# ---- debouncer ----
==> src/rtl/debounce_pkg.sv <==
// Shared definitions for the debouncer block: FSM state encoding and
// the default stability window (20 ms at 12 MHz).
package debounce_pkg;

  typedef enum logic {
    ST_IDLE = 1'b0,
    ST_WAIT = 1'b1
  } state_t;

  localparam int DEB_NCYC_DEFAULT = 240000;

endpackage

==> src/rtl/sync2.sv <==
// Two-flop synchroniser for an asynchronous board input.
// Synchronous active-high reset clears both stages to 0.
module sync2 (
  input  logic clk,
  input  logic rst,
  input  logic d,
  output logic q
);

  logic s1;

  // Two back-to-back flops; only q is safe to use downstream.
  always_ff @(posedge clk) begin
    if (rst) begin
      s1 <= 1'b0;
      q  <= 1'b0;
    end else begin
      s1 <= d;
      q  <= s1;
    end
  end

endmodule

==> src/rtl/debouncer.sv <==
// Button/switch debouncer: synchronises din, requires NCYC consecutive
// cycles of difference from dout before dout follows, and emits
// registered single-cycle rise/fall pulses.
// Optional macro DEBOUNCE_TOGGLE_EN adds a push-on/push-off 'toggle'
// output that inverts on the edge after each rise pulse.
module debouncer
  import debounce_pkg::*;
#(
  parameter int NCYC = DEB_NCYC_DEFAULT,
  parameter int CW   = $clog2(NCYC)
) (
  input  logic clk,
  input  logic rst,
  input  logic din,
  output logic dout,
  output logic rise,
  output logic fall
`ifdef DEBOUNCE_TOGGLE_EN
  ,
  output logic toggle
`endif
);

  // Terminal count: the NCYC-th consecutive differing sample.
  localparam logic [CW-1:0] CNT_LAST = CW'(NCYC - 1);

  logic          s2;
  state_t        state_q, state_d;
  logic [CW-1:0] cnt, cnt_d;
  logic          dout_d, rise_d, fall_d;

  // Stage 0: bring the raw input into the clock domain.
  sync2 u_sync (
    .clk (clk),
    .rst (rst),
    .d   (din),
    .q   (s2)
  );

  // Stage 1: state, counter and registered outputs; reset wins over all.
  always_ff @(posedge clk) begin
    if (rst) begin
      state_q <= ST_IDLE;
      cnt     <= '0;
      dout    <= 1'b0;
      rise    <= 1'b0;
      fall    <= 1'b0;
    end else begin
      state_q <= state_d;
      cnt     <= cnt_d;
      dout    <= dout_d;
      rise    <= rise_d;
      fall    <= fall_d;
    end
  end

  // Next-state logic: count while s2 disagrees with dout, abort on bounce.
  always_comb begin
    state_d = state_q;
    cnt_d   = cnt;
    dout_d  = dout;
    rise_d  = 1'b0;
    fall_d  = 1'b0;
    case (state_q)
      ST_IDLE: begin
        cnt_d = '0;
        if (s2 != dout) begin
          state_d = ST_WAIT;
          cnt_d   = CW'(1);
        end
      end
      ST_WAIT: begin
        if (s2 == dout) begin
          state_d = ST_IDLE;
          cnt_d   = '0;
        end else if (cnt == CNT_LAST) begin
          dout_d  = s2;
          rise_d  = s2;
          fall_d  = ~s2;
          state_d = ST_IDLE;
          cnt_d   = '0;
        end else begin
          cnt_d = cnt + CW'(1);
        end
      end
      default: begin
        state_d = ST_IDLE;
        cnt_d   = '0;
      end
    endcase
  end

`ifdef DEBOUNCE_TOGGLE_EN
  // Stage 2: push-on/push-off level, flips the edge after each rise pulse.
  always_ff @(posedge clk) begin
    if (rst) begin
      toggle <= 1'b0;
    end else if (rise) begin
      toggle <= ~toggle;
    end
  end
`endif

endmodule

==> config.mk <==
export PLATFORM = sky130hd
export DESIGN_NAME = debouncer
export DESIGN_NICKNAME = d
export VERILOG_FILES = /design/src/rtl/debounce_pkg.sv /design/src/rtl/sync2.sv /design/src/rtl/debouncer.sv
export SDC_FILE = /design/constraint.sdc
export NUM_CORES = 1
export LEC_CHECK = 0
export ABC_AREA = 1
export CAP_MARGIN = 20
export CORE_MARGIN = 4
export CORE_UTILIZATION = 52
export DETAILED_ROUTE_END_ITERATION = 8
export MAX_ROUTING_LAYER = met4
export PLACE_DENSITY_LB_ADDON = 0.15
export SYNTH_ARGS = -nofsm -noshare
export SYNTH_HDL_FRONTEND = slang
export SYNTH_HIERARCHICAL = 1
export SYNTH_SLANG_ARGS = --single-unit
==> constraint.sdc <==
create_clock -name clk -period 1.6 [get_ports clk]
set_clock_uncertainty 0.2 [all_clocks]
set_input_delay 0.24 -clock clk [delete_from_list [all_inputs] [get_ports clk]]
set_output_delay 0.24 -clock clk [all_outputs]
set_load 0.01 [all_outputs]
==> debouncer/wires.png <==
(6 px per µm) Only two layers are drawn.
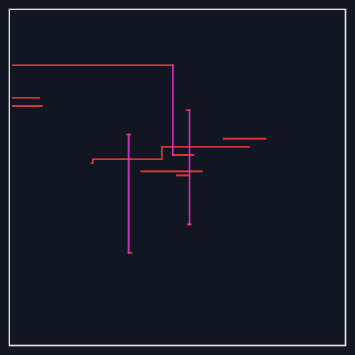
Key: magenta = metal 4 [wire length 53.7 µm]; red = metal 3 [wire length 88.0 µm]

==> flow_summary.json <==
{
  "layout.cells.non_filler": 213,
  "synth_cells": 168,
  "synth_top_area_share_pct": 40.46,
  "num_tap_cells": 28,
  "setup_ws_ps": 85.99,
  "io-pin-count": 6,
  "critPathLaunch": "cnt[1]",
  "ys_types": 22,
  "cp-start-kind": "flop",
  "synthesis.nets": 172,
  "cp_slowest_cell": "dfxtp_2",
  "dr.pass1.iters": 4,
  "htreeDepth": 1,
  "nMultiInputCombCells": 125,
  "inverters": 19,
  "rows": 17,
  "finalPower_mw": 1.073,
  "cp.required_ps": 1620,
  "r2r_cells": 8,
  "top_area_cell": "dfxtp_1",
  "synth_flops": 24,
  "run_status": "completed",
  "design_area_um2": 1431,
  "wirelength_um": 2553,
  "yosys_cells": 168
}
==> cells by family (layout without fill, tap and decap cells) <==
family | after synthesis | after routing | share of synthesized area (%)
buffers and inverters | 20 | 36 | 7.692
and+or+nand+nor | 103 | 104 | 39.20
DFF | 24 | 24 | 40.46
adders and majority gates | 1 | 1 | 1.054
AOI/OAI and AO/OA | 13 | 13 | 6.428
xor gates and xnor gates | 7 | 7 | 5.163
==> flip-flops by register name, summed over array words and instances (netlist names) <==
register,count
cnt,18
dout,1
fall,1
rise,1
state_q,1
u_sync/q,1
u_sync/s1,1
==> metal layers <==
metal  vias to the layer above  track usage [%]  routed length (µm)
met4                         0            4.514                  53
met5                         -                -                   0
met1                       502            20.66                1148
li1                        565                -                   -
met3                         6            4.872                  88
met2                        17            32.09                1263
==> repair_timing <==
| action | CTS | global route |
|---|---|---|
| resized | 6 | 15 |
| pin swaps | 0 | 1 |
| setup endpoints to repair | 16 | 19 |
| gates cloned | 1 | 0 |
==> report_power, final <==
part / internal, mW / switching (mW)
Combinational: 0.0112 / 0.00880
Sequential: 0.601 / 0.00392
Clock: 0.254 / 0.194

# ---- stream_demux ----
==> stream_demux/placement_by_type.png <==
(3 px per µm) Fill, decap, tap and diode cells in gray.
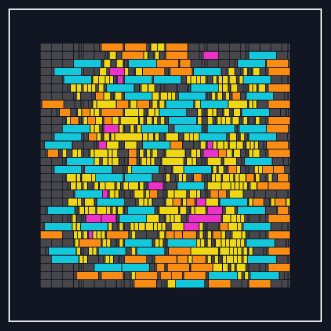
<file path="config.mk">
export PLATFORM = sky130hd
export DESIGN_NAME = stream_demux
export DESIGN_NICKNAME = d
export VERILOG_FILES = /design/src/rtl/stream_demux.sv
export SDC_FILE = /design/constraint.sdc
export NUM_CORES = 1
export LEC_CHECK = 0
export ABC_AREA = 1
export CAP_MARGIN = 15
export CORE_MARGIN = 10
export CORE_UTILIZATION = 45
export DETAILED_ROUTE_END_ITERATION = 16
export PLACE_DENSITY_LB_ADDON = 0.25
export SKIP_CTS_REPAIR_TIMING = 1
export SLEW_MARGIN = 10
export SYNTH_ARGS = -nofsm -noshare
export SYNTH_HDL_FRONTEND = slang
export SYNTH_SLANG_ARGS = --single-unit
</file>
<file path="constraint.sdc">
create_clock -name clk -period 1.85 [get_ports clk]
set_clock_uncertainty 0.1 [all_clocks]
set_input_delay 0.2775 -clock clk [delete_from_list [all_inputs] [get_ports clk]]
set_output_delay 0.2775 -clock clk [all_outputs]
set_load 0.1 [all_outputs]
</file>
<file path="src/rtl/stream_demux.sv">
// One-to-N stream demultiplexer: each accepted beat is steered by in_sel into
// a per-channel 2-entry FIFO, and every channel drains to its own consumer.
module stream_demux #(
  parameter int WIDTH = 8,
  parameter int N     = 3,
  parameter int SELW  = 2
) (
  input  logic                 clk,
  input  logic                 rst,
  input  logic [WIDTH-1:0]     in_data,
  input  logic [SELW-1:0]      in_sel,
  input  logic                 in_valid,
  output logic                 in_ready,
  output logic [N*WIDTH-1:0]   out_data,
  output logic [N-1:0]         out_valid,
  input  logic [N-1:0]         out_ready,
  output logic [7:0]           drop_count
);

  typedef enum logic [1:0] {
    OCC_EMPTY = 2'd0,
    OCC_ONE   = 2'd1,
    OCC_FULL  = 2'd2
  } occ_e;

  occ_e             occ_q  [N];
  occ_e             occ_d  [N];
  logic [WIDTH-1:0] head_q [N];
  logic [WIDTH-1:0] head_d [N];
  logic [WIDTH-1:0] tail_q [N];
  logic [WIDTH-1:0] tail_d [N];
  logic [7:0]       drop_q;
  logic [7:0]       drop_d;

  logic             in_range;
  logic             accept;
  logic [N-1:0]     push;
  logic [N-1:0]     pop;

  // in_ready looks only at registered occupancy, so out_ready never reaches it.
  always_comb begin
    // NOTE: every variable gets a default before any branch; a path that
    // leaves one unassigned would infer a latch.
    in_range = 1'b0;
    in_ready = 1'b1;
    for (int i = 0; i < N; i++) begin
      if (in_sel == SELW'(i)) begin
        in_range = 1'b1;
        in_ready = (occ_q[i] != OCC_FULL);
      end
    end
  end

  assign accept = in_valid & in_ready;
  assign pop    = out_valid & out_ready;

  always_comb begin
    drop_d = drop_q;
    if (accept && !in_range && (drop_q != 8'hFF)) begin
      drop_d = drop_q + 8'd1;
    end

    for (int i = 0; i < N; i++) begin
      push[i]   = accept && in_range && (in_sel == SELW'(i));
      occ_d[i]  = occ_q[i];
      head_d[i] = head_q[i];
      tail_d[i] = tail_q[i];
      unique case (occ_q[i])
        OCC_EMPTY: begin
          if (push[i]) begin
            head_d[i] = in_data;
            occ_d[i]  = OCC_ONE;
          end
        end
        OCC_ONE: begin
          unique case ({push[i], pop[i]})
            2'b10: begin
              tail_d[i] = in_data;
              occ_d[i]  = OCC_FULL;
            end
            2'b01:   occ_d[i]  = OCC_EMPTY;
            // Simultaneous pop and push: the new beat replaces the head.
            2'b11:   head_d[i] = in_data;
            default: ;
          endcase
        end
        OCC_FULL: begin
          if (pop[i]) begin
            head_d[i] = tail_q[i];
            occ_d[i]  = OCC_ONE;
          end
        end
        default: occ_d[i] = OCC_EMPTY;
      endcase
    end
  end

  // NOTE: the storage words are reset too, because out_data must read zero
  // straight out of reset rather than whatever the flops powered up with.
  always_ff @(posedge clk or posedge rst) begin
    if (rst) begin
      drop_q <= 8'd0;
      for (int i = 0; i < N; i++) begin
        occ_q[i]  <= OCC_EMPTY;
        head_q[i] <= '0;
        tail_q[i] <= '0;
      end
    end else begin
      // NOTE: non-blocking assignments so every register samples pre-edge values.
      drop_q <= drop_d;
      for (int i = 0; i < N; i++) begin
        occ_q[i]  <= occ_d[i];
        head_q[i] <= head_d[i];
        tail_q[i] <= tail_d[i];
      end
    end
  end

  for (genvar g = 0; g < N; g++) begin : g_out
    assign out_valid[g]                = (occ_q[g] != OCC_EMPTY);
    assign out_data[g*WIDTH +: WIDTH]  = head_q[g];
  end

  assign drop_count = drop_q;

endmodule

</file>
==> flow_summary.json <==
{
  "yosys_cells": 375,
  "setup_ws_ps": 8.195,
  "dpl.hpwl_um": 5405,
  "place_area_um2": 4349,
  "wirelength_um": 7515,
  "overflow": 0,
  "crit_path_end": "out_valid[0]",
  "drv_cap": 0,
  "tool_warnings": 32,
  "synth_warnings": 0,
  "antenna_found_initial": 0,
  "cp-end-kind": "primary output",
  "seq_cells": 62,
  "cts_root_buf": "clkbuf_8",
  "synthesis.nets": 398,
  "grt.met1_usage_pct": 16.73,
  "vias_per_cell": 4.829,
  "setup_viol": 0,
  "seq_area_um2": 1559,
  "fmax_mhz": 542.9,
  "powerDensity_nw_per_um2": 1874,
  "r2r-start": "occ_q[1]",
  "p_seq_mw": 2.34,
  "nMultiInputCombCells": 270,
  "run_status": "completed",
  "gp_congestion": 0.8042
}
Notes on stream_demux/placement_by_type.png above:
Key: cyan = flops [cells 62, share of their area 35%]; magenta = clock drivers and dummy loads [cells 16, share of their area 4.2%]; orange = other buffers and delay cells [cells 79, share of their area 25%]; yellow = combinational and other logic [cells 301, share of their area 36%]
Seq/total area: 33.74%
# rows: 30

==> sequential cells by signal, indices dropped and copies added, names as in the netlist <==
name	flops
drop_count	8
occ_q	6
out_data	24
tail_q	24
==> cell usage in the layout, fill, tap and decap left out, types with 3 or more instances in the layout <==
| master | synthesis | layout |
|---|---|---|
| ha_1 | 7 | 5 |
| nand3_4 | 2 | 4 |
| nand4_1 | 21 | 21 |
| o21ai_0 | 32 | 32 |
| inv_2 | 4 | 6 |
| a21oi_1 | 9 | 9 |
| buf_12 | 0 | 38 |
| buf_6 | 3 | 3 |
| nor2_1 | 18 | 17 |
| nor3_1 | 3 | 3 |
| nor2_4 | 2 | 3 |
| nand2_2 | 6 | 19 |
| nand2_4 | 2 | 5 |
| clkinv_2 | 0 | 3 |
| clkbuf_8 | 0 | 9 |
| xor2_1 | 3 | 3 |
| o21ai_2 | 8 | 8 |
| xnor2_1 | 3 | 3 |
| nand3_1 | 3 | 3 |
| dfrtp_1 | 62 | 56 |
| clkdlybuf4s50_1 | 0 | 13 |
| dfrtp_2 | 0 | 6 |
| nand2_1 | 137 | 122 |
| buf_4 | 2 | 23 |
| inv_1 | 26 | 22 |

# ---- loopback_mux_gbe_ovf_monitor ----
`config.mk`:
```
export PLATFORM = sky130hd
export DESIGN_NAME = loopback_mux_gbe_ovf_monitor
export DESIGN_NICKNAME = d
export VERILOG_FILES = /design/src/rtl/loopback_mux_gbe_ovf_monitor.sv
export SDC_FILE = /design/constraint.sdc
export NUM_CORES = 1
export LEC_CHECK = 0
export ABC_CLOCK_PERIOD_IN_PS = 4600
export CAP_MARGIN = 20
export CORE_MARGIN = 8
export CORE_UTILIZATION = 57
export DETAILED_ROUTE_END_ITERATION = 6
export HOLD_SLACK_MARGIN = 0.06
export PLACE_DENSITY = 0.88
export SETUP_SLACK_MARGIN = 0.15
export SKIP_CTS_REPAIR_TIMING = 1
export SLEW_MARGIN = 0
export SYNTH_ARGS = -nofsm -noshare
export SYNTH_HDL_FRONTEND = slang
export SYNTH_SLANG_ARGS = --single-unit
```
`constraint.sdc`:
```
create_clock -name user_clk -period 4.6 [get_ports user_clk]
set_input_delay 0.92 -clock user_clk [delete_from_list [all_inputs] [get_ports user_clk]]
set_output_delay 0.92 -clock user_clk [all_outputs]
set_load 0.01 [all_outputs]
```
`src/rtl/loopback_mux_gbe_ovf_monitor.sv`:
```
// GbE TX overflow status capture: sticky flag, saturating event count, longest run
// and phase state, packed into the 32-bit word feeding the status register.
module loopback_mux_gbe_ovf_monitor #(
  parameter int EVENT_CNT_W = 12,
  parameter int RUN_W       = 16
) (
  input  logic        user_clk,
  input  logic        user_rst_n,
  input  logic        gbe_tx_overflow,
  input  logic        stat_clr,
  output logic [31:0] user_data_out,
  output logic        ovf_sticky
);

  localparam logic [1:0] ST_CLEAR    = 2'b00;
  localparam logic [1:0] ST_IDLE     = 2'b01;
  localparam logic [1:0] ST_IN_OVF   = 2'b10;
  localparam logic [1:0] ST_POST_OVF = 2'b11;

  logic                   ovf_q;
  logic                   clr_q;
  logic                   clr_qq;
  logic                   clr_p;
  logic [1:0]             state;
  logic [1:0]             state_n;
  logic [EVENT_CNT_W-1:0] evt_cnt;
  logic [EVENT_CNT_W-1:0] evt_n;
  logic [RUN_W-1:0]       run_cnt;
  logic [RUN_W-1:0]       run_n;
  logic [RUN_W-1:0]       max_run;
  logic [RUN_W-1:0]       max_n;
  logic                   sticky;
  logic                   sticky_n;

  function automatic logic [EVENT_CNT_W-1:0] sat_inc_evt(input logic [EVENT_CNT_W-1:0] v);
    return (&v) ? v : v + EVENT_CNT_W'(1);
  endfunction

  function automatic logic [RUN_W-1:0] sat_inc_run(input logic [RUN_W-1:0] v);
    return (&v) ? v : v + RUN_W'(1);
  endfunction

  // Stage 1: input registers and clear edge detect
  always_ff @(posedge user_clk) begin
    if (!user_rst_n) begin
      ovf_q  <= 1'b0;
      clr_q  <= 1'b0;
      clr_qq <= 1'b0;
    end else begin
      ovf_q  <= gbe_tx_overflow;
      clr_q  <= stat_clr;
      clr_qq <= clr_q;
    end
  end

  assign clr_p = clr_q & ~clr_qq;

  always_comb begin
    state_n  = state;
    evt_n    = evt_cnt;
    run_n    = run_cnt;
    sticky_n = sticky;
    if (clr_p) begin
      state_n  = ST_CLEAR;
      evt_n    = '0;
      run_n    = '0;
      sticky_n = 1'b0;
    end else begin
      case (state)
        ST_IN_OVF: begin
          if (ovf_q) run_n   = sat_inc_run(run_cnt);
          else       state_n = ST_POST_OVF;
        end
        default: begin
          // CLEAR, IDLE and POST_OVF all start a new run the same way
          if (ovf_q) begin
            state_n  = ST_IN_OVF;
            evt_n    = sat_inc_evt(evt_cnt);
            run_n    = RUN_W'(1);
            sticky_n = 1'b1;
          end else if (state == ST_CLEAR) begin
            state_n = ST_IDLE;
          end
        end
      endcase
    end
    // Compare against the next run value so max_run moves on the same edge as run_cnt
    if (clr_p)                 max_n = '0;
    else if (run_n > max_run)  max_n = run_n;
    else                       max_n = max_run;
  end

  // Stage 2: state and statistics
  always_ff @(posedge user_clk) begin
    if (!user_rst_n) begin
      state   <= ST_CLEAR;
      evt_cnt <= '0;
      run_cnt <= '0;
      max_run <= '0;
      sticky  <= 1'b0;
    end else begin
      state   <= state_n;
      evt_cnt <= evt_n;
      run_cnt <= run_n;
      max_run <= max_n;
      sticky  <= sticky_n;
    end
  end

  // Stage 3: packed status word, all fields update together
  always_ff @(posedge user_clk) begin
    if (!user_rst_n) user_data_out <= 32'h0000_0000;
    else             user_data_out <= {sticky, ovf_q, state, evt_cnt, max_run};
  end

  assign ovf_sticky = user_data_out[31];

endmodule

```
==> loopback_mux_gbe_ovf_monitor/power_grid.png <==
(4 px per µm) Pins as bars on the die edge.
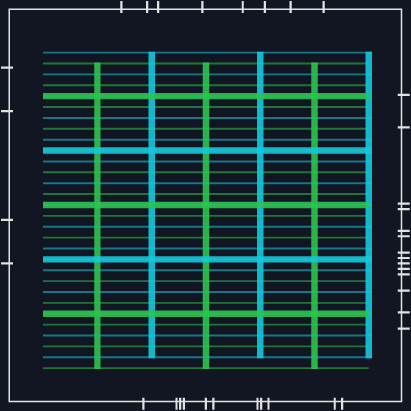
Key: cyan = VDD; green = VSS
The core has 29 rows. 5 straps on met5.
die height: 97.70 µm
Die W: 97.70 µm

==> flow_summary.json <==
{
  "dieArea_um2": 9545,
  "worstReg2RegEnd": "max_run[0]",
  "wl_per_cell_um": 16.16,
  "slew_headroom_pct": 48.60,
  "vias": 3166,
  "clk_path_buf_depth": 2,
  "htreeDepth": 3,
  "routed.top_layer": "met4",
  "drc": 0,
  "tool_warnings": 26,
  "n_fill_cell": 490,
  "core-area_um2": 6422,
  "p_seq_uw": 722,
  "powerDensity_nw_per_um2": 299.2,
  "layout_top_cells": "dfxtp_1 (82), and2_1 (38), nand2_1 (36), clkdlybuf4s50_1 (36), inv_1 (34)",
  "post_route_cells_drive_above_1_share_pct": 9.362,
  "run_status": "completed",
  "dp_cells": 521,
  "clk_latency_ps": 360,
  "cp.required_ps": 4860,
  "synth_top_area_share_pct": 43.14,
  "synth_flops": 82,
  "dr.pass1.iters": 4,
  "synth_cells": 418,
  "clkSinkCount": 82,
  "wl_met3_um": 589,
  "setup_ws_ps": 638.7,
  "setup_viol": 0,
  "critPathLaunch": "ovf_q"
}
## area by class of cell
class,instances,share of cell area [%]
Multi-Input combinational cell,288,43.45
Sequential cell,82,36.47
Timing Repair Buffer,50,10.62
Inverter,34,2.836
Clock buffer,9,2.752
Tap cell,77,2.141
Clock inverter,7,1.724
## worst max-delay path: cells and delay by family, from the launching register on
| family | cells | cell delay, ps |
|---|---|---|
| compound gates | 2 | 430 |
| fa+ha+maj | 1 | 330 |
| buf+inv | 1 | 180 |
| flops | 1 | 540 |
| mux | 1 | 340 |
| simple gates | 7 | 2030 |
## cells by family (layout without fill, tap and decap cells)
family | Yosys count | after routing | share of synthesized area (%)
mux | 16 | 16 | 4.242
buf+inv | 48 | 100 | 5.458
simple gates | 185 | 185 | 27.89
xor+xnor | 8 | 8 | 1.842
flops | 82 | 82 | 43.14
compound gates | 61 | 61 | 11.51
fa+ha+maj | 18 | 18 | 5.919
## worst min path at each step
stage                              endpoint  slack (ps)  cells past startpoint
after global routing            max_run[10]         490                      2
after global placement    user_data_out[31]         460                      1
final                     user_data_out[31]         470                      1
after CTS                 user_data_out[31]         470                      1
after floorplan           user_data_out[31]         430                      1
after detailed placement  user_data_out[31]         450                      1

# ---- deal_arbiter ----
--- src/rtl/deal_arbiter.sv ---
`timescale 1ns/1ps
`default_nettype none
// ============================================================================
// Module   : deal_arbiter
// Brief    : Round-robin sharing of one card source between player and dealer,
//            with shoe-count tracking and shuffle reload.
// Revision : 1.0 - initial release
// ============================================================================
module deal_arbiter #(
    parameter int CARD_W    = 8,
    parameter int SRC_LAT   = 2,
    parameter int DECK_SIZE = 52
) (
    input  logic              clk_i,
    input  logic              rst_i,
    input  logic              p_req_i,
    input  logic              d_req_i,
    output logic              p_ack_o,
    output logic              d_ack_o,
    output logic [CARD_W-1:0] card_o,
    output logic              request_card_o,
    input  logic [CARD_W-1:0] card_to_send_i,
    input  logic              shuffle_i,
    output logic [5:0]        cards_left_o,
    output logic              deck_empty_o,
    output logic              busy_o
);

    localparam logic [1:0] c_st_idle    = 2'd0;
    localparam logic [1:0] c_st_issue   = 2'd1;
    localparam logic [1:0] c_st_wait    = 2'd2;
    localparam logic [1:0] c_st_deliver = 2'd3;

    localparam logic c_side_player = 1'b0;
    localparam logic c_side_dealer = 1'b1;

    localparam logic [3:0] c_wait_load = 4'(SRC_LAT - 1);
    localparam logic [5:0] c_deck_full = 6'(DECK_SIZE);

    logic [1:0]        r_state;
    logic [1:0]        w_next_state;
    logic              r_grant;
    logic              r_last_grant;
    logic              r_shuffle_pend;
    logic [3:0]        r_wait_cnt;
    logic [CARD_W-1:0] r_card;
    logic [5:0]        r_cards_left;

    logic w_shuffle_now;
    logic w_grant_en;
    logic w_grant_side;
    logic w_deck_empty;
    logic w_request_card;
    logic w_p_ack;
    logic w_d_ack;
    logic w_busy;

    assign w_deck_empty = (r_cards_left == 6'd0);

    // A shuffle (live or deferred) owns the IDLE cycle, so no grant coincides with a reload.
    always_comb begin
        w_shuffle_now = (r_state == c_st_idle) && (shuffle_i || r_shuffle_pend);
        w_grant_en    = 1'b0;
        w_grant_side  = r_grant;
        if ((r_state == c_st_idle) && !w_shuffle_now && !w_deck_empty) begin
            case ({p_req_i, d_req_i})
                2'b10: begin
                    w_grant_en   = 1'b1;
                    w_grant_side = c_side_player;
                end
                2'b01: begin
                    w_grant_en   = 1'b1;
                    w_grant_side = c_side_dealer;
                end
                2'b11: begin
                    w_grant_en   = 1'b1;
                    w_grant_side = ~r_last_grant;
                end
                default: begin
                    w_grant_en   = 1'b0;
                    w_grant_side = r_grant;
                end
            endcase
        end
    end

    always_ff @(posedge clk_i or posedge rst_i) begin
        if (rst_i) begin
            r_state <= c_st_idle;
        end else begin
            r_state <= w_next_state;
        end
    end

    always_comb begin
        w_next_state = r_state;
        case (r_state)
            c_st_idle:    w_next_state = w_grant_en ? c_st_issue : c_st_idle;
            c_st_issue:   w_next_state = c_st_wait;
            c_st_wait:    w_next_state = (r_wait_cnt == 4'd0) ? c_st_deliver : c_st_wait;
            c_st_deliver: w_next_state = c_st_idle;
            default:      w_next_state = c_st_idle;
        endcase
    end

    always_comb begin
        w_request_card = (r_state == c_st_issue);
        w_p_ack        = (r_state == c_st_deliver) && (r_grant == c_side_player);
        w_d_ack        = (r_state == c_st_deliver) && (r_grant == c_side_dealer);
        w_busy         = (r_state != c_st_idle);
    end

    always_ff @(posedge clk_i or posedge rst_i) begin
        if (rst_i) begin
            r_grant        <= c_side_player;
            r_last_grant   <= c_side_dealer;
            r_shuffle_pend <= 1'b0;
            r_wait_cnt     <= 4'd0;
            r_card         <= '0;
            r_cards_left   <= c_deck_full;
        end else begin
            if (w_grant_en) begin
                r_grant      <= w_grant_side;
                r_last_grant <= w_grant_side;
            end

            if (r_state == c_st_issue) begin
                r_wait_cnt <= c_wait_load;
            end else if ((r_state == c_st_wait) && (r_wait_cnt != 4'd0)) begin
                r_wait_cnt <= r_wait_cnt - 4'd1;
            end

            if ((r_state == c_st_wait) && (r_wait_cnt == 4'd0)) begin
                r_card <= card_to_send_i;
            end

            // Mid-transaction shuffles are deferred so DELIVER's decrement lands first.
            if (w_shuffle_now) begin
                r_shuffle_pend <= 1'b0;
            end else if ((r_state != c_st_idle) && shuffle_i) begin
                r_shuffle_pend <= 1'b1;
            end

            if (w_shuffle_now) begin
                r_cards_left <= c_deck_full;
            end else if ((r_state == c_st_deliver) && !w_deck_empty) begin
                r_cards_left <= r_cards_left - 6'd1;
            end
        end
    end

    assign p_ack_o        = w_p_ack;
    assign d_ack_o        = w_d_ack;
    assign card_o         = r_card;
    assign request_card_o = w_request_card;
    assign cards_left_o   = r_cards_left;
    assign deck_empty_o   = w_deck_empty;
    assign busy_o         = w_busy;

endmodule
`default_nettype wire
--- config.mk ---
export PLATFORM = sky130hd
export DESIGN_NAME = deal_arbiter
export DESIGN_NICKNAME = d
export VERILOG_FILES = /design/src/rtl/deal_arbiter.sv
export SDC_FILE = /design/constraint.sdc
export NUM_CORES = 1
export LEC_CHECK = 0
export ABC_AREA = 1
export CAP_MARGIN = 30
export CORE_AREA = 4 4 71 73
export DETAILED_ROUTE_END_ITERATION = 8
export DIE_AREA = 0 0 75 77
export GPL_ROUTABILITY_DRIVEN = 0
export HOLD_SLACK_MARGIN = 0.1
export PLACE_DENSITY = 0.58
export SLEW_MARGIN = 30
export SYNTH_ARGS = -nofsm -noshare
export SYNTH_HDL_FRONTEND = slang
export SYNTH_SLANG_ARGS = --single-unit
--- constraint.sdc ---
create_clock -name clk_i -period 1.1 [get_ports clk_i]
set_input_delay 0.165 -clock clk_i [delete_from_list [all_inputs] [get_ports clk_i]]
set_output_delay 0.165 -clock clk_i [all_outputs]
set_load 0.1 [all_outputs]
==> deal_arbiter/power_grid.png <==
(4 px per µm) Pins as bars on the die edge.
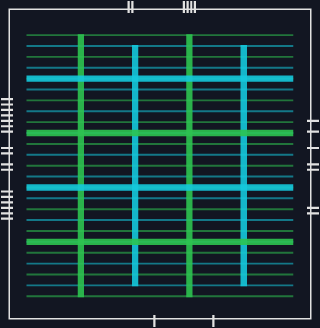
Key: cyan = VDD; green = VSS
4 straps on met5. The core has 24 rows.
Die W: 75 µm
core area: 4354 µm²

==> deal_arbiter/placement_by_type.png <==
(4 px per µm) Fill, decap, tap and diode cells in gray.
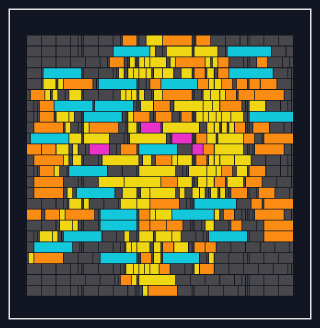
Key: yellow = combinational and other logic [cells 130, share of their area 38%]; orange = other buffers and delay cells [cells 77, share of their area 36%]; magenta = clock drivers and dummy loads [cells 4, share of their area 1.9%]; cyan = flops [cells 23, share of their area 24%]
Final Core Density: 59.97%
# rows: 24
Seq/total area: 23.48%
design area: 2611 µm²

==> deal_arbiter/clk_routes.png <==
(8 px per µm)
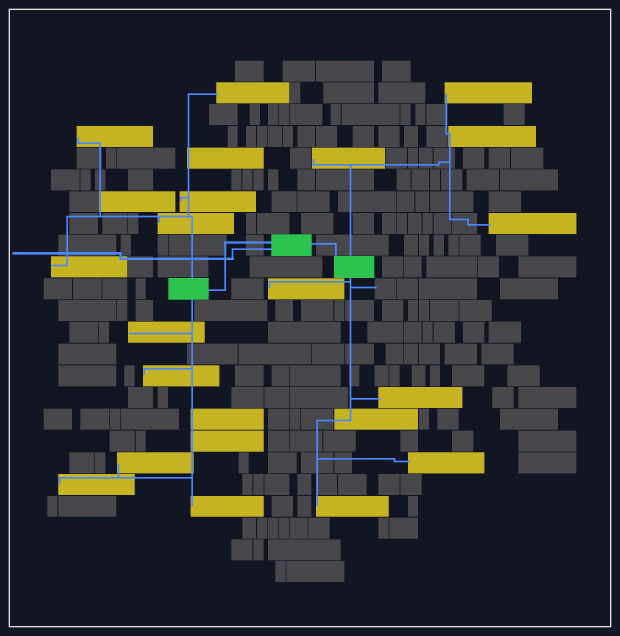
Key: yellow = flip-flops [count 23]; blue = clock wires [length 311 µm]; green = clock drivers [count 3]
There are 4 routed clock nets.
Clock Skew: 0.5254 ps
clock latency (worst-skew pair): 260 ps

==> flow_summary.json <==
{
  "run_status": "complete, but fails checks",
  "violations": "setup timing",
  "compound_area_share_pct": 9.668,
  "numCtsBuffers": 3,
  "synth_cells": 152,
  "synthToLayoutAreaGrowth_pct": 103.8,
  "initCoreUtil_pct": 29.43,
  "cp.required_ps": 940,
  "cp_slowest_cell": "dfstp_4",
  "overflow": 0,
  "wl_per_cell_um": 12.37,
  "setup_ws_ps": -385.9,
  "tool_warnings": 33,
  "grt_setup_unrepaired": "yes",
  "setup_viol": 32,
  "yosys.area_share.simple_pct": 27.54,
  "ys_sh_mux_pct": 0
}
## through the flow
step / TNS (ps) / instance area (µm²) / std cells / util, % / worst slack [ps]
floorplan: -3922 / 1460 / 152 / - / -490.0
global placement: -2479 / 2198 / 259 / 50.49 / -153.0
detailed placement: -3258 / 2198 / 259 / 50.49 / -180.7
CTS: -5782 / 2437 / 276 / 55.98 / -389.3
global route: -9231 / 2611 / 286 / 59.97 / -423.7
finish: -7734 / 2611 / 286 / 59.97 / -385.9
## metal layers
layer | track usage [%] | wire, µm | vias up
met5 | 0 | 0 | -
met4 | 0.1779 | 0 | 0
met3 | 3.660 | 149 | 0
met2 | 23.52 | 1975 | 26
met1 | 14.39 | 1414 | 606
li1 | - | - | 641
## how the worst min path moves through the flow
| stage | from | to | slack [ps] | cells past startpoint |
|---|---|---|---|---|
| 6_report | rst_i | cards_left_o[3] | 190 | 3 |
| 5_1_grt | rst_i | r_grant | 210 | 3 |
| 4_1_cts | rst_i | r_grant | 190 | 3 |
| 3_5_place_dp | r_last_grant | r_last_grant | 460 | 2 |
| 3_3_place_gp | r_last_grant | r_last_grant | 460 | 2 |
| 2_1_floorplan | rst_i | cards_left_o[0] | 160 | 1 |

# ---- wordline_sequencer ----
==> wordline_sequencer/power_grid.png <==
(8 px per µm) Pins as bars on the die edge.
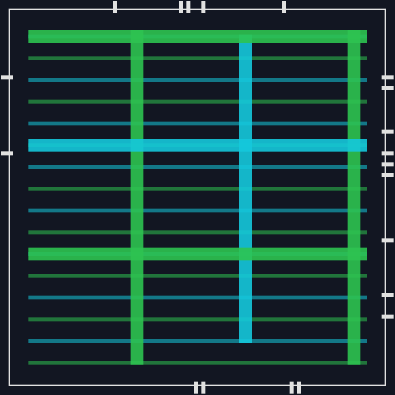
==> wordline_sequencer/placement_by_type.png <==
(6 px per µm) Fill, decap, tap and diode cells in gray.
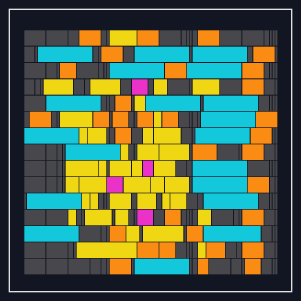
[src/rtl/wordline_sequencer.sv]
// Row decoder and word-line sequencer: precharge, then a one-hot word-line pulse,
// then a one-cycle done pulse for each accepted access.
module wordline_sequencer #(
  parameter int ADDR_W  = 3,
  parameter int PRE_CYC = 1,
  parameter int WL_CYC  = 2
) (
  input  logic                   clk,
  input  logic                   rst_n,
  input  logic                   req_valid,
  output logic                   req_ready,
  input  logic [ADDR_W-1:0]      req_addr,
  input  logic                   req_we,
  output logic                   precharge,
  output logic [(2**ADDR_W)-1:0] sel_x,
  output logic                   we_out,
  output logic                   busy,
  output logic                   done
);

  localparam int ROWS    = 2 ** ADDR_W;
  localparam int MAX_CYC = (PRE_CYC > WL_CYC) ? PRE_CYC : WL_CYC;
  localparam int CNT_W   = $clog2(MAX_CYC) + 1;

  typedef enum logic [1:0] {IDLE, PRECH, ACT, DONE} state_t;

  state_t              state_q, state_d;
  logic [CNT_W-1:0]    cnt_q, cnt_d;
  logic [ADDR_W-1:0]   addr_q, addr_d;
  logic                we_q, we_d;
  logic                precharge_q, precharge_d;
  logic [ROWS-1:0]     sel_x_q, sel_x_d;
  logic                we_out_q, we_out_d;
  logic                done_q, done_d;
  logic                accept;

  always_ff @(posedge clk or negedge rst_n) begin
    if (!rst_n) begin
      state_q     <= IDLE;
      cnt_q       <= '0;
      addr_q      <= '0;
      we_q        <= 1'b0;
      precharge_q <= 1'b0;
      sel_x_q     <= '0;
      we_out_q    <= 1'b0;
      done_q      <= 1'b0;
    end else begin
      state_q     <= state_d;
      cnt_q       <= cnt_d;
      addr_q      <= addr_d;
      we_q        <= we_d;
      precharge_q <= precharge_d;
      sel_x_q     <= sel_x_d;
      we_out_q    <= we_out_d;
      done_q      <= done_d;
    end
  end

  assign accept = req_valid && (state_q == IDLE);

  always_comb begin
    state_d = state_q;
    addr_d  = addr_q;
    we_d    = we_q;
    unique case (state_q)
      IDLE: if (accept) begin
        state_d = PRECH;
        addr_d  = req_addr;
        we_d    = req_we;
      end
      PRECH: if (cnt_q == CNT_W'(PRE_CYC - 1)) state_d = ACT;
      ACT:   if (cnt_q == CNT_W'(WL_CYC - 1))  state_d = DONE;
      DONE:  state_d = IDLE;
      default: state_d = IDLE;
    endcase
    // Phase counter restarts on every state change and rests at zero in IDLE.
    if ((state_d != state_q) || (state_q == IDLE)) cnt_d = '0;
    else                                           cnt_d = cnt_q + CNT_W'(1);
  end

  // Outputs are decoded from the next state so they come straight out of flops.
  always_comb begin
    precharge_d = (state_d == PRECH);
    sel_x_d     = (state_d == ACT) ? (ROWS'(1) << addr_d) : '0;
    we_out_d    = (state_d == ACT) ? we_d : 1'b0;
    done_d      = (state_d == DONE);
  end

  assign req_ready = (state_q == IDLE);
  assign busy      = (state_q != IDLE);
  assign precharge = precharge_q;
  assign sel_x     = sel_x_q;
  assign we_out    = we_out_q;
  assign done      = done_q;

endmodule

[config.mk]
export PLATFORM = sky130hd
export DESIGN_NAME = wordline_sequencer
export DESIGN_NICKNAME = d
export VERILOG_FILES = /design/src/rtl/wordline_sequencer.sv
export SDC_FILE = /design/constraint.sdc
export NUM_CORES = 1
export LEC_CHECK = 0
export ABC_CLOCK_PERIOD_IN_PS = 1470
export CAP_MARGIN = 0
export CORE_MARGIN = 2
export CORE_UTILIZATION = 41
export DETAILED_ROUTE_END_ITERATION = 7
export PLACE_DENSITY_LB_ADDON = 0.15
export SLEW_MARGIN = 20
export SYNTH_ARGS = -nofsm -noshare
export SYNTH_HDL_FRONTEND = slang
export SYNTH_SLANG_ARGS = --single-unit
[constraint.sdc]
create_clock -name clk -period 1.47 [get_ports clk]
set_input_delay 0.294 -clock clk [delete_from_list [all_inputs] [get_ports clk]]
set_output_delay 0.294 -clock clk [all_outputs]
set_load 0.005 [all_outputs]
==> flow_summary.json <==
{
  "run_status": "complete, but fails checks",
  "violations": "setup timing",
  "ys_types": 22,
  "nMultiInputCombCells": 31,
  "dr.pass1.iters": 4,
  "htreeDepth": 1,
  "clkSinkCount": 19,
  "path_clk_slew_ps": 110,
  "setup_ws_ps": -104.2,
  "cts_root_buf": "clkbuf_4",
  "setup-tns-final_ps": -586.5,
  "layout.cells.non_filler": 119,
  "top_cell": "dfrtp_1",
  "crit_arrival_ps": 1780,
  "inverters": 8,
  "grtUsageTotal_pct": 16.05,
  "seq_area_um2": 476.7,
  "setup_viol": 12,
  "post_route_cells_drive_above_1_share_pct": 44.68,
  "fin_crit_sh_pct": 107.1,
  "cts_resized": 10,
  "wl_met2_um": 712,
  "first_iter_violations": 4,
  "postRouteAntennaNets": 0,
  "synth_flops": 19,
  "wl_met1_um": 703,
  "finalPower_mw": 2.296,
  "tool_warnings": 30
}
Notes on wordline_sequencer/power_grid.png above:
Key: cyan = VDD; green = VSS
20 signal pins sit on the boundary. 16 met1 rails follow the rows. The core has 15 rows.
core area: 1727 µm²
die height: 46.83 µm

Notes on wordline_sequencer/placement_by_type.png above:
Key: yellow = combinational and other logic [cells 39, share of their area 31%]; magenta = clock drivers and dummy loads [cells 4, share of their area 2.4%]; cyan = flops [cells 19, share of their area 42%]; orange = other buffers and delay cells [cells 32, share of their area 25%]
Final Core Density: 68.12%
design area: 1176 µm²
# rows: 15
Seq/total area: 40.53%

## worst max-delay path, delay by kind of cell (launching register included)
family | cells | cell delay, ps
buf+inv | 2 | 230
flops | 1 | 420
simple gates | 2 | 530
mux | 1 | 300
## flip-flops by register name, summed over array words and instances (netlist names)
| register | flops |
|---|---|
| done | 1 |
| we_out | 1 |
| precharge | 1 |
| state_q | 2 |
| we_q | 1 |
| cnt_q | 2 |
| addr_q | 3 |
| sel_x | 8 |
## power by group
group | switching [mW] | internal, mW
sequential | 0.0788 | 0.697
combinational | 0.573 | 0.683
clock | 0.162 | 0.101
## cell families (layout without fill, tap and decap cells)
| family | Yosys count | after routing | share of synthesized area, % |
|---|---|---|---|
| AND/OR/NAND/NOR | 21 | 21 | 18.97 |
| multiplexers | 3 | 3 | 5.158 |
| flip-flops | 19 | 19 | 63.23 |
| AND-OR/OR-AND | 5 | 5 | 5.325 |
| adder cells (fa/ha/maj) | 2 | 2 | 3.327 |
| buffers and inverters | 8 | 44 | 3.994 |

# ---- wb_port_arbiter ----
==> wb_port_arbiter/wires.png <==
(1.5 px per µm) Only two layers are drawn.
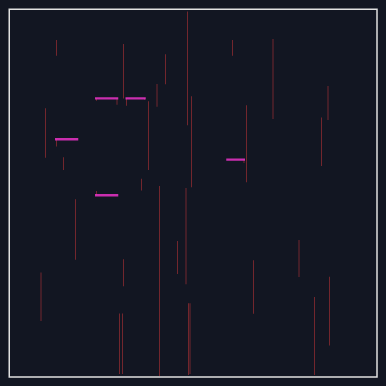
==> wb_port_arbiter/placement.png <==
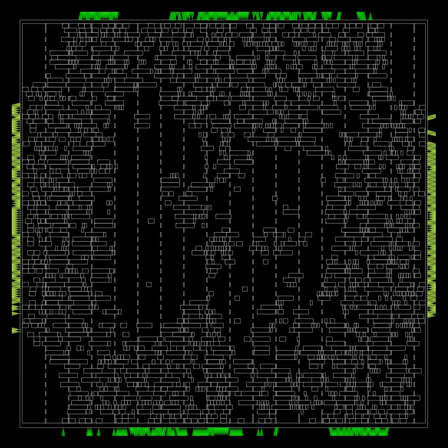
==> wb_port_arbiter/power_grid.png <==
(1.5 px per µm) Pins as bars on the die edge.
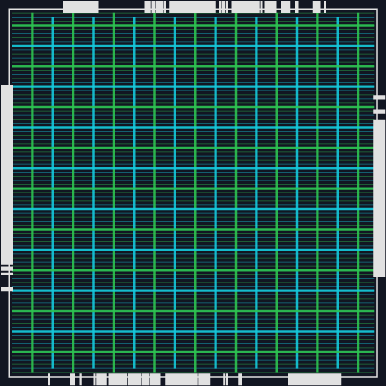
--- config.mk ---
export PLATFORM = sky130hd
export DESIGN_NAME = wb_port_arbiter
export DESIGN_NICKNAME = d
export VERILOG_FILES = /design/src/rtl/wb_port_arbiter.sv
export SDC_FILE = /design/constraint.sdc
export NUM_CORES = 1
export LEC_CHECK = 0
export ABC_AREA = 1
export ABC_CLOCK_PERIOD_IN_PS = 6390
export CELL_PAD_IN_SITES_DETAIL_PLACEMENT = 0
export CELL_PAD_IN_SITES_GLOBAL_PLACEMENT = 2
export CORE_UTILIZATION = 27
export CTS_CLUSTER_SIZE = 30
export DETAILED_ROUTE_END_ITERATION = 10
export PLACE_DENSITY = 0.78
export SYNTH_ARGS = -nofsm -noshare
export SYNTH_HDL_FRONTEND = slang
export SYNTH_SLANG_ARGS = --single-unit
--- constraint.sdc ---
create_clock -name clk -period 6.39 [get_ports clk]
set_input_delay 0.639 -clock clk [delete_from_list [all_inputs] [get_ports clk]]
set_output_delay 0.639 -clock clk [all_outputs]
set_load 0.01 [all_outputs]
--- src/rtl/wb_port_arbiter.sv ---
// wb_port_arbiter
//
// Shares the register-file write port and the commit slot between the
// in-order writeback path (pipe_*) and out-of-order results from the
// multiply/divide unit (mdu_*). The pipe normally has priority. MDU results
// wait in a 2-entry FIFO. A starvation counter forces the FIFO head through
// by stalling the pipe for one cycle.
//
// Ports
//   clk, reset                  clock; synchronous active-low reset
//   pipe_valid/ready            writeback request handshake
//   pipe_pc/wen/dst/data        retiring instruction fields
//   mdu_valid/ready             MDU result handshake (into the FIFO)
//   mdu_pc/dst/data             MDU result fields (always writes)
//   rf_wen/wa/wd                registered register-file write
//   commit_valid/pc/src         registered commit record (src 1 = MDU)
//   fifo_count                  MDU FIFO occupancy, 0..2
//
// Handshake: a transfer happens on a rising edge where valid && ready are
// both high. The ready outputs come only from registered state, so they never
// depend on valid in the same cycle. A producer that sees valid && !ready
// holds its fields stable until the transfer.

module wb_port_arbiter #(
  parameter int XLEN         = 64,
  parameter int STARVE_LIMIT = 4
) (
  input  logic            clk,
  input  logic            reset,
  input  logic            pipe_valid,
  output logic            pipe_ready,
  input  logic [XLEN-1:0] pipe_pc,
  input  logic            pipe_wen,
  input  logic [4:0]      pipe_dst,
  input  logic [XLEN-1:0] pipe_data,
  input  logic            mdu_valid,
  output logic            mdu_ready,
  input  logic [XLEN-1:0] mdu_pc,
  input  logic [4:0]      mdu_dst,
  input  logic [XLEN-1:0] mdu_data,
  output logic            rf_wen,
  output logic [4:0]      rf_wa,
  output logic [XLEN-1:0] rf_wd,
  output logic            commit_valid,
  output logic [XLEN-1:0] commit_pc,
  output logic            commit_src,
  output logic [1:0]      fifo_count
);

  localparam int StarveW = $clog2(STARVE_LIMIT + 1);
  localparam logic [StarveW-1:0] StarveMax = StarveW'(STARVE_LIMIT);

  // FIFO storage, indexed by one-bit read/write pointers.
  logic [XLEN-1:0] fifoPc   [2];
  logic [4:0]      fifoDst  [2];
  logic [XLEN-1:0] fifoData [2];
  logic            wrPtr;
  logic            rdPtr;
  logic [1:0]      count;
  logic [StarveW-1:0] starveCnt;

  logic fifoEmpty;
  logic forceMode;
  logic push;
  logic grantPipe;
  logic grantMdu;

  // Grant decisions use the registered count. An MDU result that arrives
  // this cycle is not visible yet, so it cannot be granted on arrival.
  always_comb begin
    fifoEmpty = (count == 2'd0);
    forceMode = !fifoEmpty && (starveCnt == StarveMax);
    grantPipe = !forceMode && pipe_valid;
    grantMdu  = !fifoEmpty && (forceMode || !pipe_valid);
    push      = mdu_valid && (count < 2'd2);
  end

  assign pipe_ready = !forceMode;
  // A pop in the same cycle does not raise mdu_ready. The slot it frees
  // becomes usable on the next cycle.
  assign mdu_ready  = (count < 2'd2);
  assign fifo_count = count;

  // Payload registers have no reset. Reset clears only the pointers and the
  // count, which discards any entries still held.
  always_ff @(posedge clk) begin
    if (push) begin
      fifoPc[wrPtr]   <= mdu_pc;
      fifoDst[wrPtr]  <= mdu_dst;
      fifoData[wrPtr] <= mdu_data;
    end
  end

  always_ff @(posedge clk) begin
    if (!reset) begin
      wrPtr        <= 1'b0;
      rdPtr        <= 1'b0;
      count        <= 2'd0;
      starveCnt    <= '0;
      rf_wen       <= 1'b0;
      rf_wa        <= 5'd0;
      rf_wd        <= '0;
      commit_valid <= 1'b0;
      commit_pc    <= '0;
      commit_src   <= 1'b0;
    end else begin
      if (push)     wrPtr <= !wrPtr;
      if (grantMdu) rdPtr <= !rdPtr;

      case ({push, grantMdu})
        2'b10:   count <= count + 2'd1;
        2'b01:   count <= count - 2'd1;
        default: count <= count;
      endcase

      // Count the cycles the current head has waited. The count restarts
      // for each new head.
      if (fifoEmpty || grantMdu)
        starveCnt <= '0;
      else if (starveCnt != StarveMax)
        starveCnt <= starveCnt + StarveW'(1);

      commit_valid <= grantPipe || grantMdu;
      if (grantPipe) begin
        rf_wen     <= pipe_wen && (pipe_dst != 5'd0);
        rf_wa      <= pipe_dst;
        rf_wd      <= pipe_data;
        commit_pc  <= pipe_pc;
        commit_src <= 1'b0;
      end else if (grantMdu) begin
        rf_wen     <= (fifoDst[rdPtr] != 5'd0);
        rf_wa      <= fifoDst[rdPtr];
        rf_wd      <= fifoData[rdPtr];
        commit_pc  <= fifoPc[rdPtr];
        commit_src <= 1'b1;
      end else begin
        // No grant this cycle: address, data, PC and src keep their last values.
        rf_wen <= 1'b0;
      end
    end
  end

endmodule

==> flow_summary.json <==
{
  "comb_share_pct": 19.07,
  "slew_headroom_pct": 23.90,
  "top_cell": "nand2_1",
  "max_stage_delay_ps": 650,
  "path_clk_slew_ps": 60,
  "p_leak_nw": 8.765,
  "place_area_um2": 20580,
  "inverters": 78,
  "num_antenna_cells": 2,
  "tool_warnings": 29,
  "worstPathMaxFanout": 66,
  "buffer_area_share_pct": 18.93,
  "clkSinkCount": 410,
  "setup_ws_ps": 3188,
  "ys_sh_mux_pct": 0,
  "design_area_um2": 22240,
  "compound_area_share_pct": 6.634,
  "cp-start-kind": "flop",
  "yosysChipArea_um2": 15840,
  "run_status": "completed",
  "critPathKind": "reg2reg",
  "initCoreUtil_pct": 27.41,
  "io_buffers": 410,
  "syn_area_um2": 15840,
  "ys_seq_share_pct": 68.61,
  "r2r-start": "starveCnt[0]",
  "yosys_cells": 1543,
  "grtUsageTotal_pct": 15.65
}
Notes on wb_port_arbiter/wires.png above:
Key: red = metal 4 [wire length 1130 µm]; magenta = metal 5 [wire length 64.4 µm]

Notes on wb_port_arbiter/placement.png above:
Final Non-Filler Cells: 2735
# rows: 88
core area: 57810 µm²
final sequential cell count: 410
Seq/total area: 48.89%

Notes on wb_port_arbiter/power_grid.png above:
Key: cyan = VDD; green = VSS
89 met1 rails follow the rows. 17 straps on met4. The core has 88 rows.
die height: 244.2 µm
Peak supply drop: 0.1640 mV

-- layout by cell type, fill, tap and decap left out, types with 2 or more instances in the layout --
master and n:
clkinv_1 4, inv_2 4, clkbuf_8 4, nor2_1 7, or2_2 31, a31oi_1 2
buf_4 13, inv_6 3, dfxtp_1 143, ha_1 3, clkbuf_1 16, o21ai_1 42
bufinv_16 5, clkdlybuf4s50_1 409, clkinv_2 4, a22oi_1 38, nand2_2 3, edfxtp_1 266
a21oi_1 10, nor2_4 3, inv_1 72, nand2_1 632, diode_2 2, o21ai_0 94
nand3_1 95, inv_4 2, clkbuf_16 52
-- where the power goes --
group	switching (mW)	leakage (nW)	internal (mW)
registers	0.178	3.68	3.30
logic	1.15	4.28	0.793
clock network	1.11	0.805	1.74
-- how the worst max path moves through the flow --
| stage | to | slack (ps) | depth (start not counted) |
|---|---|---|---|
| floorplan | fifoData[1][0] | 1720 | 2 |
| global placement | starveCnt[2] | 2570 | 8 |
| detailed placement | starveCnt[2] | 2560 | 8 |
| CTS | starveCnt[2] | 3060 | 12 |
| global route | starveCnt[2] | 2780 | 12 |
| finish | starveCnt[2] | 3190 | 12 |

# ---- outbuf_scan_reader ----
==> outbuf_scan_reader/power_grid.png <==
(3 px per µm) Pins as bars on the die edge.
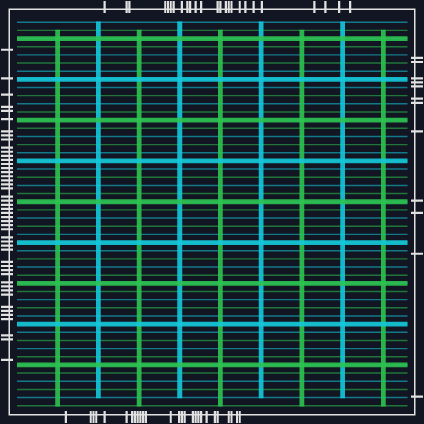
==> outbuf_scan_reader/placement_by_type.png <==
(2 px per µm) Fill, decap, tap and diode cells in gray.
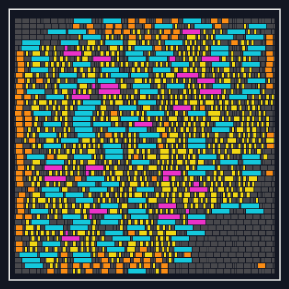
### src/rtl/ledmat_pkg.sv
// Shared constants, scan state type and helpers for the LED matrix output path.
package ledmat_pkg;

    localparam int unsigned COLS       = 64;
    localparam int unsigned SCAN_ROWS  = 16;
    localparam int unsigned BIT_PLANES = 8;
    localparam int unsigned PIXEL_W    = 3 * BIT_PLANES;
    localparam int unsigned PLANE_W    = $clog2(BIT_PLANES);

    // Colour field positions inside one pixel word.
    localparam int unsigned R_MSB = 23;
    localparam int unsigned G_MSB = 15;
    localparam int unsigned B_MSB = 7;

    typedef enum logic [1:0] {
        IDLE,
        SHIFT,
        LATCH,
        DISPLAY
    } scan_state_e;

    // Two address-issue cycles followed by the read pipeline.
    function automatic int unsigned slot_cycles(input int unsigned rd_latency);
        return 2 + rd_latency;
    endfunction

    // Returns {R,G,B} bit 'plane' of one pixel.
    function automatic logic [2:0] rgb_bits(input logic [PIXEL_W-1:0] pix,
                                            input logic [PLANE_W-1:0] plane);
        logic [BIT_PLANES-1:0] r;
        logic [BIT_PLANES-1:0] g;
        logic [BIT_PLANES-1:0] b;
        r = pix[R_MSB -: BIT_PLANES];
        g = pix[G_MSB -: BIT_PLANES];
        b = pix[B_MSB -: BIT_PLANES];
        return {r[plane], g[plane], b[plane]};
    endfunction

endpackage

### src/rtl/bcm_oe_timer.sv
// Output-enable pulse generator: drives OE low for OE_BASE<<plane cycles after start.
module bcm_oe_timer #(
    parameter int unsigned OE_BASE    = 1,
    parameter int unsigned BIT_PLANES = 8,
    parameter int unsigned PLANE_W    = 3
) (
    input  logic               i_clk,
    input  logic               i_rst_n,
    input  logic               i_start,
    input  logic [PLANE_W-1:0] i_plane,
    output logic               o_oe_n,
    output logic               o_done
);

    localparam int unsigned MAX_LEN = OE_BASE << (BIT_PLANES - 1);
    localparam int unsigned CNT_W   = $clog2(MAX_LEN + 1);

    logic [CNT_W-1:0] r_cnt;
    logic             r_oe_n;
    logic             r_done;
    logic [CNT_W-1:0] w_len;

    assign w_len  = CNT_W'(OE_BASE << i_plane);
    assign o_oe_n = r_oe_n;
    assign o_done = r_done;

    // Count down the display window; r_done marks its final low cycle.
    always_ff @(posedge i_clk or negedge i_rst_n) begin
        if (!i_rst_n) begin
            r_cnt  <= '0;
            r_oe_n <= 1'b1;
            r_done <= 1'b0;
        end else if (i_start) begin
            r_cnt  <= w_len - CNT_W'(1);
            r_oe_n <= 1'b0;
            r_done <= (w_len == CNT_W'(1));
        end else if (!r_oe_n) begin
            if (r_cnt == '0) begin
                r_oe_n <= 1'b1;
                r_done <= 1'b0;
            end else begin
                r_cnt  <= r_cnt - CNT_W'(1);
                r_done <= (r_cnt == CNT_W'(1));
            end
        end
    end

endmodule

### src/rtl/outbuf_scan_reader.sv
// Read-side scan engine: fetches upper/lower pixels per column and drives HUB75 segments
// with 1/16 scan and BCM brightness.
module outbuf_scan_reader #(
    parameter int unsigned DATA_WIDTH       = 24,
    parameter int unsigned ADDR_WIDTH       = 11,
    parameter int unsigned NUMBER_OF_BLOCKS = 3,
    parameter int unsigned COLS             = ledmat_pkg::COLS,
    parameter int unsigned SCAN_ROWS        = ledmat_pkg::SCAN_ROWS,
    parameter int unsigned BIT_PLANES       = ledmat_pkg::BIT_PLANES,
    parameter int unsigned RD_LATENCY       = 2,
    parameter int unsigned OE_BASE          = 1
) (
    input  logic                                   i_out_clk,
    input  logic                                   i_rst_n,
    input  logic                                   i_ena,
    output logic [ADDR_WIDTH-1:0]                  o_outbuf_out_addr,
    input  logic [DATA_WIDTH*NUMBER_OF_BLOCKS-1:0] i_outbuf_out_data,
    output logic [6*NUMBER_OF_BLOCKS-1:0]          o_panel_rgb,
    output logic                                   o_panel_clk,
    output logic                                   o_panel_lat,
    output logic                                   o_panel_oe_n,
    output logic [$clog2(SCAN_ROWS)-1:0]           o_panel_row,
    output logic                                   o_frame_done
);

    import ledmat_pkg::*;

    localparam int unsigned SLOT    = slot_cycles(RD_LATENCY);
    localparam int unsigned CYC_W   = $clog2(SLOT);
    localparam int unsigned COL_W   = $clog2(COLS + 1);
    localparam int unsigned ROW_W   = $clog2(SCAN_ROWS);
    localparam int unsigned PLN_W   = $clog2(BIT_PLANES);

    localparam logic [CYC_W-1:0] CYC_LAST   = CYC_W'(SLOT - 1);
    localparam logic [CYC_W-1:0] CYC_UPPER  = CYC_W'(RD_LATENCY);
    localparam logic [CYC_W-1:0] CYC_PCLK   = CYC_W'(2);
    localparam logic [COL_W-1:0] COL_LAST   = COL_W'(COLS);
    localparam logic [ROW_W-1:0] ROW_LAST   = ROW_W'(SCAN_ROWS - 1);
    localparam logic [PLN_W-1:0] PLANE_LAST = PLN_W'(BIT_PLANES - 1);

    scan_state_e r_state;
    scan_state_e w_state_d;
    logic [COL_W-1:0] r_col;
    logic [COL_W-1:0] w_col_d;
    logic [CYC_W-1:0] r_cyc;
    logic [CYC_W-1:0] w_cyc_d;
    logic [ROW_W-1:0] r_row;
    logic [ROW_W-1:0] w_row_d;
    logic [PLN_W-1:0] r_plane;
    logic [PLN_W-1:0] w_plane_d;

    logic [DATA_WIDTH*NUMBER_OF_BLOCKS-1:0] r_upper;
    logic [6*NUMBER_OF_BLOCKS-1:0]          w_rgb_col;
    logic [ADDR_WIDTH-1:0]                  w_addr_up;
    logic [ADDR_WIDTH-1:0]                  w_addr_lo;

    logic [ADDR_WIDTH-1:0]         r_addr;
    logic [6*NUMBER_OF_BLOCKS-1:0] r_rgb;
    logic                          r_pclk;
    logic                          r_lat;
    logic [ROW_W-1:0]              r_panel_row;

    logic w_oe_start;
    logic w_oe_n;
    logic w_oe_done;

    assign w_oe_start = (r_state == LATCH);

    bcm_oe_timer #(
        .OE_BASE    (OE_BASE),
        .BIT_PLANES (BIT_PLANES),
        .PLANE_W    (PLN_W)
    ) u_oe_timer (
        .i_clk   (i_out_clk),
        .i_rst_n (i_rst_n),
        .i_start (w_oe_start),
        .i_plane (r_plane),
        .o_oe_n  (w_oe_n),
        .o_done  (w_oe_done)
    );

    // Next scan position: slot/cycle walk in SHIFT, plane/row advance after DISPLAY.
    always_comb begin
        w_state_d = r_state;
        w_col_d   = r_col;
        w_cyc_d   = r_cyc;
        w_row_d   = r_row;
        w_plane_d = r_plane;
        case (r_state)
            IDLE: begin
                if (i_ena) begin
                    w_state_d = SHIFT;
                    w_col_d   = '0;
                    w_cyc_d   = '0;
                    w_row_d   = '0;
                    w_plane_d = '0;
                end
            end
            SHIFT: begin
                if (r_cyc == CYC_LAST) begin
                    w_cyc_d = '0;
                    if (r_col == COL_LAST) begin
                        w_state_d = LATCH;
                    end else begin
                        w_col_d = r_col + COL_W'(1);
                    end
                end else begin
                    w_cyc_d = r_cyc + CYC_W'(1);
                end
            end
            LATCH: begin
                w_state_d = DISPLAY;
            end
            DISPLAY: begin
                if (w_oe_done) begin
                    w_col_d   = '0;
                    w_cyc_d   = '0;
                    w_state_d = SHIFT;
                    if (r_plane == PLANE_LAST) begin
                        w_plane_d = '0;
                        if (r_row == ROW_LAST) begin
                            w_row_d = '0;
                            // ENA only matters here, at the frame boundary.
                            w_state_d = i_ena ? SHIFT : IDLE;
                        end else begin
                            w_row_d = r_row + ROW_W'(1);
                        end
                    end else begin
                        w_plane_d = r_plane + PLN_W'(1);
                    end
                end
            end
            default: begin
                w_state_d = IDLE;
            end
        endcase
    end

    // Read addresses for the slot being entered, and the panel bits of the finished column.
    always_comb begin
        w_addr_up = ADDR_WIDTH'(32'(w_row_d) * COLS + 32'(w_col_d));
        w_addr_lo = ADDR_WIDTH'((32'(w_row_d) + SCAN_ROWS) * COLS + 32'(w_col_d));
        w_rgb_col = '0;
        for (int b = 0; b < NUMBER_OF_BLOCKS; b++) begin
            w_rgb_col[b*6 +: 6] = {rgb_bits(i_outbuf_out_data[b*DATA_WIDTH +: DATA_WIDTH], r_plane),
                                   rgb_bits(r_upper[b*DATA_WIDTH +: DATA_WIDTH], r_plane)};
        end
    end

    // Scan state, counters, capture and registered panel outputs.
    always_ff @(posedge i_out_clk or negedge i_rst_n) begin
        if (!i_rst_n) begin
            r_state     <= IDLE;
            r_col       <= '0;
            r_cyc       <= '0;
            r_row       <= '0;
            r_plane     <= '0;
            r_upper     <= '0;
            r_addr      <= '0;
            r_rgb       <= '0;
            r_pclk      <= 1'b0;
            r_lat       <= 1'b0;
            r_panel_row <= '0;
        end else begin
            r_state <= w_state_d;
            r_col   <= w_col_d;
            r_cyc   <= w_cyc_d;
            r_row   <= w_row_d;
            r_plane <= w_plane_d;

            if (r_state == SHIFT && r_col != COL_LAST && r_cyc == CYC_UPPER) begin
                r_upper <= i_outbuf_out_data;
            end

            // The final slot issues no addresses, so ADDR keeps its last value.
            if (w_state_d == SHIFT && w_col_d != COL_LAST) begin
                if (w_cyc_d == '0) begin
                    r_addr <= w_addr_up;
                end else if (w_cyc_d == CYC_W'(1)) begin
                    r_addr <= w_addr_lo;
                end
            end

            // Lower pixel arrives in the last slot cycle and is used straight off the bus.
            if (w_state_d != SHIFT) begin
                r_rgb <= '0;
            end else if (r_state == SHIFT && r_cyc == CYC_LAST) begin
                r_rgb <= w_rgb_col;
            end

            r_pclk <= (w_state_d == SHIFT) && (w_col_d != '0) && (w_cyc_d == CYC_PCLK);
            r_lat  <= (w_state_d == LATCH);
            if (w_state_d == LATCH) begin
                r_panel_row <= r_row;
            end
        end
    end

    assign o_outbuf_out_addr = r_addr;
    assign o_panel_rgb       = r_rgb;
    assign o_panel_clk       = r_pclk;
    assign o_panel_lat       = r_lat;
    assign o_panel_oe_n      = w_oe_n;
    assign o_panel_row       = r_panel_row;
    assign o_frame_done      = (r_state == DISPLAY) && w_oe_done &&
                               (r_plane == PLANE_LAST) && (r_row == ROW_LAST);

endmodule

### config.mk
export PLATFORM = sky130hd
export DESIGN_NAME = outbuf_scan_reader
export DESIGN_NICKNAME = d
export VERILOG_FILES = /design/src/rtl/ledmat_pkg.sv /design/src/rtl/bcm_oe_timer.sv /design/src/rtl/outbuf_scan_reader.sv
export SDC_FILE = /design/constraint.sdc
export NUM_CORES = 1
export LEC_CHECK = 0
export ABC_AREA = 1
export CELL_PAD_IN_SITES_DETAIL_PLACEMENT = 1
export CELL_PAD_IN_SITES_GLOBAL_PLACEMENT = 1
export CORE_MARGIN = 2
export CORE_UTILIZATION = 44
export CTS_CLUSTER_SIZE = 30
export DETAILED_ROUTE_END_ITERATION = 8
export PLACE_DENSITY = 0.88
export SETUP_SLACK_MARGIN = 0.05
export SYNTH_ARGS = -nofsm -noshare
export SYNTH_HDL_FRONTEND = slang
export SYNTH_SLANG_ARGS = --single-unit
### constraint.sdc
create_clock -name i_out_clk -period 6.35 [get_ports i_out_clk]
set_input_delay 1.27 -clock i_out_clk [delete_from_list [all_inputs] [get_ports i_out_clk]]
set_output_delay 1.27 -clock i_out_clk [all_outputs]
set_load 0.1 [all_outputs]
==> flow_summary.json <==
{
  "hp-class": "reg2reg",
  "whs_ps": 468.9,
  "ir_worst_vdd_mv": 0.2009,
  "path_depth": 4,
  "nNetsFinal": 1122,
  "clkSinkCount": 135,
  "tool_warnings": 42,
  "first_iter_violations": 287,
  "drv_cap": 0,
  "hold_path_depth": 2,
  "wl_met1_um": 9329,
  "syn_area_um2": 7508,
  "gp_congestion": 0.8552,
  "drc": 0,
  "ys_seq_share_pct": 45.01,
  "min-delay-start": "o_outbuf_out_addr[8]",
  "finalPower_mw": 2.072,
  "crit_arrival_ps": 3350,
  "cts_root_buf": "clkbuf_16",
  "r2r-start": "r_state[0]",
  "run_status": "completed",
  "synthToLayoutAreaGrowth_pct": 24.31,
  "cp_cell_sequence": "ha_1 > nand2_1 > nor3_1 > clkdlybuf4s50_1",
  "worstPathMaxFanout": 24
}
Notes on outbuf_scan_reader/power_grid.png above:
Key: green = VSS; cyan = VDD
The core has 47 rows. 9 straps on met5. 48 met1 rails follow the rows. 9 straps on met4. 112 signal pins sit on the boundary.
Die W: 134.6 µm
core area: 16640 µm²

Notes on outbuf_scan_reader/placement_by_type.png above:
Key: magenta = clock drivers and dummy loads [cells 32, share of their area 7.0%]; cyan = flops [cells 135, share of their area 37%]; orange = other buffers and delay cells [cells 117, share of their area 13%]; yellow = combinational and other logic [cells 755, share of their area 43%]
design area: 9334 µm²
Final Core Density: 56.09%
Seq/total area: 36.25%

==> cells in the mapped netlist, types with 3 or more instances <==
library cell,n
nand2_2,5
inv_1,97
o21ai_1,5
nand4_1,6
o211ai_1,3
a311oi_1,16
o21ai_0,94
a31oi_1,3
buf_1,3
nand3_1,107
clkbuf_1,31
inv_2,4
xor2_1,7
buf_6,4
nor2_1,73
buf_2,13
ha_1,21
a21oi_1,51
dfrtp_1,134
nor3_1,3
nand2_1,205
nor2_2,4
nand3_2,3
mux2_2,36
==> how the worst max path moves through the flow <==
stage	end
floorplan	o_frame_done
global placement	o_outbuf_out_addr[9]
detailed placement	o_outbuf_out_addr[1]
CTS	o_frame_done
global route	o_frame_done
finish	o_frame_done
==> final cells by class <==
type | count | area share (%)
clock buffer | 19 | 4.638
clock inverter | 13 | 2.158
inverter | 101 | 4.062
multi-input combinational | 654 | 37.55
sequential | 135 | 36.25
tap | 220 | 2.949
timing repair buffer | 117 | 12.40
==> cell families (layout without fill, tap and decap cells) <==
logic type,after synthesis,after routing,share of synthesized area [%]
simple gates,408,408,23.18
compound gates,182,182,13.68
buf+inv,154,250,8.415
flops,135,135,45.01
mux,36,36,5.399
fa+ha+maj,21,21,3.499
xor+xnor,7,7,0.8165

# ---- uart_tx ----
==> uart_tx/power_grid.png <==
(6 px per µm) Pins as bars on the die edge.
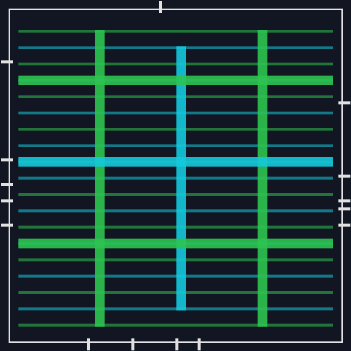
==> uart_tx/placement_by_type.png <==
(4 px per µm) Fill, decap, tap and diode cells in gray.
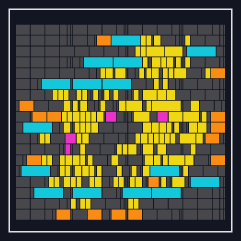
==> uart_tx/clk_routes.png <==
(10 px per µm)
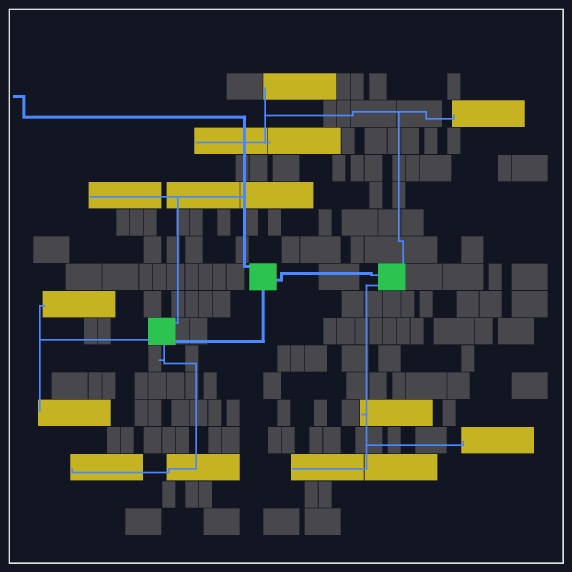
<file path="config.mk">
export PLATFORM = sky130hd
export DESIGN_NAME = uart_tx
export DESIGN_NICKNAME = d
export VERILOG_FILES = /design/src/rtl/uart_pkg.sv /design/src/rtl/uart_tx.sv
export SDC_FILE = /design/constraint.sdc
export NUM_CORES = 1
export LEC_CHECK = 0
export ABC_AREA = 1
export ABC_CLOCK_PERIOD_IN_PS = 2000
export CORE_UTILIZATION = 35
export DETAILED_ROUTE_END_ITERATION = 8
export SYNTH_ARGS = -nofsm -noshare
export SYNTH_HDL_FRONTEND = slang
export SYNTH_SLANG_ARGS = --single-unit
</file>
<file path="constraint.sdc">
create_clock -name i_clk -period 2 [get_ports i_clk]
set_input_delay 0.2 -clock i_clk [delete_from_list [all_inputs] [get_ports i_clk]]
set_output_delay 0.2 -clock i_clk [all_outputs]
set_load 0.02 [all_outputs]
</file>
<file path="src/rtl/uart_pkg.sv">
`default_nettype none
// ============================================================================
// Module   : uart_pkg
// Brief    : Shared UART definitions: FSM state encoding and the line levels
//            used for idle and start bits. Intended for reuse by uart_rx.
// Revision : 1.0 - initial release
// ============================================================================
package uart_pkg;

   // Transmit/receive frame states; PARITY is only reachable when parity is
   // built in.
   typedef enum logic [2:0] {
      ST_IDLE   = 3'd0,
      ST_SYNC   = 3'd1,
      ST_START  = 3'd2,
      ST_DATA   = 3'd3,
      ST_PARITY = 3'd4,
      ST_STOP   = 3'd5
   } uart_state_t;

   // Line level while idle and during stop bits (mark).
   localparam logic C_LINE_IDLE  = 1'b1;
   // Line level of the start bit (space).
   localparam logic C_LINE_START = 1'b0;

endpackage : uart_pkg
`default_nettype wire

</file>
<file path="src/rtl/uart_tx.sv">
`default_nettype none
// ============================================================================
// Module   : uart_tx
// Brief    : UART transmitter. Accepts a word on a valid/ready handshake,
//            waits for the next baud tick so the start bit is tick aligned,
//            then sends start, DATA_BITS data bits LSB first, optional even
//            parity and STOP_BITS stop bits. Each bit lasts one tick period.
//            Optional feature macro: UART_TX_PARITY_EN (adds the even parity
//            bit after the data bits).
// Revision : 1.0 - initial release
// ============================================================================
module uart_tx
   import uart_pkg::*;
#(
   parameter int DATA_BITS = 8,
   parameter int STOP_BITS = 1
) (
   input  logic                 i_clk,
   input  logic                 i_rst,
   input  logic                 i_tick,
   input  logic [DATA_BITS-1:0] i_data,
   input  logic                 i_valid,
   output logic                 o_ready,
   output logic                 o_tx,
   output logic                 o_busy
);

   localparam int                 C_CNT_W     = $clog2(DATA_BITS);
   localparam logic [C_CNT_W-1:0] C_LAST_BIT  = C_CNT_W'(DATA_BITS - 1);
   localparam logic               C_LAST_STOP = 1'(STOP_BITS - 1);

   uart_state_t          r_state    = ST_IDLE;
   logic [DATA_BITS-1:0] r_shift    = '0;
   logic [C_CNT_W-1:0]   r_bit_cnt  = '0;
   logic                 r_stop_cnt = 1'b0;
   logic                 r_tx       = C_LINE_IDLE;

   uart_state_t          w_state_nxt;
   logic [DATA_BITS-1:0] w_shift_nxt;
   logic [C_CNT_W-1:0]   w_bit_cnt_nxt;
   logic                 w_stop_cnt_nxt;
   logic                 w_tx_nxt;

`ifdef UART_TX_PARITY_EN
   // Parity is captured with the word so the shift register can be consumed.
   logic                 r_parity = 1'b0;
   logic                 w_parity_nxt;
`endif

   // State register and datapath registers; reset wins over everything.
   always_ff @(posedge i_clk) begin
      if (i_rst) begin
         r_state    <= ST_IDLE;
         r_shift    <= '0;
         r_bit_cnt  <= '0;
         r_stop_cnt <= 1'b0;
         r_tx       <= C_LINE_IDLE;
`ifdef UART_TX_PARITY_EN
         r_parity   <= 1'b0;
`endif
      end else begin
         r_state    <= w_state_nxt;
         r_shift    <= w_shift_nxt;
         r_bit_cnt  <= w_bit_cnt_nxt;
         r_stop_cnt <= w_stop_cnt_nxt;
         r_tx       <= w_tx_nxt;
`ifdef UART_TX_PARITY_EN
         r_parity   <= w_parity_nxt;
`endif
      end
   end

   // Next-state and next line level; the line value is decided one cycle
   // ahead so o_tx comes straight from a flop.
   always_comb begin
      w_state_nxt    = r_state;
      w_shift_nxt    = r_shift;
      w_bit_cnt_nxt  = r_bit_cnt;
      w_stop_cnt_nxt = r_stop_cnt;
      w_tx_nxt       = r_tx;
`ifdef UART_TX_PARITY_EN
      w_parity_nxt   = r_parity;
`endif
      case (r_state)
         ST_IDLE: begin
            // Ticks are ignored here; a tick on the accept cycle does not
            // count towards SYNC because SYNC is not yet the current state.
            w_tx_nxt = C_LINE_IDLE;
            if (i_valid) begin
               w_state_nxt    = ST_SYNC;
               w_shift_nxt    = i_data;
               w_bit_cnt_nxt  = '0;
               w_stop_cnt_nxt = 1'b0;
`ifdef UART_TX_PARITY_EN
               w_parity_nxt   = ^i_data;
`endif
            end
         end
         ST_SYNC: begin
            if (i_tick) begin
               w_state_nxt = ST_START;
               w_tx_nxt    = C_LINE_START;
            end
         end
         ST_START: begin
            if (i_tick) begin
               w_state_nxt = ST_DATA;
               w_tx_nxt    = r_shift[0];
               w_shift_nxt = r_shift >> 1;
            end
         end
         ST_DATA: begin
            if (i_tick) begin
               if (r_bit_cnt == C_LAST_BIT) begin
`ifdef UART_TX_PARITY_EN
                  w_state_nxt = ST_PARITY;
                  w_tx_nxt    = r_parity;
`else
                  w_state_nxt = ST_STOP;
                  w_tx_nxt    = C_LINE_IDLE;
`endif
               end else begin
                  w_bit_cnt_nxt = r_bit_cnt + C_CNT_W'(1);
                  w_tx_nxt      = r_shift[0];
                  w_shift_nxt   = r_shift >> 1;
               end
            end
         end
`ifdef UART_TX_PARITY_EN
         ST_PARITY: begin
            if (i_tick) begin
               w_state_nxt = ST_STOP;
               w_tx_nxt    = C_LINE_IDLE;
            end
         end
`endif
         ST_STOP: begin
            if (i_tick) begin
               if (r_stop_cnt == C_LAST_STOP) begin
                  w_state_nxt = ST_IDLE;
               end else begin
                  w_stop_cnt_nxt = r_stop_cnt + 1'b1;
               end
            end
         end
         default: begin
            w_state_nxt = ST_IDLE;
            w_tx_nxt    = C_LINE_IDLE;
         end
      endcase
   end

   assign o_tx    = r_tx;
   assign o_ready = (r_state == ST_IDLE);
   assign o_busy  = (r_state != ST_IDLE);

endmodule : uart_tx
`default_nettype wire

</file>
==> flow_summary.json <==
{
  "run_status": "completed",
  "post_route_cells_drive_above_1_share_pct": 16.97,
  "yosys.area_share.simple_pct": 51.20,
  "ys_sh_adder_pct": 2.522,
  "cts_tree": "done",
  "cp-start-kind": "flop",
  "nNetsFinal": 180,
  "synth_flops": 15,
  "setup_viol": 0,
  "compound_area_share_pct": 5.296,
  "critPathLaunch": "r_state[0]",
  "initCoreUtil_pct": 38.65,
  "setup_ws_ps": 177.0,
  "syn_avg_cell_area_um2": 6.615,
  "drc": 0,
  "post-place-ws_ps": 491.5,
  "combGateArea_um2": 585.6,
  "grtUsageTotal_pct": 14.59,
  "grt_pass1_wl_um": 3608,
  "setup-tns-final_ps": 0,
  "postCtsSetupBuffers": 0,
  "min-delay-start": "o_tx"
}
About uart_tx/power_grid.png:
Key: cyan = VDD; green = VSS
3 straps on met5. The core has 18 rows.
Peak supply drop: 1.051 mV
die height: 55.25 µm
core area: 2567 µm²

About uart_tx/placement_by_type.png:
Key: cyan = flops [cells 15, share of their area 27%]; orange = other buffers and delay cells [cells 15, share of their area 13%]; magenta = clock drivers and dummy loads [cells 4, share of their area 2.3%]; yellow = combinational and other logic [cells 131, share of their area 58%]
Seq/total area: 25.78%
# rows: 18
design area: 1165 µm²
Final Core Density: 45.37%

About uart_tx/clk_routes.png:
Key: green = clock drivers [count 3]; yellow = flip-flops [count 15]; blue = clock wires [length 244 µm]
There are 4 routed clock nets.
Clock Skew: 0.8136 ps
Power Clock: 183 µW
Clock power frac: 9.8%
clock latency (worst-skew pair): 290 ps

## worst min path at each step
stage	to	cells after the start	slack, ps
global placement	o_tx	2	460
CTS	r_state[1]	2	480
global route	r_state[1]	2	480
floorplan	r_state[1]	1	260
detailed placement	o_tx	2	470
finish	o_tx	2	490
## final cells by class
cell class                 instances  area share (%)
tap                               30           3.222
sequential                        15           25.78
clock buffer                       4           2.256
timing repair buffer              15           12.67
inverter                          18           5.800
multi-input combinational        113           50.27
## Yosys cell counts, drive strengths merged
master and count:
ha 2, dfxtp 15, a21oi 4, o21ai 2
nand4 1, or2 1, inv 18, o21a 1
nand3 24, buf 4, a21o 1, nor2 29
nand2 48
## power breakdown
group,switching [mW],total [mW],internal (mW)
Combinational,0.739,1.18,0.441
Clock,0.105,0.183,0.0776
Sequential,0.0888,0.501,0.412
Total,0.933,1.86,0.931
## critical path, delay by kind of cell (launching register included)
family / cells / cell delay [ps]
buffers and inverters: 2 / 750
and+or+nand+nor: 1 / 140
DFF: 1 / 440
## state kept, by name, summed over array words and instances (netlist names)
signal	count
r_bit_cnt	3
o_tx	1
r_state	3
r_shift	8

# ---- shift_sequencer ----
==> shift_sequencer/power_grid.png <==
(4 px per µm) Pins as bars on the die edge.
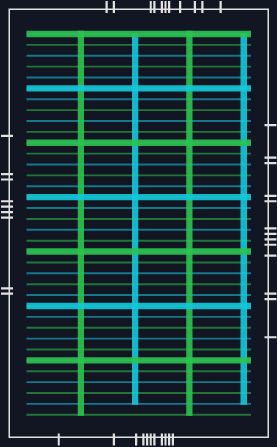
==> shift_sequencer/placement_by_type.png <==
(3 px per µm) Fill, decap, tap and diode cells in gray.
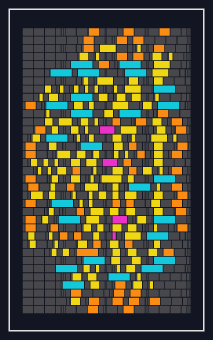
**src/rtl/shift_sequencer_pkg.sv**
```systemverilog
// Shared op-code and FSM state definitions for the shift sequencer and its
// single-bit shifter.
package shift_sequencer_pkg;

  localparam logic [1:0] SH_PASS = 2'b00;
  localparam logic [1:0] SH_LEFT = 2'b01;
  localparam logic [1:0] SH_LSR  = 2'b10;
  localparam logic [1:0] SH_ASR  = 2'b11;

  typedef enum logic [1:0] {
    ST_IDLE  = 2'd0,
    ST_SHIFT = 2'd1,
    ST_DONE  = 2'd2
  } state_t;

endpackage

```
**src/rtl/shift_sequencer_shifter.sv**
```systemverilog
// Combinational single-bit shifter: pass, left, logical right or arithmetic
// right by exactly one position, selected by a 2-bit shift code.
module shifter
  import shift_sequencer_pkg::*;
#(
  parameter int k = 16
) (
  input  logic [k-1:0] d,
  input  logic [1:0]   code,
  output logic [k-1:0] y
);

  always_comb begin
    unique case (code)
      SH_PASS: y = d;
      SH_LEFT: y = {d[k-2:0], 1'b0};
      SH_LSR:  y = {1'b0, d[k-1:1]};
      default: y = {d[k-1], d[k-1:1]};
    endcase
  end

endmodule

```
**src/rtl/shift_sequencer.sv**
```systemverilog
// Multi-cycle shift-by-N controller: steps the single-bit shifter once per
// clock and reports completion with a start/busy/done handshake.
module shift_sequencer
  import shift_sequencer_pkg::*;
#(
  parameter int k     = 16,
  parameter int AMT_W = 4
) (
  input  logic             clk,
  input  logic             reset,
  input  logic             start,
  input  logic [1:0]       op,
  input  logic [AMT_W-1:0] amount,
  input  logic [k-1:0]     data_in,
  output logic             busy,
  output logic             done,
  output logic [k-1:0]     data_out,
  output logic             carry
);

  state_t           state, state_nxt;
  logic [AMT_W-1:0] cnt;
  logic [1:0]       op_q;
  logic [1:0]       shift_code;
  logic [k-1:0]     step_val;
  logic             accept;

  assign accept     = (state == ST_IDLE) && start;
  // Shifter only sees a real code while stepping, so its output is otherwise a plain pass.
  assign shift_code = (state == ST_SHIFT) ? op_q : SH_PASS;
  assign busy       = (state != ST_IDLE);
  assign done       = (state == ST_DONE);

  shifter #(.k(k)) u_shifter (
    .d    (data_out),
    .code (shift_code),
    .y    (step_val)
  );

  // NOTE: next-state is assigned a default before the case so no path leaves it unassigned (no latch).
  always_comb begin
    state_nxt = state;
    unique case (state)
      ST_IDLE: begin
        if (start) state_nxt = (op == SH_PASS || amount == '0) ? ST_DONE : ST_SHIFT;
      end
      ST_SHIFT: begin
        if (cnt == AMT_W'(1)) state_nxt = ST_DONE;
      end
      ST_DONE: state_nxt = ST_IDLE;
      default: state_nxt = ST_IDLE;
    endcase
  end

  // NOTE: non-blocking assignments so every register samples pre-edge values of the others.
  always_ff @(posedge clk) begin
    if (reset) begin
      state    <= ST_IDLE;
      cnt      <= '0;
      op_q     <= SH_PASS;
      data_out <= '0;
      carry    <= 1'b0;
    end else begin
      state <= state_nxt;
      if (accept) begin
        data_out <= data_in;
        carry    <= 1'b0;
        cnt      <= amount;
        op_q     <= op;
      end else if (state == ST_SHIFT) begin
        data_out <= step_val;
        carry    <= (op_q == SH_LEFT) ? data_out[k-1] : data_out[0];
        cnt      <= cnt - AMT_W'(1);
      end
    end
  end

endmodule
```
**config.mk**
```make
export PLATFORM = sky130hd
export DESIGN_NAME = shift_sequencer
export DESIGN_NICKNAME = d
export VERILOG_FILES = /design/src/rtl/shift_sequencer_pkg.sv /design/src/rtl/shift_sequencer_shifter.sv /design/src/rtl/shift_sequencer.sv
export SDC_FILE = /design/constraint.sdc
export NUM_CORES = 1
export LEC_CHECK = 0
export CELL_PAD_IN_SITES_DETAIL_PLACEMENT = 2
export CELL_PAD_IN_SITES_GLOBAL_PLACEMENT = 2
export CORE_ASPECT_RATIO = 1.75
export CORE_MARGIN = 4
export CORE_UTILIZATION = 28
export CTS_BUF_LIST = sky130_fd_sc_hd__clkbuf_8 sky130_fd_sc_hd__clkbuf_16
export DETAILED_ROUTE_END_ITERATION = 8
export GPL_ROUTABILITY_DRIVEN = 0
export PLACE_DENSITY = 0.91
export SYNTH_ARGS = -nofsm -noshare
export SYNTH_HDL_FRONTEND = slang
export SYNTH_SLANG_ARGS = --single-unit
```
**constraint.sdc**
```tcl
create_clock -name clk -period 2.35 [get_ports clk]
set_clock_uncertainty 0.1 [all_clocks]
set_input_delay 0.705 -clock clk [delete_from_list [all_inputs] [get_ports clk]]
set_output_delay 0.705 -clock clk [all_outputs]
set_load 0.02 [all_outputs]
```
==> flow_summary.json <==
{
  "path_delay_family": "buffers and inverters",
  "run_status": "completed",
  "r2r-start": "state[0]",
  "dr.pass1.iters": 4,
  "finalPower_mw": 1.207,
  "top_area_cell": "dfxtp_1",
  "setup-tns-final_ps": 0,
  "grtUsageMet2_pct": 32.32,
  "vias": 1622,
  "yosysChipArea_um2": 1556,
  "path_clk_slew_ps": 90,
  "dominant-cell-class": "combinational gates",
  "setup_ws_ps": 82.58,
  "antenna_found_initial": 0,
  "synthTopCellsByArea": "dfxtp_1 (32%), a221oi_1 (8.4%), o32ai_1 (7.9%)",
  "clk_path_buf_depth": 2,
  "yosys.area_share.simple_pct": 15.35,
  "top_usage_layer": "met2",
  "wl_met1_um": 2350,
  "first_global_vias": 1779,
  "dieHeight_um": 106.6,
  "hp-class": "reg2reg"
}
About shift_sequencer/power_grid.png:
Key: green = VSS; cyan = VDD
The core has 35 rows. 4 straps on met4. 44 signal pins sit on the boundary.

About shift_sequencer/placement_by_type.png:
Key: cyan = flops [cells 25, share of their area 24%]; magenta = clock drivers and dummy loads [cells 4, share of their area 2.2%]; yellow = combinational and other logic [cells 130, share of their area 47%]; orange = other buffers and delay cells [cells 59, share of their area 27%]
# rows: 35
Seq/total area: 23.00%
Final Core Density: 40.73%
design area: 2176 µm²

-- cells by family after synthesis --
| family | after synthesis |
|---|---|
| flops | 25 |
| compound gates | 65 |
| fa+ha+maj | 5 |
| simple gates | 40 |
| mux | 1 |
| buf+inv | 35 |
-- synth_stat cells --
library cell / instances
a31oi_1: 3
ha_1: 5
o2bb2ai_1: 1
nor2_1: 7
inv_1: 19
buf_4: 3
or2_2: 1
or3b_2: 1
nor3b_4: 1
a22oi_1: 1
nand2b_1: 5
nand3b_1: 2
nand3_1: 1
a221o_1: 1
nand4_1: 1
o221ai_1: 7
o32ai_1: 14
a2bb2oi_1: 1
a221oi_1: 15
clkbuf_1: 5
o211ai_1: 1
a2111oi_0: 1
a21oi_1: 5
dfxtp_1: 25
o21a_1: 1
nand4bb_1: 1
nand2_1: 8
o31a_1: 1
and2_0: 1
nor2b_1: 6
o21bai_1: 1
a21o_1: 1
mux2i_1: 1
and3_1: 1
o221a_1: 1
clkbuf_2: 1
o221ai_2: 7
buf_6: 3
or3b_1: 1
nor2b_2: 1
o21ai_0: 3
buf_2: 4
nor4_1: 2
-- registers in the layout, indices dropped and copies added, names as in the netlist --
signal	cells
op_q	2
cnt	4
carry	1
data_out	16
state	2

# ---- mant_norm ----
==> mant_norm/power_grid.png <==
(1.5 px per µm) Pins as bars on the die edge.
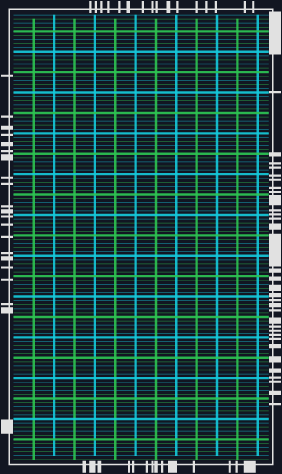
==> mant_norm/placement_by_type.png <==
(1 px per µm) Fill, decap, tap and diode cells in gray.
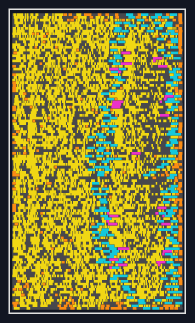
File: src/rtl/mant_norm.sv
// Two-stage normalizer for lane-packed posit adder sums: stage 1 counts leading zeros, stage 2 shifts.
// Optional accepted-result counter (stat_cnt) is built only when MANT_NORM_STAT_EN is defined.
module mant_norm #(
   parameter int LZW    = 6,
   parameter int STAT_W = 16
) (
   input  logic              clk,
   input  logic              rst_n,
   input  logic              in_valid,
   output logic              in_ready,
   input  logic [67:0]       mant_pl,
   input  logic [1:0]        in_pre,
   output logic              out_valid,
   input  logic              out_ready,
   output logic [67:0]       mant_nm,
   output logic [4*LZW-1:0]  lzc,
   output logic [3:0]        zero,
   output logic [1:0]        pre_out
`ifdef MANT_NORM_STAT_EN
   ,
   output logic [STAT_W-1:0] stat_cnt
`endif
);

   logic              s1_v;
   logic              s1_adv;
   logic [67:0]       s1_data;
   logic [1:0]        s1_pre;
   logic [4*LZW-1:0]  s1_lzc;
   logic [3:0]        s1_zero;

   logic [1:0]        pre_eff;
   logic [67:0]       data_in;
   logic [4*LZW-1:0]  lzc_in;
   logic [3:0]        zero_in;
   logic [67:0]       shift_d;

   // Leading zeros within the low w bits of v; an all-zero lane reports 0.
   function automatic logic [LZW-1:0] lz_count(input logic [56:0] v, input int w);
      logic [LZW-1:0] n;
      logic           hit;
      n   = '0;
      hit = 1'b0;
      for (int i = 56; i >= 0; i--) begin
         if (i < w && !hit) begin
            if (v[i]) hit = 1'b1;
            else      n   = n + 1'b1;
         end
      end
      return hit ? n : '0;
   endfunction

   assign s1_adv   = !out_valid | out_ready;
   assign in_ready = !s1_v | s1_adv;

   // Stage 1 front end: per-lane LZC and zero detect; in 1x57 mode the junk above bit 56 is dropped.
   always_comb begin
      pre_eff = (in_pre == 2'b11) ? 2'b10 : in_pre;
      data_in = mant_pl;
      lzc_in  = '0;
      zero_in = '0;
      case (pre_eff)
         2'b00: begin
            for (int i = 0; i < 4; i++) begin
               lzc_in[LZW*i +: LZW] = lz_count({40'b0, mant_pl[17*i +: 17]}, 17);
               zero_in[i]           = (mant_pl[17*i +: 17] == 17'd0);
            end
         end
         2'b01: begin
            for (int i = 0; i < 2; i++) begin
               lzc_in[LZW*i +: LZW] = lz_count({23'b0, mant_pl[34*i +: 34]}, 34);
               zero_in[i]           = (mant_pl[34*i +: 34] == 34'd0);
            end
         end
         default: begin
            data_in           = {11'b0, mant_pl[56:0]};
            lzc_in[LZW-1:0]   = lz_count(mant_pl[56:0], 57);
            zero_in[0]        = (mant_pl[56:0] == 57'd0);
         end
      endcase
   end

   // Stage 2 barrel shift; each lane shifts independently and truncates to its own width.
   always_comb begin
      shift_d = '0;
      case (s1_pre)
         2'b00: begin
            for (int i = 0; i < 4; i++)
               shift_d[17*i +: 17] = s1_data[17*i +: 17] << s1_lzc[LZW*i +: LZW];
         end
         2'b01: begin
            for (int i = 0; i < 2; i++)
               shift_d[34*i +: 34] = s1_data[34*i +: 34] << s1_lzc[LZW*i +: LZW];
         end
         default: begin
            shift_d[56:0] = s1_data[56:0] << s1_lzc[LZW-1:0];
         end
      endcase
   end

   // Elastic pipeline registers: S1 refills whenever S2 can take its content.
   always_ff @(posedge clk) begin
      if (!rst_n) begin
         s1_v      <= 1'b0;
         s1_data   <= '0;
         s1_pre    <= '0;
         s1_lzc    <= '0;
         s1_zero   <= '0;
         out_valid <= 1'b0;
         mant_nm   <= '0;
         lzc       <= '0;
         zero      <= '0;
         pre_out   <= '0;
      end else begin
         if (in_ready) begin
            s1_v <= in_valid;
            if (in_valid) begin
               s1_data <= data_in;
               s1_pre  <= pre_eff;
               s1_lzc  <= lzc_in;
               s1_zero <= zero_in;
            end
         end
         if (s1_adv) begin
            out_valid <= s1_v;
            if (s1_v) begin
               mant_nm <= shift_d;
               lzc     <= s1_lzc;
               zero    <= s1_zero;
               pre_out <= s1_pre;
            end
         end
      end
   end

`ifdef MANT_NORM_STAT_EN
   // Saturating count of results taken by the consumer.
   always_ff @(posedge clk) begin
      if (!rst_n)
         stat_cnt <= '0;
      else if (out_valid && out_ready && stat_cnt != {STAT_W{1'b1}})
         stat_cnt <= stat_cnt + 1'b1;
   end
`endif

endmodule

File: config.mk
export PLATFORM = sky130hd
export DESIGN_NAME = mant_norm
export DESIGN_NICKNAME = d
export VERILOG_FILES = /design/src/rtl/mant_norm.sv
export SDC_FILE = /design/constraint.sdc
export NUM_CORES = 1
export LEC_CHECK = 0
export CORE_ASPECT_RATIO = 1.75
export CORE_MARGIN = 2
export CORE_UTILIZATION = 59
export DETAILED_ROUTE_END_ITERATION = 16
export PLACE_DENSITY_LB_ADDON = 0.05
export SYNTH_ARGS = -nofsm -noshare
export SYNTH_HDL_FRONTEND = slang
export SYNTH_SLANG_ARGS = --single-unit
File: constraint.sdc
create_clock -name clk -period 32.1 [get_ports clk]
set_input_delay 6.42 -clock clk [delete_from_list [all_inputs] [get_ports clk]]
set_output_delay 6.42 -clock clk [all_outputs]
set_load 0.1 [all_outputs]
==> flow_summary.json <==
{
  "num_antenna_cells": 0,
  "yosysChipArea_um2": 30050,
  "nNetsFinal": 4542,
  "ys_seq_share_pct": 13.19,
  "synthTopCellsByArea": "dfxtp_1 (13%), nand2_1 (9.9%), mux2i_1 (6.0%)",
  "gp_congestion": 1.024,
  "layout.cells.non_filler": 5007,
  "cp_slowest_cell": "clkdlybuf4s50_1",
  "critPathKind": "in2reg",
  "post-place-ws_ps": -304.0,
  "clk_latency_ps": 470,
  "drc": 0,
  "die_w_um": 174.6,
  "htreeDepth": 4,
  "syn_avg_cell_area_um2": 6.923,
  "run_status": "completed",
  "initCoreUtil_pct": 59.56,
  "comb_power_share_pct": 41.9,
  "inverters": 114,
  "synth_flops": 198,
  "numCtsBuffers": 17,
  "yosys.area_share.xor_xnor_pct": 11.36,
  "clkSinkCount": 198
}
Notes on mant_norm/power_grid.png above:
Key: green = VSS; cyan = VDD
21 straps on met5. The core has 109 rows.

Notes on mant_norm/placement_by_type.png above:
Key: yellow = combinational and other logic [cells 3869, share of their area 79%]; magenta = clock drivers and dummy loads [cells 31, share of their area 1.8%]; cyan = flops [cells 198, share of their area 12%]; orange = other buffers and delay cells [cells 243, share of their area 7.0%]
# rows: 109
core area: 50460 µm²
Final Core Density: 65.14%

sequential cells by signal, summed over array words and instances (netlist names):
| signal | count |
|---|---|
| mant_nm | 68 |
| pre_out | 2 |
| s1_data | 68 |
| s1_v | 1 |
| zero | 4 |
| out_valid | 1 |
| s1_zero | 4 |
| lzc | 24 |
| s1_pre | 2 |
| s1_lzc | 24 |
path summary, 6_finish.rpt:
kind                            cells past startpoint         from     endpoint  slack, ps
worst max-delay path                              143  mant_pl[54]    s1_lzc[5]       1670
worst min-delay path                                2       lzc[4]       lzc[4]        460
worst max register to register                     11    s1_lzc[0]  mant_nm[55]      28260
worst min register to register                      2       lzc[4]       lzc[4]        460
metal layers:
| layer | share of wire, % | routed length, µm | global-route usage (%) |
|---|---|---|---|
| met5 | 0 | 0 | 0 |
| met3 | 5.3 | 5268 | 3.396 |
| met1 | 38 | 38040 | 41.15 |
| met4 | 6.0 | 5995 | 21.55 |
| met2 | 50 | 49880 | 66.69 |
timing repair:
item / 4_1_cts / 5_1_grt
gates resized: 0 / 47
endpoints found under the setup margin: 0 / 5
endpoints found under the hold margin: 0 / 0
buffers inserted: 0 / 9

# ---- fetch_prefetch_unit ----
==> fetch_prefetch_unit/power_grid.png <==
(2 px per µm) Pins as bars on the die edge.
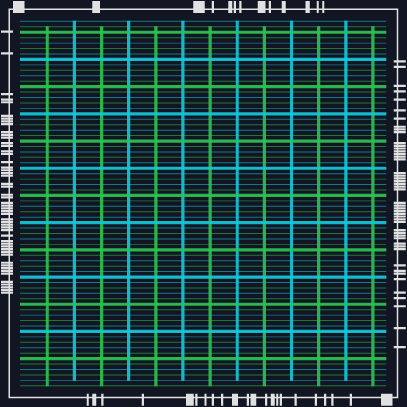
$ cat src/rtl/fetch_prefetch_unit.sv
// Instruction prefetch unit: issues sequential word fetches, buffers in-order
// responses in a small FIFO and hands {instr, pc} to decode. A redirect
// flushes the buffer and discards responses still owed by memory.
module fetch_prefetch_unit #(
  parameter int unsigned DEPTH    = 4,
  parameter int unsigned MAX_OUT  = 2,
  parameter logic [31:0] RESET_PC = 32'h0
) (
  input  logic        clock,
  input  logic        reset,
  input  logic        redirect_valid,
  input  logic [31:0] redirect_pc,
  output logic        imem_req_valid,
  input  logic        imem_req_ready,
  output logic [31:0] imem_req_addr,
  input  logic        imem_rsp_valid,
  input  logic [31:0] imem_rsp_data,
  output logic        out_valid,
  input  logic        out_ready,
  output logic [31:0] out_instr,
  output logic [31:0] out_pc
);

  localparam int unsigned PTR_W = $clog2(DEPTH);
  localparam int unsigned CNT_W = $clog2(DEPTH + 1);
  localparam int unsigned OUT_W = $clog2(MAX_OUT + 1);

  typedef enum logic {
    ST_FETCH = 1'b0,
    ST_DRAIN = 1'b1
  } state_t;

  state_t           state_q, state_d;
  logic [31:0]      fetch_pc_q, fetch_pc_d;
  logic [31:0]      rsp_pc_q, rsp_pc_d;
  logic [CNT_W-1:0] count_q, count_d;
  logic [OUT_W-1:0] inflight_q, inflight_d;
  logic [OUT_W-1:0] discard_q, discard_d;
  logic [PTR_W-1:0] wr_ptr_q, wr_ptr_d;
  logic [PTR_W-1:0] rd_ptr_q, rd_ptr_d;

  logic [31:0]      instr_mem [DEPTH];
  logic [31:0]      pc_mem    [DEPTH];

  logic             rsp_live;
  logic             req_fire;
  logic             push;
  logic             pop;

  // Head of the FIFO; outputs read as zero whenever the FIFO is empty.
  assign out_valid     = (count_q != '0);
  assign out_instr     = out_valid ? instr_mem[rd_ptr_q] : 32'h0;
  assign out_pc        = out_valid ? pc_mem[rd_ptr_q] : 32'h0;
  assign imem_req_addr = fetch_pc_q;

  // Request only when every outstanding word already has a FIFO slot reserved.
  always_comb begin
    imem_req_valid = reset
                  && (state_q == ST_FETCH)
                  && !redirect_valid
                  && ((32'(count_q) + 32'(inflight_q)) < DEPTH)
                  && (32'(inflight_q) < MAX_OUT);
  end

  // Handshake qualifiers; a response with nothing outstanding is ignored.
  always_comb begin
    rsp_live = imem_rsp_valid && (inflight_q != '0);
    req_fire = imem_req_valid && imem_req_ready;
    push     = rsp_live && !redirect_valid && (discard_q == '0);
    pop      = out_valid && out_ready && !redirect_valid;
  end

  // Next-state logic; redirect overrides every other update.
  always_comb begin
    state_d    = state_q;
    fetch_pc_d = fetch_pc_q;
    rsp_pc_d   = rsp_pc_q;
    count_d    = count_q;
    inflight_d = inflight_q;
    discard_d  = discard_q;
    wr_ptr_d   = wr_ptr_q;
    rd_ptr_d   = rd_ptr_q;

    if (redirect_valid) begin
      fetch_pc_d = redirect_pc;
      rsp_pc_d   = redirect_pc;
      count_d    = '0;
      wr_ptr_d   = '0;
      rd_ptr_d   = '0;
      inflight_d = inflight_q - OUT_W'(rsp_live);
      discard_d  = inflight_q - OUT_W'(rsp_live);
      state_d    = (discard_d != '0) ? ST_DRAIN : ST_FETCH;
    end else begin
      if (req_fire && !rsp_live) begin
        inflight_d = inflight_q + OUT_W'(1);
      end else if (rsp_live && !req_fire) begin
        inflight_d = inflight_q - OUT_W'(1);
      end

      if (req_fire) begin
        fetch_pc_d = fetch_pc_q + 32'd4;
      end

      if (rsp_live && (discard_q != '0)) begin
        discard_d = discard_q - OUT_W'(1);
      end

      if (push) begin
        wr_ptr_d = wr_ptr_q + PTR_W'(1);
        rsp_pc_d = rsp_pc_q + 32'd4;
      end

      if (pop) begin
        rd_ptr_d = rd_ptr_q + PTR_W'(1);
      end

      if (push && !pop) begin
        count_d = count_q + CNT_W'(1);
      end else if (pop && !push) begin
        count_d = count_q - CNT_W'(1);
      end

      if ((state_q == ST_DRAIN) && (discard_d == '0)) begin
        state_d = ST_FETCH;
      end
    end
  end

  // State registers.
  always_ff @(posedge clock or negedge reset) begin
    if (!reset) begin
      state_q    <= ST_FETCH;
      fetch_pc_q <= RESET_PC;
      rsp_pc_q   <= RESET_PC;
      count_q    <= '0;
      inflight_q <= '0;
      discard_q  <= '0;
      wr_ptr_q   <= '0;
      rd_ptr_q   <= '0;
    end else begin
      state_q    <= state_d;
      fetch_pc_q <= fetch_pc_d;
      rsp_pc_q   <= rsp_pc_d;
      count_q    <= count_d;
      inflight_q <= inflight_d;
      discard_q  <= discard_d;
      wr_ptr_q   <= wr_ptr_d;
      rd_ptr_q   <= rd_ptr_d;
    end
  end

  // FIFO storage; contents are only observed through a nonzero count.
  always_ff @(posedge clock) begin
    if (push) begin
      instr_mem[wr_ptr_q] <= imem_rsp_data;
      pc_mem[wr_ptr_q]    <= rsp_pc_q;
    end
  end

endmodule

$ cat config.mk
export PLATFORM = sky130hd
export DESIGN_NAME = fetch_prefetch_unit
export DESIGN_NICKNAME = d
export VERILOG_FILES = /design/src/rtl/fetch_prefetch_unit.sv
export SDC_FILE = /design/constraint.sdc
export NUM_CORES = 1
export LEC_CHECK = 0
export ABC_AREA = 1
export CORE_MARGIN = 5
export CORE_UTILIZATION = 45
export CTS_BUF_LIST = sky130_fd_sc_hd__clkbuf_2
export DETAILED_ROUTE_END_ITERATION = 6
export PLACE_DENSITY_LB_ADDON = 0.1
export SYNTH_ARGS = -nofsm -noshare
export SYNTH_HDL_FRONTEND = slang
export SYNTH_SLANG_ARGS = --single-unit
$ cat constraint.sdc
create_clock -name clock -period 6.2 [get_ports clock]
set_clock_uncertainty 0.15 [all_clocks]
set_input_delay 1.24 -clock clock [delete_from_list [all_inputs] [get_ports clock]]
set_output_delay 1.24 -clock clock [all_outputs]
set_load 0.01 [all_outputs]
==> flow_summary.json <==
{
  "dominant-cell-class": "sequential cells",
  "syn_area_um2": 15130,
  "yosysChipArea_um2": 15130,
  "core-area_um2": 33360,
  "cts_resized": 0,
  "post-place-ws_ps": 1736,
  "critPathBufInv": 3,
  "fmax_mhz": 194.5,
  "buffer_area_share_pct": 9.912,
  "cp.required_ps": 4810,
  "grt_pass1_wl_um": 63160,
  "num_antenna_cells": 1,
  "run_status": "completed",
  "synth_top_area_share_pct": 50.81,
  "io-pin-count": 168,
  "dieHeight_um": 193.4,
  "worstPathMaxFanout": 75,
  "num_tap_cells": 448,
  "powerDensity_nw_per_um2": 349.9,
  "top_area_cell": "edfxtp_1",
  "combGateArea_um2": 4891,
  "grt_start_max_net_pins": 76,
  "htreeDepth": 3,
  "crit_path_end": "out_pc[10]",
  "antenna_found_initial": 1,
  "vias": 11460
}
About fetch_prefetch_unit/power_grid.png:
Key: cyan = VDD; green = VSS
13 straps on met4. 13 straps on met5.

where the power goes:
group / total (mW) / switching, mW / internal (mW) / leakage (nW)
clock network: 1.42 / 0.880 / 0.543 / 0.572
registers: 2.88 / 0.257 / 2.62 / 3.23
logic: 1.99 / 1.13 / 0.861 / 3.12
sequential cells by signal (all words and copies together), names as in the netlist:
signal and count:
instr_mem 128, pc_mem 128, imem_req_addr 32, rsp_pc_q 32
count_q 3, discard_q 2, inflight_q 2, rd_ptr_q 2
wr_ptr_q 2, state_q 1
metrics by stage:
step / util (%) / hold WS, ps
2_1_floorplan: - / 321.0
3_3_place_gp: 51.63 / 347.3
3_5_place_dp: 51.63 / 354.3
4_1_cts: 53.87 / 34.13
5_1_grt: 53.88 / 32.39
6_report: 53.88 / 127.7
metal layers:
metal	up-vias	global-route usage, %	wire length (µm)
met4	0	8.340	1295
met2	368	33.32	18280
met5	-	0	0
met3	86	4.401	2325
met1	5427	28.18	17580
li1	5578	-	-
cell families after synthesis:
| family | share of synthesized area [%] |
|---|---|
| simple gates | 19.79 |
| compound gates | 9.809 |
| xor+xnor | 1.621 |
| fa+ha+maj | 0.8767 |
| buf+inv | 4.516 |
| flops | 63.39 |

# ---- valid_ready_out_of_order_completer ----
`src/rtl/valid_ready_out_of_order_completer_pkg.sv`:
```
// Shared defaults and helpers for the out-of-order completion generator.
// Optional duplicate-index check: VALID_READY_OUT_OF_ORDER_COMPLETER_DUPLICATE_CHECK_EN.
package valid_ready_out_of_order_completer_pkg;

    localparam int DEF_WIDTH       = 8;
    localparam int DEF_INDEX_WIDTH = 3;
    localparam int DEF_SLOTS       = 4;
    localparam int DEF_DELAY_WIDTH = 4;

    // Saturating decrement; callers cast to the real counter width.
    function automatic logic [31:0] sat_dec(input logic [31:0] v);
        return (v == 32'd0) ? 32'd0 : v - 32'd1;
    endfunction

endpackage

```
`src/rtl/valid_ready_out_of_order_completer_first_one.sv`:
```
// Lowest-set-bit priority encoder; found_o is low when no bit is set.
module valid_ready_out_of_order_completer_first_one #(
    parameter int N = 4,
    localparam int W = (N > 1) ? $clog2(N) : 1
) (
    input  logic [N-1:0] req_i,
    output logic         found_o,
    output logic [W-1:0] idx_o
);

    always_comb begin
        found_o = |req_i;
        idx_o   = '0;
        for (int i = N - 1; i >= 0; i--) begin
            if (req_i[i]) begin
                idx_o = W'(i);
            end
        end
    end

endmodule

```
`src/rtl/valid_ready_out_of_order_completer.sv`:
```
// Out-of-order completer: slots count down and release lowest eligible first.
// Optional duplicate-index check: VALID_READY_OUT_OF_ORDER_COMPLETER_DUPLICATE_CHECK_EN.
module valid_ready_out_of_order_completer
    import valid_ready_out_of_order_completer_pkg::*;
#(
    parameter int WIDTH       = DEF_WIDTH,
    parameter int INDEX_WIDTH = DEF_INDEX_WIDTH,
    parameter int SLOTS       = DEF_SLOTS,
    parameter int DELAY_WIDTH = DEF_DELAY_WIDTH
) (
    input  logic                   clock,
    input  logic                   resetn,
    input  logic                   request_valid,
    input  logic [INDEX_WIDTH-1:0] request_index,
    input  logic [WIDTH-1:0]       request_data,
    input  logic [DELAY_WIDTH-1:0] request_delay,
    output logic                   request_ready,
    output logic                   completion_valid,
    output logic [INDEX_WIDTH-1:0] completion_index,
    output logic [WIDTH-1:0]       completion_data,
    input  logic                   completion_ready,
    output logic                   full,
    output logic                   empty
`ifdef VALID_READY_OUT_OF_ORDER_COMPLETER_DUPLICATE_CHECK_EN
    ,
    output logic                   duplicate_error
`endif
);

    localparam int SW = (SLOTS > 1) ? $clog2(SLOTS) : 1;

    typedef struct packed {
        logic                   occ;
        logic [INDEX_WIDTH-1:0] idx;
        logic [WIDTH-1:0]       data;
        logic [DELAY_WIDTH-1:0] cnt;
    } slot_t;

    slot_t slots_q [SLOTS];
    slot_t slots_d [SLOTS];

    logic [SLOTS-1:0] occ;
    logic [SLOTS-1:0] elig;
    logic             free_found;
    logic             sel_found;
    logic [SW-1:0]    free_idx;
    logic [SW-1:0]    sel_idx;
    logic             req_fire;
    logic             cmp_fire;

    always_comb begin
        occ  = '0;
        elig = '0;
        for (int i = 0; i < SLOTS; i++) begin
            occ[i]  = slots_q[i].occ;
            elig[i] = slots_q[i].occ && (slots_q[i].cnt == '0);
        end
    end

    valid_ready_out_of_order_completer_first_one #(
        .N (SLOTS)
    ) u_free (
        .req_i   (~occ),
        .found_o (free_found),
        .idx_o   (free_idx)
    );

    valid_ready_out_of_order_completer_first_one #(
        .N (SLOTS)
    ) u_sel (
        .req_i   (elig),
        .found_o (sel_found),
        .idx_o   (sel_idx)
    );

    assign request_ready    = free_found;
    assign full             = ~free_found;
    assign empty            = ~|occ;
    assign req_fire         = request_valid & free_found;
    assign cmp_fire         = sel_found & completion_ready;
    assign completion_valid = sel_found;

    always_comb begin
        completion_index = '0;
        completion_data  = '0;
        if (sel_found) begin
            completion_index = slots_q[sel_idx].idx;
            completion_data  = slots_q[sel_idx].data;
        end
    end

    // A freed slot and the new request never collide: free slots are unoccupied.
    always_comb begin
        for (int i = 0; i < SLOTS; i++) begin
            slots_d[i] = slots_q[i];
            if (slots_q[i].occ && (slots_q[i].cnt != '0)) begin
                slots_d[i].cnt =
                    DELAY_WIDTH'(sat_dec(32'(slots_q[i].cnt)));
            end
            if (cmp_fire && (sel_idx == SW'(i))) begin
                slots_d[i].occ = 1'b0;
            end
            if (req_fire && (free_idx == SW'(i))) begin
                slots_d[i].occ  = 1'b1;
                slots_d[i].idx  = request_index;
                slots_d[i].data = request_data;
                slots_d[i].cnt  = request_delay;
            end
        end
    end

    always_ff @(posedge clock or negedge resetn) begin
        if (!resetn) begin
            for (int i = 0; i < SLOTS; i++) begin
                slots_q[i] <= '0;
            end
        end else begin
            for (int i = 0; i < SLOTS; i++) begin
                slots_q[i] <= slots_d[i];
            end
        end
    end

`ifdef VALID_READY_OUT_OF_ORDER_COMPLETER_DUPLICATE_CHECK_EN
    logic dup_hit;
    logic dup_q;

    always_comb begin
        dup_hit = 1'b0;
        for (int i = 0; i < SLOTS; i++) begin
            if (occ[i] && (slots_q[i].idx == request_index)) begin
                dup_hit = 1'b1;
            end
        end
    end

    always_ff @(posedge clock or negedge resetn) begin
        if (!resetn) begin
            dup_q <= 1'b0;
        end else begin
            dup_q <= req_fire & dup_hit;
        end
    end

    assign duplicate_error = dup_q;
`endif

endmodule

```
`config.mk`:
```
export PLATFORM = sky130hd
export DESIGN_NAME = valid_ready_out_of_order_completer
export DESIGN_NICKNAME = d
export VERILOG_FILES = /design/src/rtl/valid_ready_out_of_order_completer_pkg.sv /design/src/rtl/valid_ready_out_of_order_completer_first_one.sv /design/src/rtl/valid_ready_out_of_order_completer.sv
export SDC_FILE = /design/constraint.sdc
export NUM_CORES = 1
export LEC_CHECK = 0
export ABC_AREA = 1
export ABC_CLOCK_PERIOD_IN_PS = 1700
export CORE_UTILIZATION = 57
export CTS_CLUSTER_DIAMETER = 40
export CTS_CLUSTER_SIZE = 20
export DETAILED_ROUTE_END_ITERATION = 12
export GPL_ROUTABILITY_DRIVEN = 0
export PLACE_DENSITY_LB_ADDON = 0.12
export REMOVE_ABC_BUFFERS = 1
export SLEW_MARGIN = 20
export SYNTH_ARGS = -nofsm -noshare
export SYNTH_HDL_FRONTEND = slang
export SYNTH_SLANG_ARGS = --single-unit
export TNS_END_PERCENT = 100
```
`constraint.sdc`:
```
create_clock -name clock -period 1.7 [get_ports clock]
set_input_delay 0.17 -clock clock [delete_from_list [all_inputs] [get_ports clock]]
set_output_delay 0.17 -clock clock [all_outputs]
set_load 0.1 [all_outputs]
```
==> flow_summary.json <==
{
  "post-place-ws_ps": -408.0,
  "setup_ws_ps": -622.8,
  "crit_arrival_ps": 2150,
  "dr.pass1.iters": 6,
  "fin_crit_sh_pct": 136.6,
  "run_status": "complete, but fails checks",
  "cp-end-kind": "primary output",
  "clock_skew_ps": 9.254,
  "setup_viol": 27,
  "clkSinkCount": 64,
  "clk_share_pct": 3.937,
  "hp-class": "in2async",
  "first_iter_violations": 617,
  "io_buffers": 33,
  "violations": "setup timing",
  "path_delay_family": "simple AND/OR/NAND/NOR gates",
  "post_route_cells_drive_above_1_share_pct": 32.89,
  "synthTopCellsByArea": "dfrtp_1 (48%), nand2_1 (12%), o21ai_0 (8.7%)",
  "drc": 0
}
[timing repair]
item                                    in CTS  in global routing
hold endpoints to repair                    64                  0
gates resized                               67                 36
pin swaps                                   37                 22
gates cloned                                 1                  2
hold buffers                                 1                  0
setup buffers                               12                  7
endpoints found under the setup margin      15                 16
[cell usage in the layout, fill, tap and decap left out, drive strengths merged, types with 13 or more instances in the layout]
cell           synthesis  routed
clkbuf                 5      13
inv                   71      71
nand3                 42      42
nor2                  17      17
nand2                112     112
buf                   14      78
a21oi                 15      15
dfrtp                 64      64
clkdlybuf4s50          0      17
o21ai                 61      61
[routing by layer]
metal  up-vias  routed length [µm]
met3       112                1622
met5         -                   0
met2       398                6079
met4         0                 932
li1       1555                   -
met1      1798                4453
[cells in the mapped netlist, drive strengths merged]
master  number
a211oi       1
a21boi       1
a21oi       15
a31oi        1
a32oi        1
buf         14
clkbuf       5
clkinv       1
dfrtp       64
inv         71
nand2      112
nand3       42
nand3b       1
nand4        2
nor2        17
nor3         5
nor4         2
o211ai       3
o21a         1
o21ai       61
o221ai       2
o22ai        3
o31ai        3
[cell families after synthesis]
kind of cell           after synthesis
buffers and inverters               91
flip-flops                          64
AND-OR/OR-AND                       92
AND/OR/NAND/NOR                    181
==> valid_ready_out_of_order_completer/power_grid.png <==
(4 px per µm) Pins as bars on the die edge.
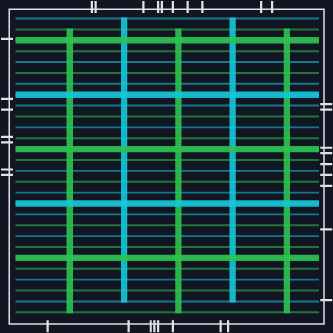
Key: cyan = VDD; green = VSS
28 met1 rails follow the rows. 5 straps on met5. 5 straps on met4. 34 signal pins sit on the boundary.
die height: 78.30 µm
Die W: 78.30 µm
core area: 5574 µm²

==> valid_ready_out_of_order_completer/placement_by_type.png <==
(4 px per µm) Fill, decap, tap and diode cells in gray.
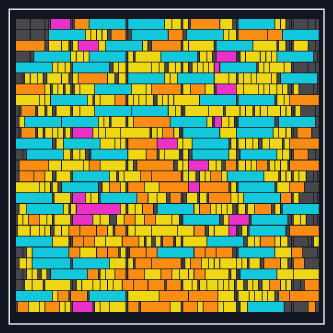
Key: cyan = flops [cells 64, share of their area 33%]; magenta = clock drivers and dummy loads [cells 16, share of their area 4.0%]; yellow = combinational and other logic [cells 345, share of their area 41%]; orange = other buffers and delay cells [cells 98, share of their area 23%]
Seq/total area: 31.92%
Final Core Density: 90.08%


# ---- bit16_adder ----
### src/rtl/adder_pkg.sv
// Shared constants and types for the 16-bit carry-lookahead adder.
package adder_pkg;

    localparam int unsigned ADD_W  = 16;
    localparam int unsigned GRP_W  = 4;
    localparam int unsigned GRP_N  = ADD_W / GRP_W;
    localparam int unsigned SUM_W  = ADD_W + 1;

    // Group generate / propagate pair produced by each 4-bit CLA group.
    typedef struct packed {
        logic g;
        logic p;
    } group_gp_t;

endpackage : adder_pkg

### src/rtl/cla4_group.sv
// 4-bit carry-lookahead group: local sums plus group generate/propagate.
module cla4_group
    import adder_pkg::*;
(
    input  logic [GRP_W-1:0] a,
    input  logic [GRP_W-1:0] b,
    input  logic             cin,
    output logic [GRP_W-1:0] s,
    output logic             g_grp,
    output logic             p_grp
);

    logic [GRP_W-1:0] g;
    logic [GRP_W-1:0] p;
    logic [GRP_W-1:0] c;

    // Bit-level generate/propagate, in-group lookahead carries and sums.
    always_comb begin
        g = a & b;
        p = a ^ b;

        c[0] = cin;
        c[1] = g[0] | (p[0] & cin);
        c[2] = g[1] | (p[1] & g[0]) | (p[1] & p[0] & cin);
        c[3] = g[2] | (p[2] & g[1]) | (p[2] & p[1] & g[0])
             | (p[2] & p[1] & p[0] & cin);

        s = p ^ c;

        g_grp = g[3] | (p[3] & g[2]) | (p[3] & p[2] & g[1])
              | (p[3] & p[2] & p[1] & g[0]);
        p_grp = &p;
    end

endmodule : cla4_group

### src/rtl/bit16_adder.sv
// 16-bit two-level carry-lookahead adder with a registered 17-bit result.
module bit16_adder
    import adder_pkg::*;
(
    input  logic             clk,
    input  logic             rst,
    input  logic [ADD_W-1:0] in1,
    input  logic [ADD_W-1:0] in2,
    input  logic             cy_in,
    output logic             cy_out,
    output logic [SUM_W-1:0] sum
);

    group_gp_t        gp [GRP_N];
    logic [GRP_N:0]   gc;
    logic [ADD_W-1:0] s_c;

    // Four CLA groups; each takes its carry from the lookahead unit, never from a neighbour.
    for (genvar i = 0; i < int'(GRP_N); i++) begin : g_grp
        cla4_group u_grp (
            .a     (in1[i*GRP_W +: GRP_W]),
            .b     (in2[i*GRP_W +: GRP_W]),
            .cin   (gc[i]),
            .s     (s_c[i*GRP_W +: GRP_W]),
            .g_grp (gp[i].g),
            .p_grp (gp[i].p)
        );
    end

    // Second-level lookahead: group carries in flat sum-of-products form.
    always_comb begin
        gc[0] = cy_in;
        gc[1] = gp[0].g | (gp[0].p & cy_in);
        gc[2] = gp[1].g | (gp[1].p & gp[0].g) | (gp[1].p & gp[0].p & cy_in);
        gc[3] = gp[2].g | (gp[2].p & gp[1].g) | (gp[2].p & gp[1].p & gp[0].g)
              | (gp[2].p & gp[1].p & gp[0].p & cy_in);
        gc[4] = gp[3].g | (gp[3].p & gp[2].g) | (gp[3].p & gp[2].p & gp[1].g)
              | (gp[3].p & gp[2].p & gp[1].p & gp[0].g)
              | (gp[3].p & gp[2].p & gp[1].p & gp[0].p & cy_in);
    end

    // Result register; carry-out is loaded from the same carry as sum[16].
    always_ff @(posedge clk or posedge rst) begin
        if (rst) begin
            sum    <= '0;
            cy_out <= 1'b0;
        end else begin
            sum    <= {gc[GRP_N], s_c};
            cy_out <= gc[GRP_N];
        end
    end

endmodule : bit16_adder

### config.mk
export PLATFORM = sky130hd
export DESIGN_NAME = bit16_adder
export DESIGN_NICKNAME = d
export VERILOG_FILES = /design/src/rtl/adder_pkg.sv /design/src/rtl/cla4_group.sv /design/src/rtl/bit16_adder.sv
export SDC_FILE = /design/constraint.sdc
export NUM_CORES = 1
export LEC_CHECK = 0
export CAP_MARGIN = 20
export CORE_MARGIN = 3
export CORE_UTILIZATION = 32
export CTS_BUF_LIST = sky130_fd_sc_hd__clkbuf_8
export DETAILED_ROUTE_END_ITERATION = 8
export GPL_TIMING_DRIVEN = 0
export PLACE_DENSITY = 0.66
export SLEW_MARGIN = 30
export SYNTH_ARGS = -nofsm -noshare
export SYNTH_HDL_FRONTEND = slang
export SYNTH_SLANG_ARGS = --single-unit
export TNS_END_PERCENT = 100
### constraint.sdc
create_clock -name clk -period 0.8 [get_ports clk]
set_input_delay 0.2 -clock clk [delete_from_list [all_inputs] [get_ports clk]]
set_output_delay 0.2 -clock clk [all_outputs]
set_load 0.01 [all_outputs]
==> bit16_adder/clk_routes.png <==
(10 px per µm)
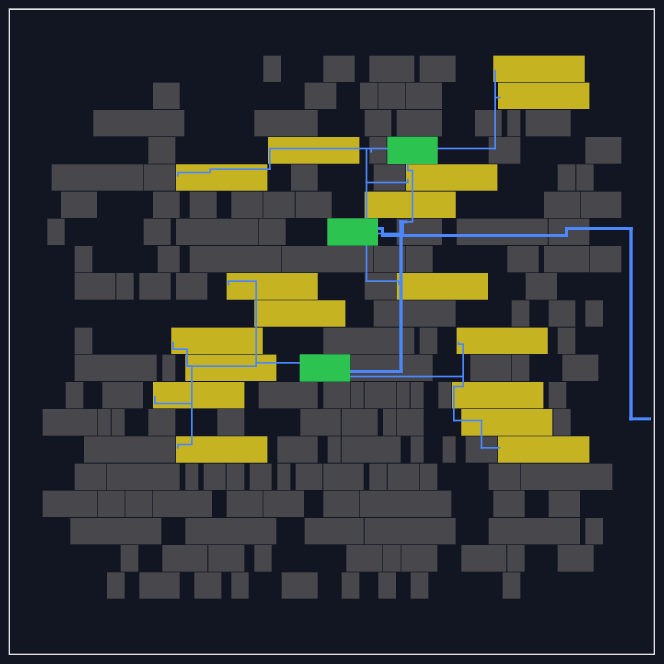
Key: blue = clock wires [length 231 µm]; green = clock drivers [count 3]; yellow = flip-flops [count 17]
There are 4 routed clock nets.

-- per-stage QoR --
| stage | total power [mW] | TNS, ps | cells |
|---|---|---|---|
| final | 3.047 | -12460 | 210 |
| after global routing | 3.245 | -13690 | 210 |
| after CTS | 2.993 | -13080 | 208 |
| after detailed placement | 2.377 | -29480 | 194 |
| after global placement | 2.350 | -29230 | 194 |
| after floorplan | 1.705 | -9809 | 98 |
-- area by class of cell --
| class | count | area (µm²) |
|---|---|---|
| fillers | 286 | 1172 |
| clock inverters | 1 | 5.005 |
| multi-input cells | 70 | 895.9 |
| inverters | 10 | 48.80 |
| well taps | 44 | 55.05 |
| clock buffers | 3 | 41.29 |
| flip-flops and latches | 17 | 425.4 |
| repair buffers | 65 | 509.2 |
-- state kept, by name, indices dropped and copies added (netlist names) --
name	count
cy_out	1
sum	16
-- report_power, final --
| part | internal, mW | switching (mW) | leakage (nW) |
|---|---|---|---|
| Combinational | 0.720 | 0.612 | 0.689 |
| Clock | 0.345 | 0.286 | 0.0255 |
| Sequential | 1.03 | 0.0506 | 0.198 |
| Total | 2.10 | 0.948 | 0.912 |
==> flow_summary.json <==
{
  "run_status": "complete, but fails checks",
  "violations": "setup timing",
  "crit_arrival_ps": 1780,
  "io_buffers": 52,
  "numCtsBuffers": 3,
  "clk_path_buf_depth": 2,
  "synth_top_area_share_pct": 39.04,
  "grt_setup_unrepaired": "yes",
  "post-route-util_pct": 62.82,
  "cts_root_buf": "clkbuf_8",
  "setup_viol": 33,
  "common_cells": "dfrtp_1 (17), ha_1 (16), inv_1 (10)",
  "synthTopLogicFamily": "adder cells",
  "postCtsSetupBuffers": 11,
  "num_antenna_cells": 0,
  "path_clk_slew_ps": 60,
  "setup_ws_ps": -835.6,
  "rows": 20,
  "layout_top_cell": "buf_2",
  "post-place-ws_ps": -1589,
  "use_met3_pct": 4.394,
  "yosys.area_share.simple_pct": 5.396,
  "clkSinkCount": 17,
  "worstPathMaxFanout": 3,
  "powerDensity_nw_per_um2": 1538,
  "io-pin-count": 53,
  "wl_per_cell_um": 13.47
}


==> gallery <==
Placement view.
Plate I
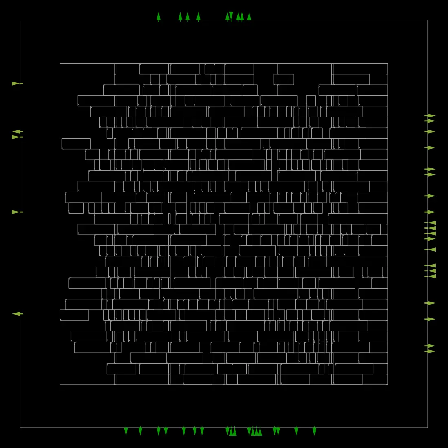
Plate II
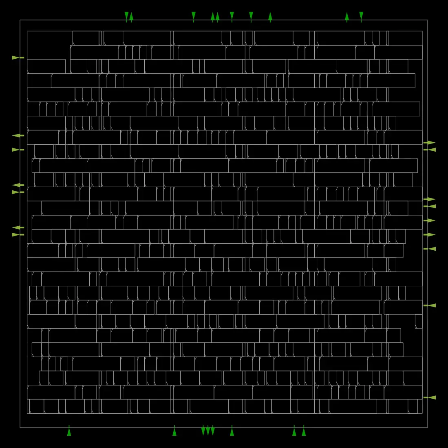
Plate III
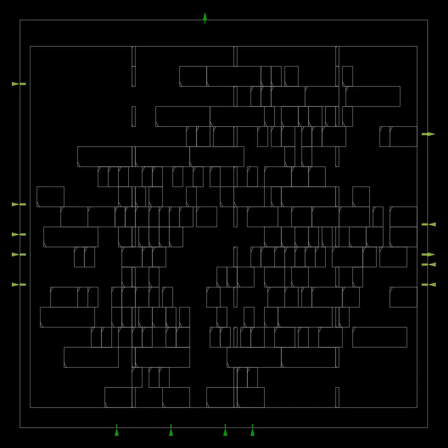
Plate IV
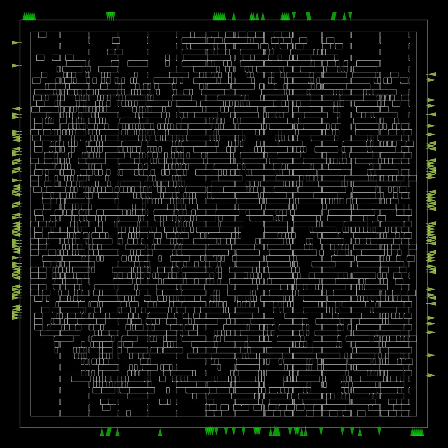
Plate V
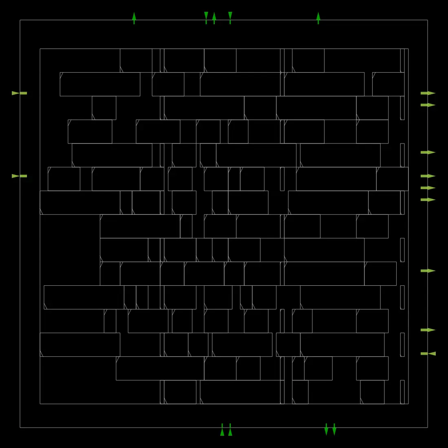
Plate VI
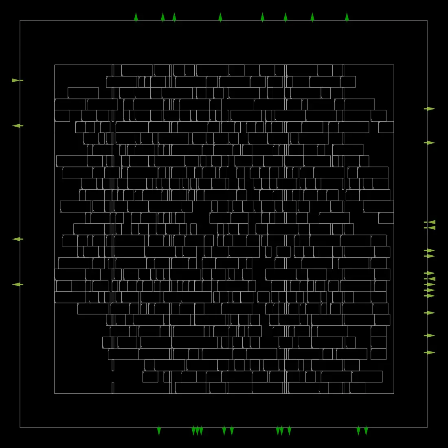
Of these, most sequential cells: Plate IV
Of these, fewest cells: Plate V
wordline_sequencer -> Plate V
stream_demux -> Plate I
uart_tx -> Plate III
valid_ready_out_of_order_completer -> Plate II
fetch_prefetch_unit -> Plate IV
loopback_mux_gbe_ovf_monitor -> Plate VI


==> screenshots <==
Placed cells, one color a class.
(a)
(4 px per µm) Fill, decap, tap and diode cells in gray.
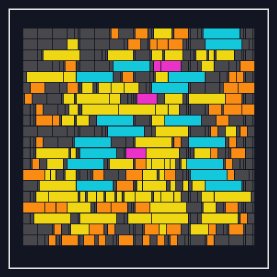
(b)
(1 px per µm) Fill, decap, tap and diode cells in gray.
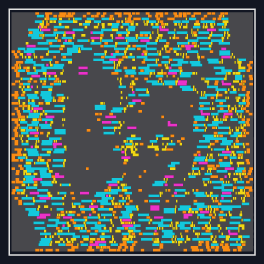
(c)
(3 px per µm) Fill, decap, tap and diode cells in gray.
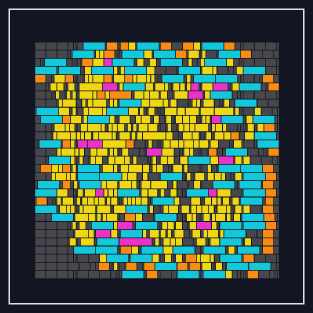
(d)
(1.5 px per µm) Fill, decap, tap and diode cells in gray.
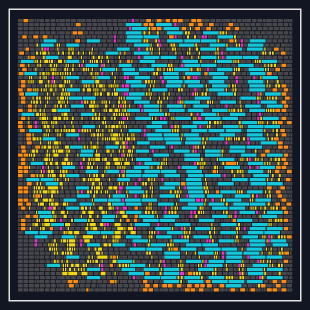
(e)
(4 px per µm) Fill, decap, tap and diode cells in gray.
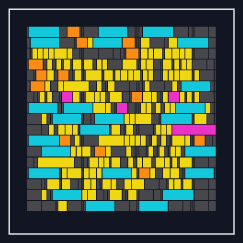
(c) comes from loopback_mux_gbe_ovf_monitor.
(e) comes from debouncer.
(d) comes from fetch_prefetch_unit.
(a) comes from bit16_adder.
(b) comes from wb_port_arbiter.
- largest die: (b)
- smallest die: (e)

No activity file was given, so power comes from the tool's default toggle rates.
